# ---- throw_charge_ctl_flat ----
==> throw_charge_ctl_flat/pins.png <==
Pins as bars across the die edge, other pins in gray.
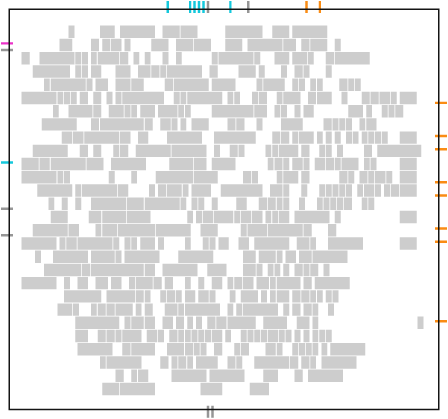

===== config.mk =====
export PLATFORM = sky130hd
export DESIGN_NAME = throw_charge_ctl_flat
export DESIGN_NICKNAME = d
export VERILOG_FILES = /design/src/rtl/throw_charge_ctl_if.sv /design/src/rtl/throw_charge_ctl.sv /design/src/flat_wrapper.sv
export SDC_FILE = /design/constraint.sdc
export NUM_CORES = 1
export LEC_CHECK = 0
export ABC_AREA = 1
export CAP_MARGIN = 10
export CORE_AREA = 2 2 86 80
export CTS_BUF_LIST = sky130_fd_sc_hd__clkbuf_8
export DETAILED_ROUTE_END_ITERATION = 7
export DIE_AREA = 0 0 88 82
export GPL_TIMING_DRIVEN = 0
export PLACE_DENSITY = 0.69
export REMOVE_ABC_BUFFERS = 1
export SYNTH_ARGS = -nofsm -noshare
export SYNTH_HDL_FRONTEND = slang
export SYNTH_SLANG_ARGS = --single-unit

===== constraint.sdc =====
create_clock -name clk -period 1.7 [get_ports clk]
set_input_delay 0.34 -clock clk [delete_from_list [all_inputs] [get_ports clk]]
set_output_delay 0.34 -clock clk [all_outputs]
set_load 0.005 [all_outputs]

===== src/rtl/throw_charge_ctl_if.sv =====
// Purpose: groups the turn/button/flight handshake and meter outputs of throw_charge_ctl.
// Latency: n/a (signal bundle only).
// Backpressure: throw_done is a level held by the downstream throw controller; enable is held until it rises.
//
// Signals:
//   turn_active  - this player's turn (master -> slave)
//   fire_btn     - throw button level, already synchronised (master -> slave)
//   throw_done   - end-of-flight level from downstream (master -> slave)
//   enable       - start/hold request to downstream (slave -> master)
//   throw_force  - live meter while charging, latched during flight (slave -> master)
//   wind_force   - wind for the current turn, 0..100 (slave -> master)
//   charging     - meter active (slave -> master)
//   turn_end     - one-cycle pulse when the throw sequence completes (slave -> master)
interface throw_charge_ctl_if;
    logic       turn_active;
    logic       fire_btn;
    logic       throw_done;
    logic       enable;
    logic [9:0] throw_force;
    logic [6:0] wind_force;
    logic       charging;
    logic       turn_end;

    // Game/turn logic side: drives the requests, observes the meter.
    modport master (
        output turn_active,
        output fire_btn,
        output throw_done,
        input  enable,
        input  throw_force,
        input  wind_force,
        input  charging,
        input  turn_end
    );

    // Charge controller side.
    modport slave (
        input  turn_active,
        input  fire_btn,
        input  throw_done,
        output enable,
        output throw_force,
        output wind_force,
        output charging,
        output turn_end
    );
endinterface


===== src/rtl/throw_charge_ctl.sv =====
// Purpose: button-driven ping-pong force meter that launches a throw and waits out its flight.
// Latency: all outputs registered; a press/release/throw_done is reflected one clk after it is sampled.
// Backpressure: enable is held for the whole flight; the block waits in DONE_WAIT while throw_done stays high.
//
// Ports:
//   clk  - system clock
//   rst  - synchronous active-high reset
//   bus  - throw_charge_ctl_if.slave (turn_active, fire_btn, throw_done in;
//          enable, throw_force[9:0], wind_force[6:0], charging, turn_end out)
module throw_charge_ctl #(
    parameter int TICK_CYCLES = 650000,  // clk cycles per charge step
    parameter int FORCE_STEP  = 2,       // force change per step
    parameter int FORCE_MAX   = 100,     // force ceiling
    parameter int WIND_CALM   = 50       // wind value meaning no wind
) (
    input  logic                     clk,
    input  logic                     rst,
    throw_charge_ctl_if.slave        bus
);

    localparam int TW = (TICK_CYCLES > 1) ? $clog2(TICK_CYCLES) : 1;
    localparam logic [TW-1:0] TICK_LAST = TW'(TICK_CYCLES - 1);
    localparam logic [9:0]    FMAX      = 10'(FORCE_MAX);
    localparam logic [9:0]    FSTEP     = 10'(FORCE_STEP);
    localparam logic [6:0]    WCALM     = 7'(WIND_CALM);
    localparam logic [15:0]   LFSR_SEED = 16'hACE1;

    typedef enum logic [1:0] {
        S_IDLE      = 2'd0,
        S_CHARGE    = 2'd1,
        S_FLIGHT    = 2'd2,
        S_DONE_WAIT = 2'd3
    } state_t;

    // ------------------------------------------------------------------
    // Registers
    // ------------------------------------------------------------------
    state_t        r_state;
    logic          r_fire_q;
    logic [TW-1:0] r_tick;
    logic          r_dir_up;
    logic [9:0]    r_force;
    logic [6:0]    r_wind;
    logic [15:0]   r_lfsr;
    logic          r_enable;
    logic          r_charging;
    logic          r_turn_end;

    // ------------------------------------------------------------------
    // Combinational helpers
    // ------------------------------------------------------------------
    state_t        w_state_nxt;
    logic [TW-1:0] w_tick_nxt;
    logic          w_dir_up_nxt;
    logic [9:0]    w_force_nxt;
    logic [6:0]    w_wind_nxt;
    logic          w_enable_nxt;
    logic          w_charging_nxt;
    logic          w_turn_end_nxt;

    logic          w_press;
    logic          w_release;
    logic          w_tick_wrap;
    logic [10:0]   w_force_up;
    logic [9:0]    w_force_step;
    logic          w_dir_up_step;
    logic          w_lfsr_fb;
    logic [6:0]    w_wind_raw;
    logic [6:0]    w_wind_new;

    // A press needs a fresh rising edge, so a button already held when the
    // turn starts never begins a charge.
    assign w_press     = bus.fire_btn & ~r_fire_q;
    assign w_release   = ~bus.fire_btn;
    assign w_tick_wrap = (r_tick == TICK_LAST);

    // Ping-pong step, saturating at both ends; the direction flips on the
    // step that lands on an end so the next step heads back.
    assign w_force_up = {1'b0, r_force} + {1'b0, FSTEP};

    always_comb begin
        w_force_step  = r_force;
        w_dir_up_step = r_dir_up;
        if (r_dir_up) begin
            if (w_force_up >= {1'b0, FMAX}) begin
                w_force_step  = FMAX;
                w_dir_up_step = 1'b0;
            end else begin
                w_force_step  = w_force_up[9:0];
            end
        end else begin
            if (r_force <= FSTEP) begin
                w_force_step  = 10'd0;
                w_dir_up_step = 1'b1;
            end else begin
                w_force_step  = r_force - FSTEP;
            end
        end
    end

    // 16-bit Fibonacci LFSR, taps 16,14,13,11 (right-shifting form).
    // Non-zero seed and maximal-length taps keep it off the all-zero state.
    assign w_lfsr_fb  = r_lfsr[0] ^ r_lfsr[2] ^ r_lfsr[3] ^ r_lfsr[5];

    // Fold 101..127 down into 74..100 so every draw is a legal wind value.
    assign w_wind_raw = r_lfsr[6:0];
    assign w_wind_new = (w_wind_raw <= 7'd100) ? w_wind_raw : (w_wind_raw - 7'd27);

    // ------------------------------------------------------------------
    // FSM: state register
    // ------------------------------------------------------------------
    always_ff @(posedge clk) begin
        if (rst) begin
            r_state <= S_IDLE;
        end else begin
            r_state <= w_state_nxt;
        end
    end

    // ------------------------------------------------------------------
    // FSM: next-state logic
    // ------------------------------------------------------------------
    always_comb begin
        w_state_nxt = r_state;
        case (r_state)
            S_IDLE: begin
                if (w_press && bus.turn_active) begin
                    w_state_nxt = S_CHARGE;
                end
            end
            S_CHARGE: begin
                // Release takes priority over both a tick and a lost turn.
                if (w_release) begin
                    w_state_nxt = S_FLIGHT;
                end else if (!bus.turn_active) begin
                    w_state_nxt = S_IDLE;
                end
            end
            S_FLIGHT: begin
                if (bus.throw_done) begin
                    w_state_nxt = S_DONE_WAIT;
                end
            end
            S_DONE_WAIT: begin
                if (!bus.throw_done) begin
                    w_state_nxt = S_IDLE;
                end
            end
            default: w_state_nxt = S_IDLE;
        endcase
    end

    // ------------------------------------------------------------------
    // FSM: output / datapath next values (registered below)
    // ------------------------------------------------------------------
    always_comb begin
        w_tick_nxt     = r_tick;
        w_dir_up_nxt   = r_dir_up;
        w_force_nxt    = r_force;
        w_wind_nxt     = r_wind;
        w_turn_end_nxt = 1'b0;
        // Enable and charging follow the state being entered, so both are
        // valid on the same cycle the new state becomes visible.
        w_enable_nxt   = (w_state_nxt == S_FLIGHT);
        w_charging_nxt = (w_state_nxt == S_CHARGE);

        case (r_state)
            S_IDLE: begin
                w_force_nxt = 10'd0;
                if (w_press && bus.turn_active) begin
                    w_tick_nxt   = '0;
                    w_dir_up_nxt = 1'b1;
                end
            end
            S_CHARGE: begin
                if (w_release) begin
                    // Latch the un-stepped value even if a tick lands here.
                    w_force_nxt = r_force;
                end else if (!bus.turn_active) begin
                    w_force_nxt = 10'd0;
                end else if (w_tick_wrap) begin
                    w_tick_nxt   = '0;
                    w_force_nxt  = w_force_step;
                    w_dir_up_nxt = w_dir_up_step;
                end else begin
                    w_tick_nxt = r_tick + 1'b1;
                end
            end
            S_FLIGHT: begin
                // Force and wind hold; button and turn are ignored in flight.
            end
            S_DONE_WAIT: begin
                if (!bus.throw_done) begin
                    w_turn_end_nxt = 1'b1;
                    w_force_nxt    = 10'd0;
                    w_wind_nxt     = w_wind_new;
                end
            end
            default: begin
                w_force_nxt = 10'd0;
            end
        endcase
    end

    // ------------------------------------------------------------------
    // Datapath / output registers
    // ------------------------------------------------------------------
    always_ff @(posedge clk) begin
        if (rst) begin
            r_fire_q   <= 1'b0;
            r_tick     <= '0;
            r_dir_up   <= 1'b1;
            r_force    <= 10'd0;
            r_wind     <= WCALM;
            r_lfsr     <= LFSR_SEED;
            r_enable   <= 1'b0;
            r_charging <= 1'b0;
            r_turn_end <= 1'b0;
        end else begin
            r_fire_q   <= bus.fire_btn;
            r_tick     <= w_tick_nxt;
            r_dir_up   <= w_dir_up_nxt;
            r_force    <= w_force_nxt;
            r_wind     <= w_wind_nxt;
            r_lfsr     <= {w_lfsr_fb, r_lfsr[15:1]};
            r_enable   <= w_enable_nxt;
            r_charging <= w_charging_nxt;
            r_turn_end <= w_turn_end_nxt;
        end
    end

    assign bus.enable      = r_enable;
    assign bus.throw_force = r_force;
    assign bus.wind_force  = r_wind;
    assign bus.charging    = r_charging;
    assign bus.turn_end    = r_turn_end;

endmodule


===== src/flat_wrapper.sv =====
// flat-port wrapper written by rule: the top's interface ports become plain ports
module throw_charge_ctl_flat 
#(
    parameter int TICK_CYCLES = 650000,                               
    parameter int FORCE_STEP  = 2,                               
    parameter int FORCE_MAX   = 100,                     
    parameter int WIND_CALM   = 50                                    
)
  (clk, rst, bus_turn_active, bus_fire_btn, bus_throw_done, bus_enable, bus_throw_force, bus_wind_force, bus_charging, bus_turn_end);
  throw_charge_ctl_if bus_i ();
  input  logic clk;
  input  logic rst;
  input wire logic [$bits(bus_i.turn_active)-1:0] bus_turn_active;
  input wire logic [$bits(bus_i.fire_btn)-1:0] bus_fire_btn;
  input wire logic [$bits(bus_i.throw_done)-1:0] bus_throw_done;
  output wire logic [$bits(bus_i.enable)-1:0] bus_enable;
  output wire logic [$bits(bus_i.throw_force)-1:0] bus_throw_force;
  output wire logic [$bits(bus_i.wind_force)-1:0] bus_wind_force;
  output wire logic [$bits(bus_i.charging)-1:0] bus_charging;
  output wire logic [$bits(bus_i.turn_end)-1:0] bus_turn_end;
  assign bus_i.turn_active = bus_turn_active;
  assign bus_i.fire_btn = bus_fire_btn;
  assign bus_i.throw_done = bus_throw_done;
  assign bus_enable = bus_i.enable;
  assign bus_throw_force = bus_i.throw_force;
  assign bus_wind_force = bus_i.wind_force;
  assign bus_charging = bus_i.charging;
  assign bus_turn_end = bus_i.turn_end;
  throw_charge_ctl #(.TICK_CYCLES(TICK_CYCLES), .FORCE_STEP(FORCE_STEP), .FORCE_MAX(FORCE_MAX), .WIND_CALM(WIND_CALM)) u_core (.clk(clk), .rst(rst), .bus(bus_i));
endmodule

# ---- uart_cmd_bridge_flat ----
===== src/rtl/uart_cmd_bridge_if.sv =====
// Command/response handshake bundle between the UART bridge and its consumer,
// plus read-only views of the bridge's FSM states.
interface uart_cmd_bridge_if;
  logic [7:0]  cmd;
  logic [15:0] data;
  logic        cmd_rdy;
  logic        clr_cmd_rdy;
  logic [7:0]  resp;
  logic        snd_resp;
  logic        resp_sent;
  logic        frm_err;
  logic        rx_state_dbg;
  logic [1:0]  frm_state_dbg;
  logic        tx_state_dbg;

  // Handshakes: cmd_rdy rises with cmd/data already valid and holds them until
  // the consumer pulses clr_cmd_rdy (a completing frame beats a same-cycle clear);
  // snd_resp is a one-cycle request taken only while the transmitter is idle,
  // and resp_sent is a one-cycle pulse once the stop bit has been fully sent.
  modport master (
    output cmd, data, cmd_rdy, resp_sent, frm_err,
    output rx_state_dbg, frm_state_dbg, tx_state_dbg,
    input  clr_cmd_rdy, resp, snd_resp
  );

  modport slave (
    input  cmd, data, cmd_rdy, resp_sent, frm_err,
    input  rx_state_dbg, frm_state_dbg, tx_state_dbg,
    output clr_cmd_rdy, resp, snd_resp
  );
endinterface


===== src/rtl/uart_cmd_bridge.sv =====
// 8N1 UART front end: assembles 3-byte command frames from RX and serialises
// one-byte responses onto TX. Receive and transmit paths run independently.
module uart_cmd_bridge #(
  parameter int BAUD_DIV = 2604,
  parameter int IDLE_TO  = 32
) (
  input  logic clk,
  input  logic rst,
  input  logic RX,
  output logic TX,
  uart_cmd_bridge_if.master bus
);

  localparam int BW     = $clog2(BAUD_DIV);
  localparam int TO_MAX = IDLE_TO * BAUD_DIV;
  localparam int TW     = $clog2(TO_MAX + 1);
  localparam logic [BW-1:0] HALF_M1 = BW'(BAUD_DIV / 2 - 1);
  localparam logic [BW-1:0] FULL_M1 = BW'(BAUD_DIV - 1);
  localparam logic [TW-1:0] TO_M1   = TW'(TO_MAX - 1);

  typedef enum logic       {RX_IDLE, RX_BUSY} rx_state_t;
  typedef enum logic [1:0] {WAIT_CMD, WAIT_DH, WAIT_DL} frm_state_t;
  typedef enum logic       {TX_IDLE, TX_BUSY} tx_state_t;

  rx_state_t  rx_q, rx_d;
  frm_state_t frm_q, frm_d;
  tx_state_t  tx_q, tx_d;

  // ---------------- receive bit engine ----------------
  logic          rx_s1, rx_s2, rx_prev;
  logic [BW-1:0] rx_baud;
  logic [3:0]    rx_bit;
  logic [7:0]    rx_shift;
  logic          start_det, rx_tick, byte_vld, stop_err;

  // rx_prev gives a true falling edge, so a line still low after a bad stop
  // bit cannot start a phantom byte.
  always_ff @(posedge clk) begin
    if (rst) begin
      rx_s1   <= 1'b1;
      rx_s2   <= 1'b1;
      rx_prev <= 1'b1;
    end else begin
      rx_s1   <= RX;
      rx_s2   <= rx_s1;
      rx_prev <= rx_s2;
    end
  end

  assign start_det = (rx_q == RX_IDLE) && rx_prev && !rx_s2;
  assign rx_tick   = (rx_q == RX_BUSY) &&
                     (rx_baud == ((rx_bit == 4'd0) ? HALF_M1 : FULL_M1));

  always_ff @(posedge clk) begin
    if (rst) rx_q <= RX_IDLE;
    else     rx_q <= rx_d;
  end

  always_comb begin
    rx_d = rx_q;
    case (rx_q)
      RX_IDLE: if (start_det) rx_d = RX_BUSY;
      RX_BUSY: if (rx_tick && ((rx_bit == 4'd0 && rx_s2) || rx_bit == 4'd9))
                 rx_d = RX_IDLE;
      default: rx_d = RX_IDLE;
    endcase
  end

  always_comb begin
    byte_vld = 1'b0;
    stop_err = 1'b0;
    if (rx_tick && rx_bit == 4'd9) begin
      byte_vld = rx_s2;
      stop_err = !rx_s2;
    end
  end

  always_ff @(posedge clk) begin
    if (rst) begin
      rx_baud  <= '0;
      rx_bit   <= '0;
      rx_shift <= '0;
    end else if (rx_q == RX_IDLE) begin
      rx_baud <= '0;
      rx_bit  <= '0;
    end else if (rx_tick) begin
      rx_baud <= '0;
      rx_bit  <= rx_bit + 4'd1;
      if (rx_bit != 4'd0 && rx_bit != 4'd9)
        rx_shift <= {rx_s2, rx_shift[7:1]};
    end else begin
      rx_baud <= rx_baud + BW'(1);
    end
  end

  // ---------------- frame assembler ----------------
  logic [7:0]    sh_cmd, sh_dh;
  logic [TW-1:0] to_cnt;
  logic          timeout, ld_cmd_sh, ld_dh_sh, frame_done;

  assign timeout = (frm_q != WAIT_CMD) && (rx_q == RX_IDLE) && !start_det &&
                   (to_cnt == TO_M1);

  always_ff @(posedge clk) begin
    if (rst) frm_q <= WAIT_CMD;
    else     frm_q <= frm_d;
  end

  always_comb begin
    frm_d = frm_q;
    if (stop_err || timeout) begin
      frm_d = WAIT_CMD;
    end else if (byte_vld) begin
      case (frm_q)
        WAIT_CMD: frm_d = WAIT_DH;
        WAIT_DH:  frm_d = WAIT_DL;
        default:  frm_d = WAIT_CMD;
      endcase
    end
  end

  always_comb begin
    ld_cmd_sh  = 1'b0;
    ld_dh_sh   = 1'b0;
    frame_done = 1'b0;
    if (byte_vld) begin
      case (frm_q)
        WAIT_CMD: ld_cmd_sh  = 1'b1;
        WAIT_DH:  ld_dh_sh   = 1'b1;
        default:  frame_done = 1'b1;
      endcase
    end
  end

  // The idle timer only runs while a frame is partial and the line is quiet.
  always_ff @(posedge clk) begin
    if (rst) begin
      sh_cmd      <= '0;
      sh_dh       <= '0;
      bus.cmd     <= '0;
      bus.data    <= '0;
      bus.cmd_rdy <= 1'b0;
      bus.frm_err <= 1'b0;
      to_cnt      <= '0;
    end else begin
      bus.frm_err <= stop_err || timeout;
      if (ld_cmd_sh) sh_cmd <= rx_shift;
      if (ld_dh_sh)  sh_dh  <= rx_shift;
      if (frame_done) begin
        bus.cmd  <= sh_cmd;
        bus.data <= {sh_dh, rx_shift};
      end
      if (frame_done)           bus.cmd_rdy <= 1'b1;
      else if (bus.clr_cmd_rdy) bus.cmd_rdy <= 1'b0;
      if (frm_q == WAIT_CMD || rx_q != RX_IDLE || start_det) to_cnt <= '0;
      else if (to_cnt != TO_M1)                              to_cnt <= to_cnt + TW'(1);
    end
  end

  // ---------------- transmitter ----------------
  logic [9:0]    tx_sh;
  logic [BW-1:0] tx_baud;
  logic [3:0]    tx_bit;
  logic          tx_tick, tx_go, tx_last;

  assign tx_tick = (tx_q == TX_BUSY) && (tx_baud == FULL_M1);
  assign tx_go   = (tx_q == TX_IDLE) && bus.snd_resp;
  assign tx_last = tx_tick && (tx_bit == 4'd9);

  always_ff @(posedge clk) begin
    if (rst) tx_q <= TX_IDLE;
    else     tx_q <= tx_d;
  end

  always_comb begin
    tx_d = tx_q;
    case (tx_q)
      TX_IDLE: if (tx_go)   tx_d = TX_BUSY;
      TX_BUSY: if (tx_last) tx_d = TX_IDLE;
      default: tx_d = TX_IDLE;
    endcase
  end

  // Idle shift register holds all ones, so TX is simply its LSB.
  always_ff @(posedge clk) begin
    if (rst) begin
      tx_sh         <= '1;
      tx_baud       <= '0;
      tx_bit        <= '0;
      bus.resp_sent <= 1'b0;
    end else begin
      bus.resp_sent <= tx_last;
      if (tx_go) begin
        tx_sh   <= {1'b1, bus.resp, 1'b0};
        tx_baud <= '0;
        tx_bit  <= '0;
      end else if (tx_tick) begin
        tx_baud <= '0;
        if (tx_last) begin
          tx_sh  <= '1;
          tx_bit <= '0;
        end else begin
          tx_sh  <= {1'b1, tx_sh[9:1]};
          tx_bit <= tx_bit + 4'd1;
        end
      end else if (tx_q == TX_BUSY) begin
        tx_baud <= tx_baud + BW'(1);
      end
    end
  end

  assign TX = tx_sh[0];

  assign bus.rx_state_dbg  = rx_q;
  assign bus.frm_state_dbg = frm_q;
  assign bus.tx_state_dbg  = tx_q;

endmodule


===== src/flat_wrapper.sv =====
// flat-port wrapper written by rule: the top's interface ports become plain ports
module uart_cmd_bridge_flat 
#(
  parameter int BAUD_DIV = 2604,
  parameter int IDLE_TO  = 32
)
  (clk, rst, RX, TX, bus_cmd, bus_data, bus_cmd_rdy, bus_resp_sent, bus_frm_err, bus_rx_state_dbg, bus_frm_state_dbg, bus_tx_state_dbg, bus_clr_cmd_rdy, bus_resp, bus_snd_resp);
  uart_cmd_bridge_if bus_i ();
  input  logic clk;
  input  logic rst;
  input  logic RX;
  output logic TX;
  output wire logic [$bits(bus_i.cmd)-1:0] bus_cmd;
  output wire logic [$bits(bus_i.data)-1:0] bus_data;
  output wire logic [$bits(bus_i.cmd_rdy)-1:0] bus_cmd_rdy;
  output wire logic [$bits(bus_i.resp_sent)-1:0] bus_resp_sent;
  output wire logic [$bits(bus_i.frm_err)-1:0] bus_frm_err;
  output wire logic [$bits(bus_i.rx_state_dbg)-1:0] bus_rx_state_dbg;
  output wire logic [$bits(bus_i.frm_state_dbg)-1:0] bus_frm_state_dbg;
  output wire logic [$bits(bus_i.tx_state_dbg)-1:0] bus_tx_state_dbg;
  input wire logic [$bits(bus_i.clr_cmd_rdy)-1:0] bus_clr_cmd_rdy;
  input wire logic [$bits(bus_i.resp)-1:0] bus_resp;
  input wire logic [$bits(bus_i.snd_resp)-1:0] bus_snd_resp;
  assign bus_cmd = bus_i.cmd;
  assign bus_data = bus_i.data;
  assign bus_cmd_rdy = bus_i.cmd_rdy;
  assign bus_resp_sent = bus_i.resp_sent;
  assign bus_frm_err = bus_i.frm_err;
  assign bus_rx_state_dbg = bus_i.rx_state_dbg;
  assign bus_frm_state_dbg = bus_i.frm_state_dbg;
  assign bus_tx_state_dbg = bus_i.tx_state_dbg;
  assign bus_i.clr_cmd_rdy = bus_clr_cmd_rdy;
  assign bus_i.resp = bus_resp;
  assign bus_i.snd_resp = bus_snd_resp;
  uart_cmd_bridge #(.BAUD_DIV(BAUD_DIV), .IDLE_TO(IDLE_TO)) u_core (.clk(clk), .rst(rst), .RX(RX), .TX(TX), .bus(bus_i));
endmodule

===== config.mk =====
export PLATFORM = sky130hd
export DESIGN_NAME = uart_cmd_bridge_flat
export DESIGN_NICKNAME = d
export VERILOG_FILES = /design/src/rtl/uart_cmd_bridge_if.sv /design/src/rtl/uart_cmd_bridge.sv /design/src/flat_wrapper.sv
export SDC_FILE = /design/constraint.sdc
export NUM_CORES = 1
export LEC_CHECK = 0
export ABC_AREA = 1
export CELL_PAD_IN_SITES_DETAIL_PLACEMENT = 1
export CELL_PAD_IN_SITES_GLOBAL_PLACEMENT = 1
export CORE_UTILIZATION = 36
export DETAILED_ROUTE_END_ITERATION = 8
export GPL_TIMING_DRIVEN = 0
export PLACE_DENSITY_LB_ADDON = 0.1
export SLEW_MARGIN = 20
export SYNTH_ARGS = -nofsm -noshare
export SYNTH_HDL_FRONTEND = slang
export SYNTH_SLANG_ARGS = --single-unit

===== constraint.sdc =====
create_clock -name clk -period 2.5 [get_ports clk]
set_clock_uncertainty 0.15 [all_clocks]
set_input_delay 0.75 -clock clk [delete_from_list [all_inputs] [get_ports clk]]
set_output_delay 0.75 -clock clk [all_outputs]
set_load 0.005 [all_outputs]


==> layout pictures side by side <==
Sequential cells colored by netlist name.
picture 1
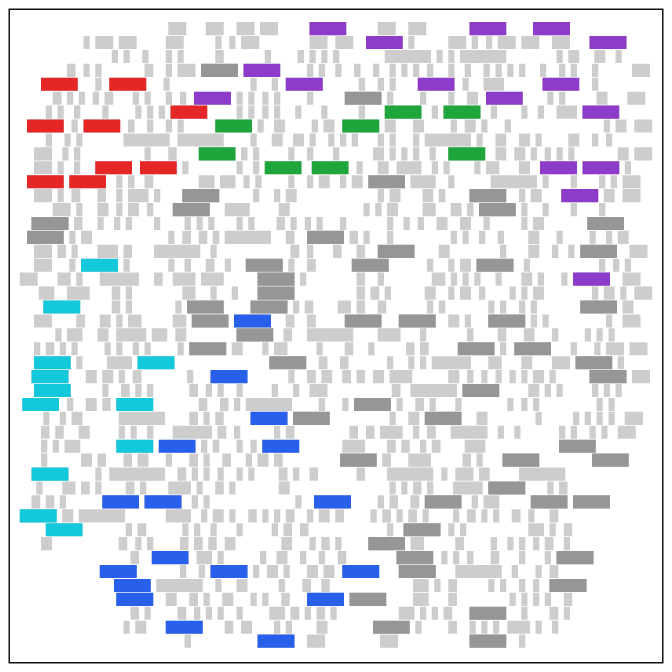
picture 2
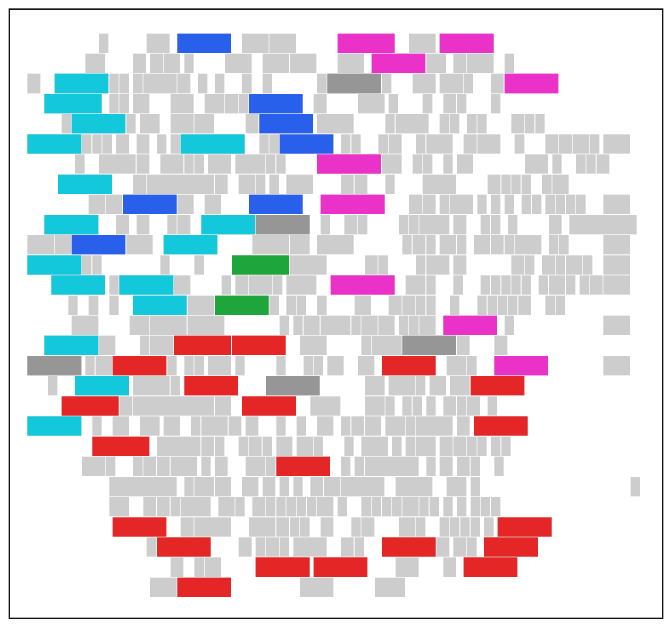
uart_cmd_bridge_flat: picture 1
throw_charge_ctl_flat: picture 2
- most cells: picture 1
- most sequential cells: picture 1

Key to picture 1:
Key: green = `u_core.sh_dh` [sequential cells 8, where top middle]; cyan = `u_core.tx_baud` [sequential cells 12]; blue = `u_core.to_cnt` [sequential cells 17]; red = `u_core.tx_sh` [sequential cells 9, where top left]; purple = `u_core.bus.data` [sequential cells 16]

==> throw_charge_ctl_flat/metal_stack.png <==
Scale bar: 20 um.
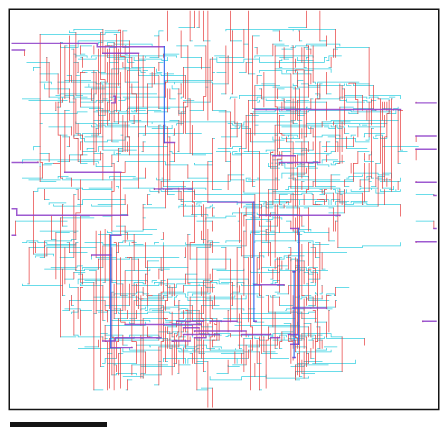
Key: blue = met4 [wire length 109 um]; purple = met3 [wire length 293 um]; cyan = met1 [wire length 3200 um]; red = met2 [wire length 3240 um]
post-detailed-route wirelength per cell: 11.8 um
total routed wirelength: 6840 um

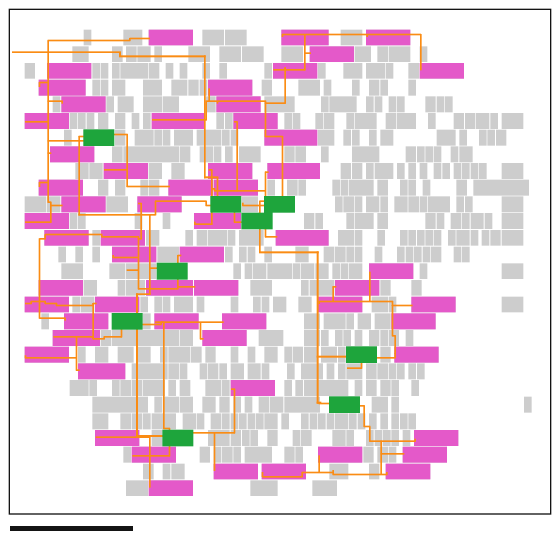
(throw_charge_ctl_flat/clock_map.png)
Scale bar: 20 um.
Key: green = cells driving clock nets [count 9]; orange = clock wires [length 752 um]; magenta = flip-flops [count 59]
Position of the flops: spread over the die. There are 10 routed clock nets.
largest clock skew in the final design: 0.00949 ns
insertion delay of the later-clocked pin in the worst-skew pair: 0.33 ns
Clock power frac: 44.3%
clock network power: 1.33 mW

Notes on throw_charge_ctl_flat/pins.png above:
Key: orange = `bus_throw_force` [pins 10, direction output, edge 8 right, 2 top]; magenta = `clk` [pins 1, direction input, edge left]; cyan = `bus_wind_force` [pins 7, direction output, edge 6 top, 1 left]
All pins by edge: 10 top, 8 right, 5 left, 2 bottom.
die extent in x: 88 um
vertical extent of the die: 82 um
number of buffer cells added on primary ports: 23

==> metrics.csv, throw_charge_ctl_flat <==
metric,value,unit
status,"finished, final reports clean",
clkSinkCount,59,
hold_path_end,u_core.r_fire_q,
share_of_the_core_filled_by_cells_before_placement,48.5,%
synth_top_area_share,38.4,%
ys.warnings.count,0,
setup_viol,0,
ioPinCount,25,
clock_cell_area_share,5.58,%
design.final.nets,493,
critPathMaxStageDelay,0.53,ns
fin_crit,1.63,ns
grt_pass1_vias,2549,
peakVddDrop,0.594,mV
cp.depth,1,
routed-via-count,2842,
fraction_of_the_yosys_area_taken_by_sequential_cells,38.4,%
sh_seq_area,31.6,%
final.signal_buffer_count,38,
power_frac_seq,48.0,%
-- throw_charge_ctl_flat: metal layers --
| metal | vias to the layer above | track usage [%] | wire (um) |
|---|---|---|---|
| li1 | 1478 | - | - |
| met1 | 1283 | 24.9 | 3200 |
| met2 | 69 | 31.5 | 3240 |
| met3 | 12 | 4.62 | 292 |
| met4 | 0 | 8.92 | 108 |
| met5 | - | 0 | 0 |
-- throw_charge_ctl_flat: power by group through the flow --
stage / clock (mW) / combinational, mW / sequential (mW)
4_1_cts: 1.36 / 0.198 / 1.44
6_report: 1.33 / 0.230 / 1.44
3_3_place_gp: 0 / 0.166 / 1.47
3_5_place_dp: 0 / 0.170 / 1.47
2_1_floorplan: 0 / 0.112 / 1.47
5_1_grt: 1.43 / 0.253 / 1.44
-- throw_charge_ctl_flat: registers in the layout (all words and copies together) (netlist names) --
| name | cells |
|---|---|
| u_core.bus.wind_force | 7 |
| u_core.bus.turn_end | 1 |
| u_core.r_dir_up | 1 |
| u_core.r_tick | 20 |
| u_core.r_lfsr | 16 |
| u_core.r_fire_q | 1 |
| u_core.bus.throw_force | 9 |
| u_core.r_state | 2 |
| u_core.bus.enable | 1 |
| u_core.bus.charging | 1 |
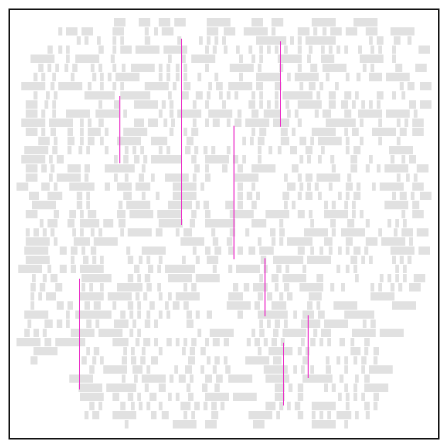
(uart_cmd_bridge_flat/met4.png)
The layer carries 226 um of wire. The wires run mostly vertical. The layer holds 1.6% of the routed length.
total routed wirelength: 14600 um
routed via count: 5264

==> metrics.csv, uart_cmd_bridge_flat <==
metric,value,unit
status,"finished, final reports clean",
min_delay_path_depth,1,
logic_gate_count,522,
power.combinational.total,0.157,mW
relSlewSlack,54.5,%
power_frac_seq,43.6,%
share_of_the_core_filled_by_cells_before_placement,37.1,%
power.group.top,clock,
insertion_delay_of_the_later_clocked_pin_in_the_worst_skew_pair,0.42,ns
power.clock.fraction,52.8,%
power_switching_share,21.1,%
grt_antenna_before_repair,0,
cp.depth,1,
p_leak,2.69,nW
fraction_of_the_yosys_area_taken_by_sequential_cells,41.0,%
sh_seq_area,33.6,%
postCtsResizedCells,0,
worstSetupStartpointType,flip-flop,
flow.area_growth_from_synthesis,22.0,%
==> uart_cmd_bridge_flat: state kept, by name, indices dropped and copies added, names as in the netlist, 2 cells and up <==
name	flops
u_core.tx_sh	9
u_core.sh_cmd	8
u_core.rx_shift	8
u_core.tx_baud	12
u_core.tx_bit	4
u_core.bus.cmd	8
u_core.bus.data	16
u_core.sh_dh	8
u_core.rx_bit	4
u_core.bus.frm_state_dbg	2
u_core.rx_baud	12
u_core.to_cnt	17
==> uart_cmd_bridge_flat: stage by stage <==
stage	hold WS (ns)	utilization [%]	worst slack [ns]	std cells
final	0.258	45.3	0.218	1099
after CTS	0.259	45.3	0.205	1099
after floorplan	0.239	-	0.635	816
after global routing	0.278	45.3	0.0821	1099
after detailed placement	0.245	41.6	-0.158	1070
after global placement	0.241	41.6	-0.128	1070
==> uart_cmd_bridge_flat: layer usage <==
metal / vias to the layer above / GRT usage (%) / routed length (um)
met1: 2508 / 23.1 / 6740
li1: 2678 / - / -
met4: 0 / 7.00 / 225
met5: - / 0 / 0
met3: 21 / 4.48 / 359
met2: 57 / 33.9 / 7240

# ---- coherence_bus_ctrl ----
==> coherence_bus_ctrl/clock_map.png <==
Scale bar: 50 um.
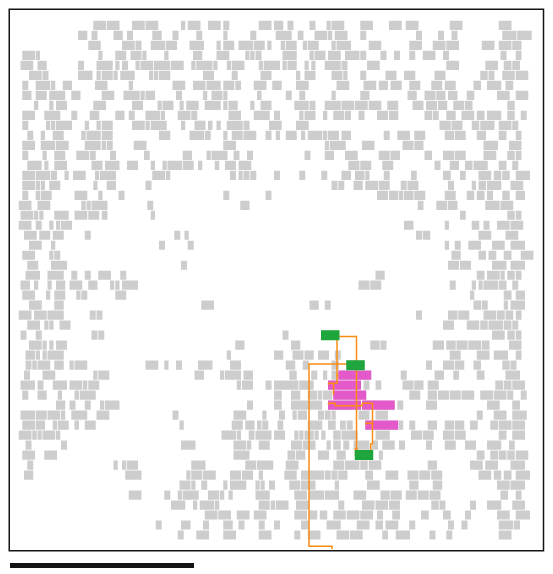

==> src/rtl/cpu_types_pkg.sv <==
// cpu_types_pkg: shared types for the coherence bus controller.
//   CPUS        - number of snooping dcaches served by the bus (two only)
//   word_t      - 32-bit data / address word
//   ramstate_t  - status reported by the RAM each cycle
//   bus_state_t - coherence bus controller states
package cpu_types_pkg;

  localparam int CPUS = 2;

  typedef logic [31:0] word_t;

  typedef enum logic [1:0] {
    FREE,
    BUSY,
    ACCESS,
    ERROR
  } ramstate_t;

  typedef enum logic [3:0] {
    IDLE,
    SNOOP,
    C2C0,
    C2C1,
    RD0,
    RD1,
    WB0,
    WB1,
    DONE
  } bus_state_t;

endpackage

==> src/rtl/rr_arbiter2.sv <==
// rr_arbiter2: two-way round-robin grant.
//   clk, rst_n - clock, asynchronous active-low reset (priority -> 0)
//   req[1:0]   - request lines
//   advance    - pulse when a granted transaction completes; flips priority
//   grant      - index of the winning requester (only meaningful if |req)
module rr_arbiter2 (
  input  logic       clk,
  input  logic       rst_n,
  input  logic [1:0] req,
  input  logic       advance,
  output logic       grant
);

  logic prio_reg;

  always_ff @(posedge clk or negedge rst_n) begin
    if (!rst_n) begin
      prio_reg <= 1'b0;
    end else if (advance) begin
      prio_reg <= ~prio_reg;
    end
  end

  // Favoured requester wins if it asks; otherwise the other one does.
  always_comb begin
    grant = req[prio_reg] ? prio_reg : ~prio_reg;
  end

endmodule

==> src/rtl/coherence_bus_ctrl.sv <==
// coherence_bus_ctrl: MSI-style snooping bus controller for two dcaches
// sharing one RAM port.
//   CLK, nRST            - clock, asynchronous active-low reset
//   dREN/dWEN/daddr/dstore, cctrans/ccwrite - per-cache requests / snoop responses
//   dwait/dload          - per-cache completion and read data
//   ccwait/ccinv/ccsnoopaddr - snoop request toward the non-requesting cache
//   ramREN/ramWEN/ramaddr/ramstore, ramload/ramstate - RAM port
// One transaction is in flight at a time; r is the granted cache and s=~r
// is the snooper. All outputs are combinational from state and r.
module coherence_bus_ctrl
  import cpu_types_pkg::*;
(
  input  logic            CLK,
  input  logic            nRST,
  input  logic [CPUS-1:0] dREN,
  input  logic [CPUS-1:0] dWEN,
  input  word_t           daddr [CPUS],
  input  word_t           dstore [CPUS],
  input  logic [CPUS-1:0] cctrans,
  input  logic [CPUS-1:0] ccwrite,
  output logic [CPUS-1:0] dwait,
  output word_t           dload [CPUS],
  output logic [CPUS-1:0] ccwait,
  output logic [CPUS-1:0] ccinv,
  output word_t           ccsnoopaddr [CPUS],
  output logic            ramREN,
  output logic            ramWEN,
  output word_t           ramaddr,
  output word_t           ramstore,
  input  word_t           ramload,
  input  ramstate_t       ramstate
);

  bus_state_t      state_reg, state_next;
  logic            r_reg, r_next;
  logic            s_idx;
  logic            grant;
  logic            advance;
  logic            ram_done;
  logic [CPUS-1:0] req;

  for (genvar gi = 0; gi < CPUS; gi++) begin : g_req
    assign req[gi] = dREN[gi] | dWEN[gi] | cctrans[gi];
  end

  assign s_idx    = ~r_reg;
  // Only ACCESS completes a word; FREE, BUSY and ERROR all stall.
  assign ram_done = (ramstate == ACCESS);
  // Priority flips whenever any transaction hands the bus back.
  assign advance  = (state_reg != IDLE) && (state_next == IDLE);

  rr_arbiter2 u_arb (
    .clk     (CLK),
    .rst_n   (nRST),
    .req     (req),
    .advance (advance),
    .grant   (grant)
  );

  always_ff @(posedge CLK or negedge nRST) begin
    if (!nRST) begin
      state_reg <= IDLE;
      r_reg     <= 1'b0;
    end else begin
      state_reg <= state_next;
      r_reg     <= r_next;
    end
  end

  always_comb begin
    state_next  = state_reg;
    r_next      = r_reg;
    dwait       = '1;
    dload       = '{default: '0};
    ccwait      = '0;
    ccinv       = '0;
    ccsnoopaddr = '{default: '0};
    ramREN      = 1'b0;
    ramWEN      = 1'b0;
    ramaddr     = '0;
    ramstore    = '0;

    unique case (state_reg)
      IDLE: begin
        if (|req) begin
          r_next = grant;
          if (cctrans[grant]) begin
            state_next = SNOOP;
          end else if (dWEN[grant]) begin
            state_next = WB0;
          end else begin
            state_next = RD0;
          end
        end
      end

      SNOOP: begin
        ccwait[s_idx]      = 1'b1;
        ccsnoopaddr[s_idx] = daddr[r_reg];
        ccinv[s_idx]       = ccwrite[r_reg];
        if (cctrans[s_idx]) begin
          if (ccwrite[s_idx]) begin
            state_next = C2C0;          // snooper owns the dirty block
          end else if (dREN[r_reg]) begin
            state_next = RD0;           // nobody supplies it: go to RAM
          end else begin
            state_next = DONE;          // upgrade: invalidation was enough
          end
        end
      end

      // Snooper's data goes to the requester and is written back at once.
      C2C0, C2C1: begin
        ccwait[s_idx] = 1'b1;
        ramWEN        = 1'b1;
        ramaddr       = daddr[s_idx];
        ramstore      = dstore[s_idx];
        dload[r_reg]  = dstore[s_idx];
        if (ram_done) begin
          dwait[r_reg] = 1'b0;
          dwait[s_idx] = 1'b0;
          if (state_reg == C2C0) begin
            state_next = C2C1;
          end else begin
            state_next = IDLE;
          end
        end
      end

      RD0, RD1: begin
        ramREN       = 1'b1;
        ramaddr      = daddr[r_reg];
        dload[r_reg] = ramload;
        if (ram_done) begin
          dwait[r_reg] = 1'b0;
          if (state_reg == RD0) begin
            state_next = RD1;
          end else begin
            state_next = IDLE;
          end
        end
      end

      WB0, WB1: begin
        ramWEN   = 1'b1;
        ramaddr  = daddr[r_reg];
        ramstore = dstore[r_reg];
        if (ram_done) begin
          dwait[r_reg] = 1'b0;
          if (state_reg == WB0) begin
            state_next = WB1;
          end else begin
            state_next = IDLE;
          end
        end
      end

      DONE: begin
        dwait[r_reg] = 1'b0;
        state_next   = IDLE;
      end

      default: begin
        state_next = IDLE;
      end
    endcase
  end

endmodule

==> config.mk <==
export PLATFORM = sky130hd
export DESIGN_NAME = coherence_bus_ctrl
export DESIGN_NICKNAME = d
export VERILOG_FILES = /design/src/rtl/cpu_types_pkg.sv /design/src/rtl/rr_arbiter2.sv /design/src/rtl/coherence_bus_ctrl.sv
export SDC_FILE = /design/constraint.sdc
export NUM_CORES = 1
export LEC_CHECK = 0
export CORE_AREA = 2 2 143 145
export CTS_BUF_LIST = sky130_fd_sc_hd__clkbuf_8
export CTS_CLUSTER_DIAMETER = 200
export DETAILED_ROUTE_END_ITERATION = 6
export DIE_AREA = 0 0 145 147
export GPL_ROUTABILITY_DRIVEN = 0
export GPL_TIMING_DRIVEN = 0
export PLACE_DENSITY = 0.63
export SLEW_MARGIN = 20
export SYNTH_ARGS = -nofsm -noshare
export SYNTH_HDL_FRONTEND = slang
export SYNTH_HIERARCHICAL = 1
export SYNTH_SLANG_ARGS = --single-unit
==> constraint.sdc <==
create_clock -name CLK -period 3.3 [get_ports CLK]
set_clock_uncertainty 0.1 [all_clocks]
set_input_delay 0.66 -clock CLK [delete_from_list [all_inputs] [get_ports CLK]]
set_output_delay 0.66 -clock CLK [all_outputs]
set_load 0.1 [all_outputs]
# ---- freq_gate_ctrl ----
### config.mk
export PLATFORM = sky130hd
export DESIGN_NAME = freq_gate_ctrl
export DESIGN_NICKNAME = d
export VERILOG_FILES = /design/src/rtl/freq_gate_ctrl.sv
export SDC_FILE = /design/constraint.sdc
export NUM_CORES = 1
export LEC_CHECK = 0
export CAP_MARGIN = 20
export CORE_ASPECT_RATIO = 1.4
export CORE_MARGIN = 8
export CORE_UTILIZATION = 53
export CTS_BUF_LIST = sky130_fd_sc_hd__clkbuf_16
export DETAILED_ROUTE_END_ITERATION = 6
export PLACE_DENSITY = 0.79
export SLEW_MARGIN = 5
export SYNTH_ARGS = -nofsm -noshare
export SYNTH_HDL_FRONTEND = slang
export SYNTH_SLANG_ARGS = --single-unit
### constraint.sdc
create_clock -name clk -period 2.2 [get_ports clk]
set_input_delay 0.33 -clock clk [delete_from_list [all_inputs] [get_ports clk]]
set_output_delay 0.33 -clock clk [all_outputs]
set_load 0.05 [all_outputs]
### src/rtl/freq_gate_ctrl.sv
// Gate-time controller for the frequency counter datapath.
// Clears the edge counter, gates it, settles, then hands off the count.
module freq_gate_ctrl #(
  parameter int CNT_W         = 16,
  parameter int GATE_CYCLES   = 50000,
  parameter int SETTLE_CYCLES = 2
) (
  input  logic             clk,
  input  logic             async_rst_n,
  input  logic             start,
  input  logic             cont,
  input  logic             abort,
  input  logic [CNT_W-1:0] edge_cnt_in,
  output logic             cnt_clr,
  output logic             cnt_en,
  output logic             busy,
  output logic [CNT_W-1:0] result,
  output logic             result_ovf,
  output logic             result_valid,
  input  logic             result_ready
);

  localparam int GW = $clog2(GATE_CYCLES + 1);
  localparam int SW = $clog2(SETTLE_CYCLES + 1);

  localparam logic [GW-1:0] GATE_LAST =
    GW'(GATE_CYCLES - 1);
  localparam logic [SW-1:0] SETTLE_LAST =
    SW'(SETTLE_CYCLES - 1);

  typedef enum logic [2:0] {
    IDLE,
    CLEAR,
    GATE,
    SETTLE,
    HOLD
  } state_t;

  state_t state_q;
  state_t state_d;

  logic [GW-1:0]    gate_q;
  logic [SW-1:0]    settle_q;
  logic [CNT_W-1:0] prev_q;
  logic             ovf_q;

  logic gate_done;
  logic settle_done;
  logic track;
  logic wrap;
  logic enter_hold;

  assign gate_done   = (gate_q == GATE_LAST);
  assign settle_done = (settle_q == SETTLE_LAST);
  assign track       = (state_q == GATE) ||
                       (state_q == SETTLE);
  assign wrap        = track &&
                       (edge_cnt_in < prev_q);
  assign enter_hold  = (state_q == SETTLE) &&
                       (state_d == HOLD);

  // State register
  always_ff @(posedge clk or negedge async_rst_n) begin
    if (!async_rst_n) begin
      state_q <= IDLE;
    end else begin
      state_q <= state_d;
    end
  end

  // Next-state and per-state outputs; abort overrides everything
  always_comb begin
    state_d      = state_q;
    cnt_clr      = 1'b0;
    cnt_en       = 1'b0;
    busy         = 1'b1;
    result_valid = 1'b0;
    unique case (state_q)
      IDLE: begin
        busy = 1'b0;
        if (start) begin
          state_d = CLEAR;
        end
      end
      CLEAR: begin
        cnt_clr = 1'b1;
        state_d = GATE;
      end
      GATE: begin
        cnt_en = 1'b1;
        if (gate_done) begin
          state_d = SETTLE;
        end
      end
      SETTLE: begin
        if (settle_done) begin
          state_d = HOLD;
        end
      end
      HOLD: begin
        result_valid = 1'b1;
        if (result_ready) begin
          state_d = cont ? CLEAR : IDLE;
        end
      end
      default: begin
        state_d = IDLE;
      end
    endcase
    if (abort) begin
      state_d = IDLE;
    end
  end

  // Gate and settle cycle counters, zero outside their state
  always_ff @(posedge clk or negedge async_rst_n) begin
    if (!async_rst_n) begin
      gate_q   <= '0;
      settle_q <= '0;
    end else begin
      if (state_q == GATE && state_d == GATE) begin
        gate_q <= gate_q + GW'(1);
      end else begin
        gate_q <= '0;
      end
      if (state_q == SETTLE &&
          state_d == SETTLE) begin
        settle_q <= settle_q + SW'(1);
      end else begin
        settle_q <= '0;
      end
    end
  end

  // Sticky wrap detector on the live count
  always_ff @(posedge clk or negedge async_rst_n) begin
    if (!async_rst_n) begin
      prev_q <= '0;
      ovf_q  <= 1'b0;
    end else if (state_q == CLEAR) begin
      prev_q <= '0;
      ovf_q  <= 1'b0;
    end else if (track) begin
      prev_q <= edge_cnt_in;
      if (wrap) begin
        ovf_q <= 1'b1;
      end
    end
  end

  // Result capture on HOLD entry; held until the next capture
  always_ff @(posedge clk or negedge async_rst_n) begin
    if (!async_rst_n) begin
      result     <= '0;
      result_ovf <= 1'b0;
    end else if (enter_hold) begin
      result     <= edge_cnt_in;
      result_ovf <= ovf_q | wrap;
    end
  end

endmodule

# ---- wait_time_engine ----
$ cat src/rtl/wait_time_engine.sv
// wait_time_engine: estimates waiting time as ceil(pcount/tcount) * SVC,
// clipped to the output width. The quotient is found by repeated
// subtraction of the teller count, one subtraction per cycle. A
// start/busy/done handshake connects the block to the queue controller.
module wait_time_engine #(
  parameter int PW  = 4,  // people count width
  parameter int TW  = 2,  // teller count width
  parameter int SVC = 3,  // service time units per customer round
  parameter int OW  = 5   // waiting-time output width
) (
  input  logic          clk,
  input  logic          rst_n,
  input  logic          start,
  input  logic [PW-1:0] pcount,
  input  logic [TW-1:0] tcount,
  output logic          busy,
  output logic          done,
  output logic [OW-1:0] wtime,
  output logic          sat,
  output logic          err
);

  // Full product width, widened to at least OW so the clip compare is exact.
  localparam int PRW = PW + $clog2(SVC + 1);
  localparam int XW  = (PRW > OW) ? PRW : OW;
  localparam logic [XW-1:0] OMAX = XW'({OW{1'b1}});

  typedef enum logic [1:0] {
    S_IDLE = 2'd0,
    S_DIV  = 2'd1,
    S_MUL  = 2'd2
  } state_t;

  state_t          state_q, state_d;
  logic [PW-1:0]   rem_q, rem_d;
  logic [TW-1:0]   tlat_q, tlat_d;
  logic [PW-1:0]   rounds_q, rounds_d;
  logic            busy_q, busy_d;
  logic            done_q, done_d;
  logic [OW-1:0]   wtime_q, wtime_d;
  logic            sat_q, sat_d;
  logic            err_q, err_d;
  logic [XW-1:0]   prod;

  function automatic logic [XW-1:0] mul_svc(input logic [PW-1:0] r);
    return XW'(r) * XW'(SVC);
  endfunction

  function automatic logic is_over(input logic [XW-1:0] p);
    return (p > OMAX);
  endfunction

  function automatic logic [OW-1:0] clip(input logic [XW-1:0] p);
    if (is_over(p)) begin
      return {OW{1'b1}};
    end
    return p[OW-1:0];
  endfunction

  // State and datapath registers; reset aborts any computation in flight.
  always_ff @(posedge clk or negedge rst_n) begin
    if (!rst_n) begin
      state_q  <= S_IDLE;
      rem_q    <= '0;
      tlat_q   <= '0;
      rounds_q <= '0;
      busy_q   <= 1'b0;
      done_q   <= 1'b0;
      wtime_q  <= '0;
      sat_q    <= 1'b0;
      err_q    <= 1'b0;
    end else begin
      state_q  <= state_d;
      rem_q    <= rem_d;
      tlat_q   <= tlat_d;
      rounds_q <= rounds_d;
      busy_q   <= busy_d;
      done_q   <= done_d;
      wtime_q  <= wtime_d;
      sat_q    <= sat_d;
      err_q    <= err_d;
    end
  end

  // Next-state logic: latch operands, subtract per cycle, then scale and clip.
  always_comb begin
    state_d  = state_q;
    rem_d    = rem_q;
    tlat_d   = tlat_q;
    rounds_d = rounds_q;
    done_d   = 1'b0;
    wtime_d  = wtime_q;
    sat_d    = sat_q;
    err_d    = err_q;
    prod     = mul_svc(rounds_q);

    case (state_q)
      S_IDLE: begin
        if (start) begin
          rem_d    = pcount;
          tlat_d   = tcount;
          rounds_d = '0;
          // Nothing to divide: go straight to the result with zero rounds.
          if ((tcount == '0) || (pcount == '0)) begin
            state_d = S_MUL;
          end else begin
            state_d = S_DIV;
          end
        end
      end
      S_DIV: begin
        rounds_d = rounds_q + PW'(1);
        // The last partial (or exact) round ends the division.
        if (rem_q <= PW'(tlat_q)) begin
          state_d = S_MUL;
        end else begin
          rem_d = rem_q - PW'(tlat_q);
        end
      end
      S_MUL: begin
        done_d  = 1'b1;
        state_d = S_IDLE;
        if (tlat_q == '0) begin
          wtime_d = '0;
          sat_d   = 1'b0;
          err_d   = 1'b1;
        end else begin
          wtime_d = clip(prod);
          sat_d   = is_over(prod);
          err_d   = 1'b0;
        end
      end
      default: begin
        state_d = S_IDLE;
      end
    endcase

    // busy is registered from the next state so it tracks state_q exactly.
    busy_d = (state_d != S_IDLE);
  end

  assign busy  = busy_q;
  assign done  = done_q;
  assign wtime = wtime_q;
  assign sat   = sat_q;
  assign err   = err_q;

endmodule

$ cat config.mk
export PLATFORM = sky130hd
export DESIGN_NAME = wait_time_engine
export DESIGN_NICKNAME = d
export VERILOG_FILES = /design/src/rtl/wait_time_engine.sv
export SDC_FILE = /design/constraint.sdc
export NUM_CORES = 1
export LEC_CHECK = 0
export ABC_AREA = 0
export CORE_ASPECT_RATIO = 0.9
export CORE_MARGIN = 2
export CORE_UTILIZATION = 30
export DETAILED_ROUTE_END_ITERATION = 12
export PLACE_DENSITY_LB_ADDON = 0.3
export SETUP_SLACK_MARGIN = 0.1
export SYNTH_ARGS = -nofsm -noshare
export SYNTH_HDL_FRONTEND = slang
export SYNTH_SLANG_ARGS = --single-unit
$ cat constraint.sdc
create_clock -name clk -period 4.2 [get_ports clk]
set_input_delay 0.63 -clock clk [delete_from_list [all_inputs] [get_ports clk]]
set_output_delay 0.63 -clock clk [all_outputs]
set_load 0.005 [all_outputs]
# ---- mux_sweep_sequencer ----
<file path="config.mk">
export PLATFORM = sky130hd
export DESIGN_NAME = mux_sweep_sequencer
export DESIGN_NICKNAME = d
export VERILOG_FILES = /design/src/rtl/mux_sweep_pkg.sv /design/src/rtl/mux_sweep_sequencer_sync_2ff.sv /design/src/rtl/mux_sweep_sequencer.sv
export SDC_FILE = /design/constraint.sdc
export NUM_CORES = 1
export LEC_CHECK = 0
export CELL_PAD_IN_SITES_DETAIL_PLACEMENT = 1
export CELL_PAD_IN_SITES_GLOBAL_PLACEMENT = 2
export CORE_MARGIN = 3
export CORE_UTILIZATION = 37
export CTS_CLUSTER_DIAMETER = 80
export DETAILED_ROUTE_END_ITERATION = 7
export GPL_ROUTABILITY_DRIVEN = 0
export PLACE_DENSITY = 0.86
export SYNTH_ARGS = -nofsm -noshare
export SYNTH_HDL_FRONTEND = slang
export SYNTH_SLANG_ARGS = --single-unit
export TNS_END_PERCENT = 10
</file>
<file path="constraint.sdc">
create_clock -name wb_clk_i -period 2.91 [get_ports wb_clk_i]
set_input_delay 0.873 -clock wb_clk_i [delete_from_list [all_inputs] [get_ports wb_clk_i]]
set_output_delay 0.873 -clock wb_clk_i [all_outputs]
set_load 0.05 [all_outputs]
</file>
<file path="src/rtl/mux_sweep_pkg.sv">
// ---------------------------------------------------------------------------
// mux_sweep_pkg
// Shared definitions for the 4:1 mux self-test sequencer.
//   state_t      : sequencer FSM states
//   NUM_VEC      : number of stimulus vectors in one sweep
//   VEC_W        : width of one vector {s1,s0,i3,i2,i1,i0}
//   golden_mux() : reference 4:1 mux, returns the data bit picked by {s1,s0}
// ---------------------------------------------------------------------------
package mux_sweep_pkg;

    localparam int NUM_VEC = 64;
    localparam int VEC_W   = 6;

    typedef enum logic [2:0] {
        IDLE   = 3'd0,
        APPLY  = 3'd1,
        SETTLE = 3'd2,
        SAMPLE = 3'd3,
        DONE   = 3'd4
    } state_t;

    // vec[3:0] are the data inputs i3..i0, vec[5:4] is the select {s1,s0}.
    function automatic logic golden_mux(input logic [VEC_W-1:0] vec);
        logic [3:0] data;
        data = vec[3:0];
        return data[vec[5:4]];
    endfunction

endpackage

</file>
<file path="src/rtl/mux_sweep_sequencer_sync_2ff.sv">
// ---------------------------------------------------------------------------
// sync_2ff
// Two-flop synchroniser for a single asynchronous bit.
//   clk   : destination clock
//   rst_n : asynchronous active-low reset, both flops clear to 0
//   d     : asynchronous input
//   q     : synchronised output, two clk cycles of latency
// ---------------------------------------------------------------------------
module sync_2ff (
    input  logic clk,
    input  logic rst_n,
    input  logic d,
    output logic q
);

    logic meta;

    always_ff @(posedge clk or negedge rst_n) begin
        if (!rst_n) begin
            meta <= 1'b0;
            q    <= 1'b0;
        end else begin
            meta <= d;
            q    <= meta;
        end
    end

endmodule

</file>
<file path="src/rtl/mux_sweep_sequencer.sv">
// ---------------------------------------------------------------------------
// mux_sweep_sequencer
// Self-test sequencer for the 4:1 mux comparison block. Walks all 64
// {s1,s0,i3,i2,i1,i0} vectors, waits SETTLE_CYCLES after applying each one,
// samples the BFG and GF mux outputs through synchronisers, checks them
// against a golden 4:1 mux and keeps saturating error statistics.
//
// Ports:
//   wb_clk_i         : clock
//   wb_rst_ni        : asynchronous active-low reset
//   start_i          : level; a rising edge in IDLE or DONE starts a sweep
//   abort_i          : synchronous abort of a running sweep
//   vec_o            : applied vector, [3:0]=i3..i0, [4]=s0, [5]=s1
//   bfg_in, gf_in    : mux outputs under test (asynchronous)
//   busy_o           : sweep in progress
//   done_o           : sweep completed, held until the next start
//   bfg_err_cnt_o    : BFG mismatches against the golden mux
//   gf_err_cnt_o     : GF mismatches against the golden mux
//   disagree_cnt_o   : samples where BFG and GF differ
//   first_fail_vld_o : a golden mismatch has been seen this sweep
//   first_fail_vec_o : vector of the first golden mismatch
//   fsm_state        : current FSM state, for debug observation
//
// Control handshake: a start request is accepted only on a rising edge of
// start_i while busy_o is low; busy_o is high from acceptance until the last
// sample; done_o then rises and stays high until the next accepted start;
// abort_i is honoured only while busy_o is high and wins over any start.
// ---------------------------------------------------------------------------
module mux_sweep_sequencer
    import mux_sweep_pkg::*;
#(
    parameter int SETTLE_CYCLES = 4,
    parameter int CNT_W         = 8
) (
    input  logic             wb_clk_i,
    input  logic             wb_rst_ni,
    input  logic             start_i,
    input  logic             abort_i,
    output logic [VEC_W-1:0] vec_o,
    input  logic             bfg_in,
    input  logic             gf_in,
    output logic             busy_o,
    output logic             done_o,
    output logic [CNT_W-1:0] bfg_err_cnt_o,
    output logic [CNT_W-1:0] gf_err_cnt_o,
    output logic [CNT_W-1:0] disagree_cnt_o,
    output logic             first_fail_vld_o,
    output logic [VEC_W-1:0] first_fail_vec_o,
    output state_t           fsm_state
);

    localparam logic [7:0]       SETTLE_LOAD = 8'(SETTLE_CYCLES - 1);
    localparam logic [CNT_W-1:0] CNT_MAX     = '1;
    localparam logic [VEC_W-1:0] LAST_IDX    = VEC_W'(NUM_VEC - 1);

    state_t           state_q;
    state_t           state_d;
    logic             start_q;
    logic             start_pulse;
    logic [VEC_W-1:0] idx_q;
    logic [7:0]       settle_q;
    logic             bfg_sync;
    logic             gf_sync;
    logic             exp_bit;
    logic             bfg_bad;
    logic             gf_bad;
    logic             pair_bad;
    logic             abort_now;

    function automatic logic [CNT_W-1:0] sat_inc(input logic [CNT_W-1:0] c);
        return (c == CNT_MAX) ? c : c + 1'b1;
    endfunction

    sync_2ff u_sync_bfg (
        .clk   (wb_clk_i),
        .rst_n (wb_rst_ni),
        .d     (bfg_in),
        .q     (bfg_sync)
    );

    sync_2ff u_sync_gf (
        .clk   (wb_clk_i),
        .rst_n (wb_rst_ni),
        .d     (gf_in),
        .q     (gf_sync)
    );

    // start_q resets high so a start_i already asserted when reset is
    // released is not mistaken for a rising edge.
    always_ff @(posedge wb_clk_i or negedge wb_rst_ni) begin
        if (!wb_rst_ni) begin
            start_q <= 1'b1;
        end else begin
            start_q <= start_i;
        end
    end

    assign start_pulse = start_i & ~start_q;
    assign busy_o      = (state_q == APPLY) || (state_q == SETTLE) || (state_q == SAMPLE);
    assign done_o      = (state_q == DONE);
    assign abort_now   = busy_o & abort_i;
    assign fsm_state   = state_q;

    assign exp_bit  = golden_mux(vec_o);
    assign bfg_bad  = (bfg_sync != exp_bit);
    assign gf_bad   = (gf_sync != exp_bit);
    assign pair_bad = (bfg_sync != gf_sync);

    // FSM state register
    always_ff @(posedge wb_clk_i or negedge wb_rst_ni) begin
        if (!wb_rst_ni) begin
            state_q <= IDLE;
        end else begin
            state_q <= state_d;
        end
    end

    // FSM next-state logic
    always_comb begin
        state_d = state_q;
        case (state_q)
            IDLE:    if (start_pulse) state_d = APPLY;
            APPLY:   state_d = SETTLE;
            SETTLE:  if (settle_q == 8'd0) state_d = SAMPLE;
            SAMPLE:  state_d = (idx_q == LAST_IDX) ? DONE : APPLY;
            DONE:    if (start_pulse) state_d = APPLY;
            default: state_d = IDLE;
        endcase
        if (abort_now) begin
            state_d = IDLE;
        end
    end

    // Datapath: vector index, settle timer, statistics
    always_ff @(posedge wb_clk_i or negedge wb_rst_ni) begin
        if (!wb_rst_ni) begin
            vec_o            <= '0;
            idx_q            <= '0;
            settle_q         <= '0;
            bfg_err_cnt_o    <= '0;
            gf_err_cnt_o     <= '0;
            disagree_cnt_o   <= '0;
            first_fail_vld_o <= 1'b0;
            first_fail_vec_o <= '0;
        end else if (abort_now) begin
            // Statistics survive an abort; only the stimulus is parked.
            vec_o <= '0;
            idx_q <= '0;
        end else begin
            case (state_q)
                IDLE, DONE: begin
                    if (start_pulse) begin
                        idx_q            <= '0;
                        bfg_err_cnt_o    <= '0;
                        gf_err_cnt_o     <= '0;
                        disagree_cnt_o   <= '0;
                        first_fail_vld_o <= 1'b0;
                    end
                end
                APPLY: begin
                    vec_o    <= idx_q;
                    settle_q <= SETTLE_LOAD;
                end
                SETTLE: begin
                    if (settle_q != 8'd0) begin
                        settle_q <= settle_q - 8'd1;
                    end
                end
                SAMPLE: begin
                    if (bfg_bad)  bfg_err_cnt_o  <= sat_inc(bfg_err_cnt_o);
                    if (gf_bad)   gf_err_cnt_o   <= sat_inc(gf_err_cnt_o);
                    if (pair_bad) disagree_cnt_o <= sat_inc(disagree_cnt_o);
                    if ((bfg_bad || gf_bad) && !first_fail_vld_o) begin
                        first_fail_vld_o <= 1'b1;
                        first_fail_vec_o <= vec_o;
                    end
                    if (idx_q != LAST_IDX) begin
                        idx_q <= idx_q + 1'b1;
                    end
                end
                default: ;
            endcase
        end
    end

endmodule

</file>
==> coherence_bus_ctrl/final_congestion.png <==
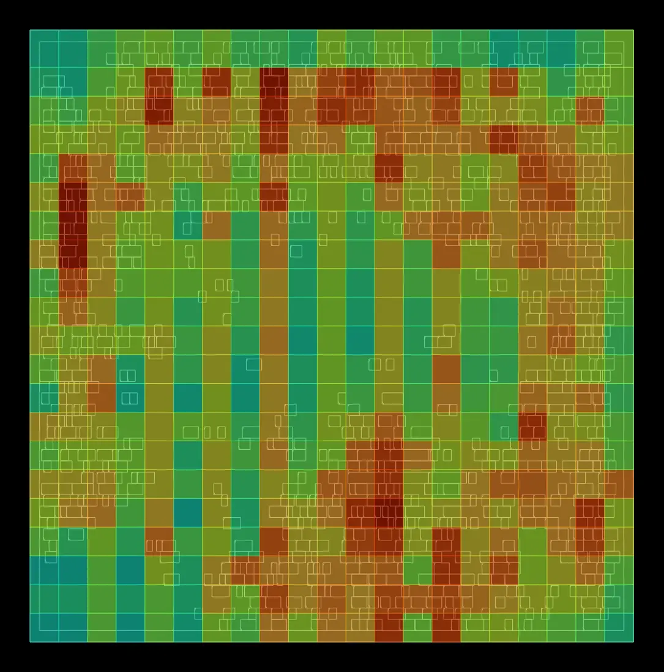
global-route track usage on met2: 42.7%
overall track demand over capacity in global routing: 23.0%
post-detailed-route wirelength per cell: 21.8 um
met1 capacity usage during global routing: 26.4%
final core utilization: 37.2%

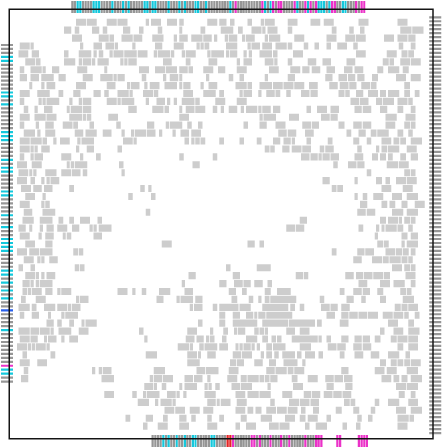
(coherence_bus_ctrl/pins.png)
Pins as bars across the die edge, other pins in gray.
Key: cyan = `dstore` [pins 64, direction input, edge 29 top, 27 left, 8 bottom]; blue = `ramREN` [pins 1, direction output, edge left]; red = `ramstate` [pins 2, direction input, edge bottom]; magenta = `ramaddr` [pins 32, direction output, edge 17 bottom, 14 top, 1 left]
All pins by edge: 110 top, 106 right, 86 left, 70 bottom.
vertical extent of the die: 147 um
number of buffer cells added on primary ports: 371
die extent in x: 145 um

## Picture notes: coherence_bus_ctrl/clock_map.png
Key: magenta = flip-flops [count 6]; green = cells driving clock nets [count 3]; orange = clock wires [length 160 um]
There are 4 routed clock nets.
insertion delay of the later-clocked pin in the worst-skew pair: 0.22 ns

==> metrics.csv, coherence_bus_ctrl <==
metric,value,unit
status,"finished, final reports clean",
max_cap_viol_count,0,
postCtsResizedCells,843,
grt_busiest_layer,met2,
worstPathRequired,2.54,ns
chip_area,0.0213,mm^2
met2RoutedLength,13300,um
layout_setup_ws,0.0819,ns
nClkBuffers,3,
netlist_instances,553,
inverters,1,
ctsRootBufferMaster,clkbuf_8,
layout_buffering_overhead_excluding_clock_cells,46.3,%
design.core.area,0.0198,mm^2
netlist.top_cell.by_instances,nand2_1,
ys_top_logic_family,AND-OR/OR-AND gates,
final.signal_buffer_count,446,
[coherence_bus_ctrl: worst paths after layout]
| path | slack [ns] | start | to |
|---|---|---|---|
| max | 0.08 | ramstate[1] | dwait[1] |
| min | 0.39 | u_arb/prio_reg | u_arb/prio_reg |
| max reg2reg | 1.34 | state_reg[1] | u_arb/prio_reg |
| min reg2reg | 0.39 | u_arb/prio_reg | u_arb/prio_reg |
| max in group asynchronous | 2.33 | nRST | state_reg[1] |
| min in group asynchronous | 0.57 | nRST | r_reg |
[coherence_bus_ctrl: worst reg2reg max path, cell delays in order (launching register included)]
cell and delay [ns]:
dfrtp_1 0.35, buf_2 0.19, nor4b_4 0.28, buf_4 0.20, buf_4 0.14, o211ai_1 0.09
a31oi_1 0.23, nor4_1 0.11, xor2_1 0.14
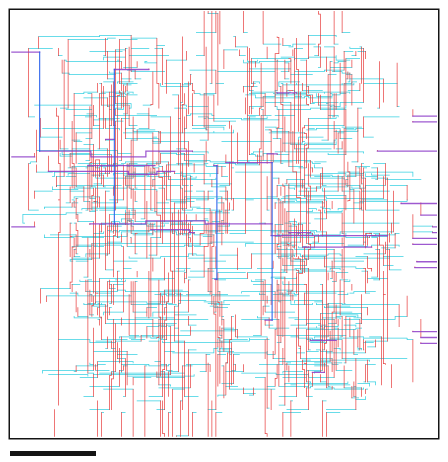
(mux_sweep_sequencer/metal_stack.png)
Scale bar: 20 um.
Key: red = met2 [wire length 4330 um]; purple = met3 [wire length 315 um]; cyan = met1 [wire length 4020 um]; blue = met4 [wire length 122 um]
overall track demand over capacity in global routing: 18.7%
routed via count: 2892
total routed wirelength: 8790 um
post-detailed-route wirelength per cell: 17.7 um

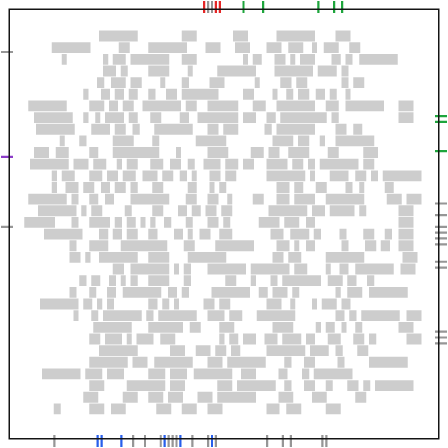
(mux_sweep_sequencer/pins.png)
Pins as bars across the die edge, other pins in gray.
Key: red = `fsm_state` [pins 3, direction output, edge top]; purple = `abort_i` [pins 1, direction input, edge left]; blue = `vec_o` [pins 6, direction output, edge bottom]; green = `disagree_cnt_o` [pins 8, direction output, edge 5 top, 3 right]
vertical extent of the die: 99.9 um
number of buffer cells added on primary ports: 47
die extent in x: 99.9 um

==> metrics.csv, mux_sweep_sequencer <==
metric,value,unit
insertion_delay_of_the_later_clocked_pin_in_the_worst_skew_pair,0.34,ns
ioPinCount,48,
final_hold_viol_count,0,
num-fill-cells,958,
status,"finished, final reports clean",
synth.ff_latch_count,59,
placement.cell_area,0.00396,mm^2
lay_top_count,dfrtp_1,
dp.cells,481,
placement.setup.worst_slack,0.0410,ns
timing.setup.critical_path_class,flip-flop to output pin,
fraction_of_the_yosys_area_taken_by_sequential_cells,45.3,%
yosys_instances,328,
ff_type,dfrtp_1,
met2_usage,30.8,%
final_cell_mix,"58 x dfrtp_1, 44 x clkdlybuf4s50_1, 23 x nand2_1",
## mux_sweep_sequencer: final timing paths
path                            slack, ns  depth (start not counted)             endpoint            from
min in group asynchronous            0.45                          1             vec_o[1]       wb_rst_ni
worst max-delay path                 0.31                          1             vec_o[4]        vec_o[4]
max in group asynchronous            1.79                          2  first_fail_vec_o[3]       wb_rst_ni
worst min-delay path                 0.35                          0          u_sync_gf.q  u_sync_gf.meta
worst max register to register       0.49                          4      gf_err_cnt_o[0]        vec_o[4]
worst min register to register       0.35                          0          u_sync_gf.q  u_sync_gf.meta
## mux_sweep_sequencer: registers in the layout, indices dropped and copies added (netlist names), 3 cells and up
signal and cells:
idx_q 6, settle_q 8, bfg_err_cnt_o 8, vec_o 6, fsm_state 3, gf_err_cnt_o 8
disagree_cnt_o 8, first_fail_vec_o 6
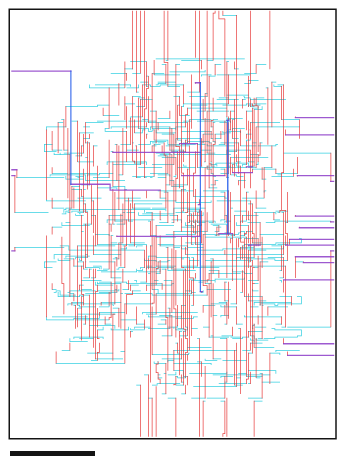
(freq_gate_ctrl/metal_stack.png)
Scale bar: 20 um.
Key: blue = met4 [wire length 102 um]; purple = met3 [wire length 227 um]; cyan = met1 [wire length 2220 um]; red = met2 [wire length 2970 um]
routed via count: 1895
total routed wirelength: 5510 um
post-detailed-route wirelength per cell: 15.9 um

==> metrics.csv, freq_gate_ctrl <==
metric,value,unit
synth.cells.most_frequent,"55 x dfrtp_1, 26 x nor2_1, 17 x ha_1, 17 x inv_1, 16 x mux2_2",
whs,0.408,ns
diodes,0,
grt_pass1_vias,2064,
max_cap_viol_count,0,
fin_area,0.00338,mm^2
clkSlewWorstSetupHoldPaths,0.07,ns
avgViaCountPerCell,5.46,
ff_type,dfrtp_1,
yosys.area_share.simple,14.2,%
clkSinkCount,55,
ctsRootBufferMaster,clkbuf_16,
topCellsByArea,"dfrtp_1 51%, ha_1 7.9%, mux2_2 6.7%, a22o_1 4.9%, nor2_1 3.6%",
port_buffers,42,
lay_top_count,dfrtp_1,
status,"finished, final reports clean",
met2RoutedLength,2970,um
freq_gate_ctrl: cell type report:
| type | instances | share of cell area, % |
|---|---|---|
| Multi-Input combinational cell | 151 | 35.3 |
| Timing Repair Buffer | 53 | 15.0 |
| Sequential cell | 55 | 40.7 |
| Clock inverter | 2 | 0.999 |
| Tap cell | 64 | 2.37 |
| Clock buffer | 5 | 3.70 |
| Inverter | 17 | 1.89 |
freq_gate_ctrl: path summary, 6_finish.rpt:
check                          startpoint          end  slack [ns]  cells after the start
max reg2reg                     gate_q[0]    gate_q[2]        0.30                      6
min reg2reg                   settle_q[0]  settle_q[0]        0.44                      1
max                        edge_cnt_in[5]   result_ovf        0.30                      7
min in group clk              settle_q[0]  settle_q[0]        0.44                      1
max in group asynchronous     async_rst_n   result[13]        1.28                      3
min                           async_rst_n    result[1]        0.41                      2
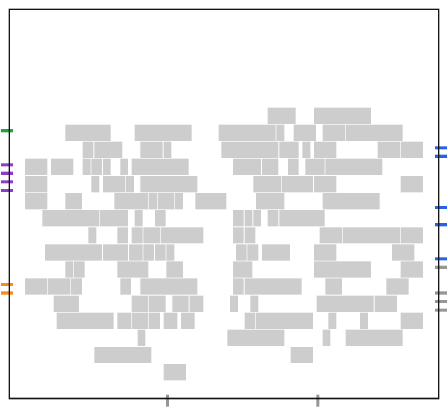
(wait_time_engine/pins.png)
Pins as bars across the die edge, other pins in gray.
Key: green = `clk` [pins 1, direction input, edge left]; purple = `pcount` [pins 4, direction input, edge left]; blue = `wtime` [pins 5, direction output, edge right]; orange = `tcount` [pins 2, direction input, edge left]
number of buffer cells added on primary ports: 17
die extent in x: 68.1 um
vertical extent of the die: 61.7 um

==> metrics.csv, wait_time_engine <==
metric,value,unit
status,"finished, final reports clean",
flow.area_growth_from_synthesis,23.6,%
placement.cell_area,0.00133,mm^2
avgSynthCellArea,10.8,um^2
avgViaCountPerCell,4.94,
yosys.area_share.simple,12.4,%
number_of_buffers_inserted_for_hold_repair_after_clock_tree_synthesis,0,
worstPathRequired,4.39,ns
crit_buf_inv,0,
drtPass1Iterations,4,
async_reset_ff_share,100,%
netlist.top_cell.by_instances,dfrtp_1,
drtAntennaViolNets,0,
design.core.area,0.00345,mm^2
cell_rows,20,
maxClockFrequency,0.517,GHz
area.sequential,526,um^2
met2RoutedLength,972,um
utilization,39.7,%
fin_area,0.00137,mm^2
tightest_slew,0.959,ns
post-cts-setup-buffer-count,0,
syn-cell-area,0.00111,mm^2
critical_path.max_fanout,3,
clkSlewWorstSetupHoldPaths,0.08,ns
synth_top_area_share,47.4,%
max_cap_viol_count,0,
==> wait_time_engine: worst max-delay path by stage <==
stage                          from          to  slack (ns)
after floorplan           tlat_q[0]  state_q[0]        2.49
after global placement        start   tlat_q[0]        2.14
after detailed placement      start    rem_q[1]        2.06
after CTS                 tlat_q[0]  state_q[0]        2.25
after global routing      tlat_q[0]  state_q[0]        2.14
final                     tlat_q[0]  state_q[0]        2.27
==> wait_time_engine: final cells by class <==
| type | count | area share, % |
|---|---|---|
| timing repair buffer | 17 | 12.4 |
| inverter | 7 | 1.92 |
| clock inverter | 1 | 0.365 |
| clock buffer | 3 | 3.01 |
| tap | 44 | 4.01 |
| multi-input combinational | 73 | 40.0 |
| sequential | 21 | 38.3 |
==> wait_time_engine: worst register-to-register path, cell delays in order (launching register included) <==
cell and delay [ns]:
dfrtp_1 0.41, ha_1 0.22, fa_1 0.44, a21oi_1 0.31, nor3_1 0.12, or2b_1 0.23, a21oi_1 0.12
==> wait_time_engine: registers in the layout, summed over array words and instances (netlist names) <==
register / count
busy: 1
state_q: 2
wtime: 5
rem_q: 4
sat: 1
rounds_q: 4
done: 1
err: 1
tlat_q: 2

==> screenshots <==
Sequential cells colored by netlist name.
shot_01.png
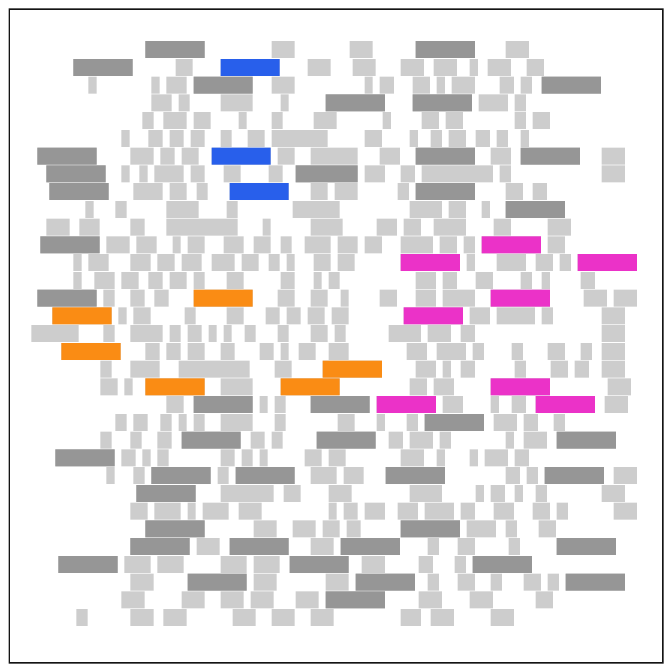
shot_02.png
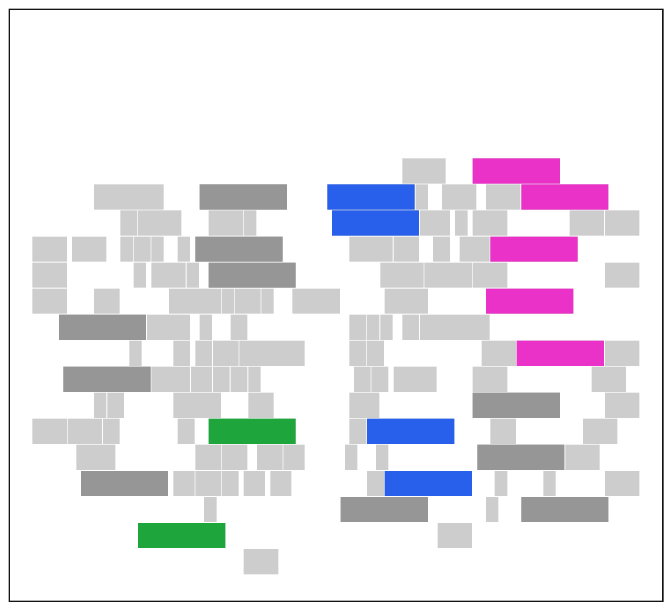
shot_03.png
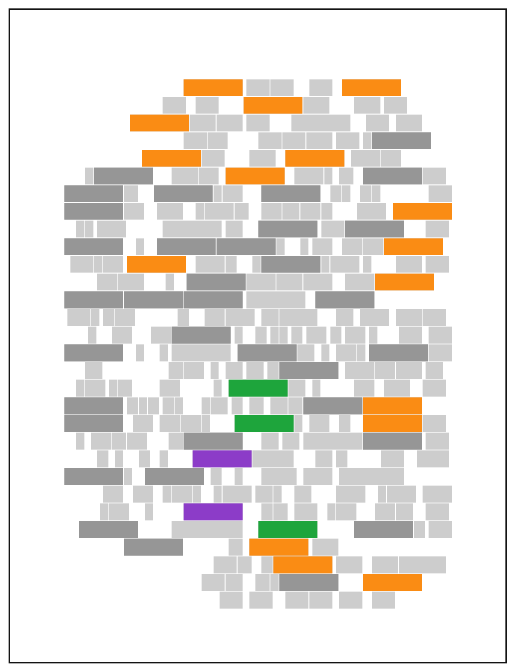
The one with the fewest sequential cells is shot_02.png.
The one with the fewest cells is shot_02.png.
For freq_gate_ctrl, see shot_03.png.
For wait_time_engine, see shot_02.png.
For mux_sweep_sequencer, see shot_01.png.

Key to shot_02.png:
Key: green = `state_q` [sequential cells 2]; magenta = `wtime` [sequential cells 5, where right middle]; blue = `rounds_q` [sequential cells 4]



## Gallery

Clock wires, drivers and flops.
Plate I
Scale bar: 50 um.
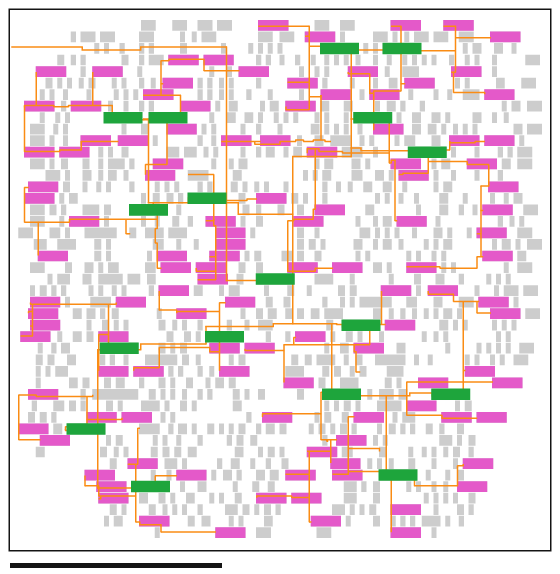
Plate II
Scale bar: 20 um.
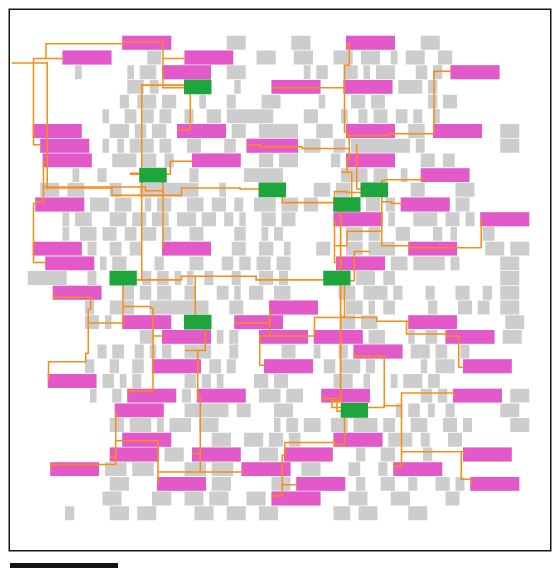
Plate III
Scale bar: 20 um.
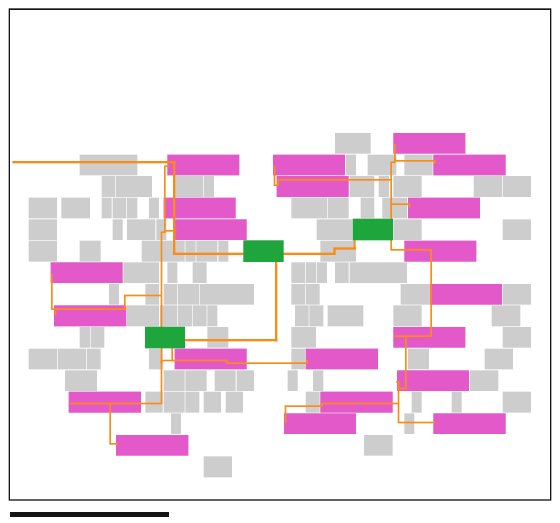
Plate IV
Scale bar: 20 um.
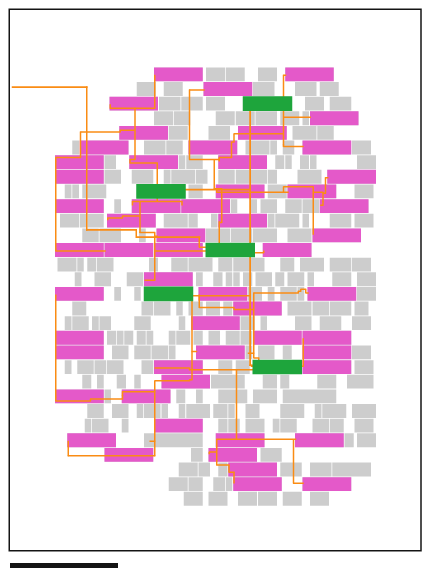
For mux_sweep_sequencer, see Plate II.
For uart_cmd_bridge_flat, see Plate I.
For freq_gate_ctrl, see Plate IV.
For wait_time_engine, see Plate III.
Of these, fewest sequential cells: Plate III
Of these, largest die: Plate I

Key to Plate IV:
Key: orange = clock wires [length 642 um]; green = cells driving clock nets [count 5]; magenta = flip-flops [count 55]
There are 6 routed clock nets.


==> screenshots <==
Routing congestion map.
image #1
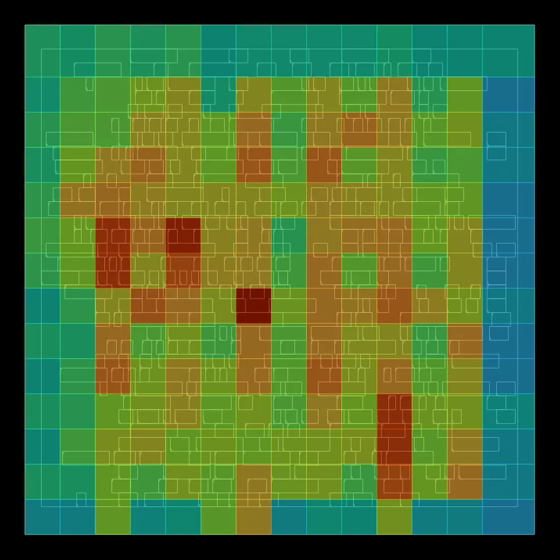
image #2
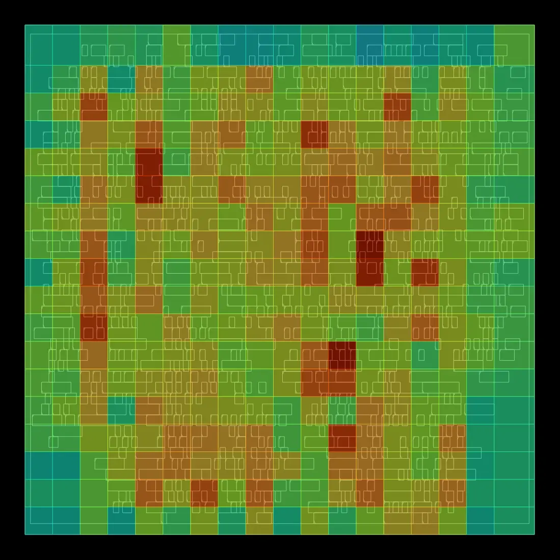
image #3
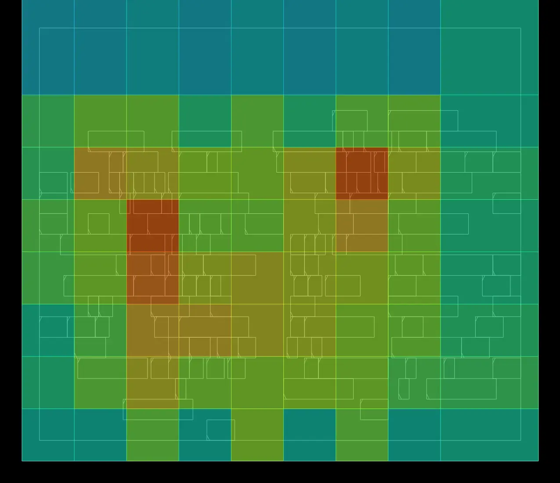
image #4
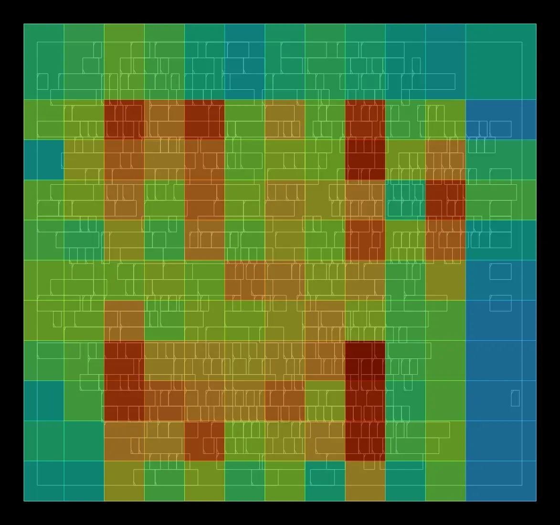
image #5
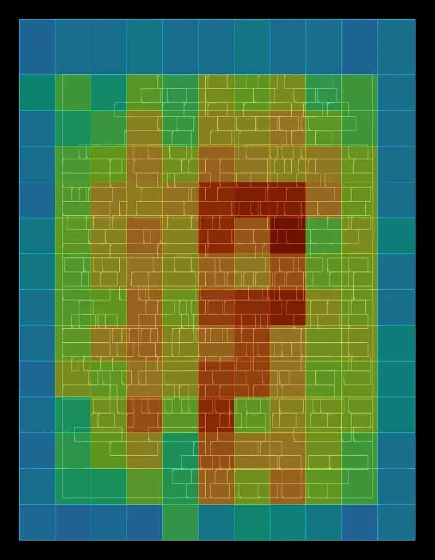
wait_time_engine is image #3.
throw_charge_ctl_flat is image #4.
uart_cmd_bridge_flat is image #2.
freq_gate_ctrl is image #5.
mux_sweep_sequencer is image #1.
Of these, lowest track usage: image #3

Power is estimated from default activity; no workload was simulated.
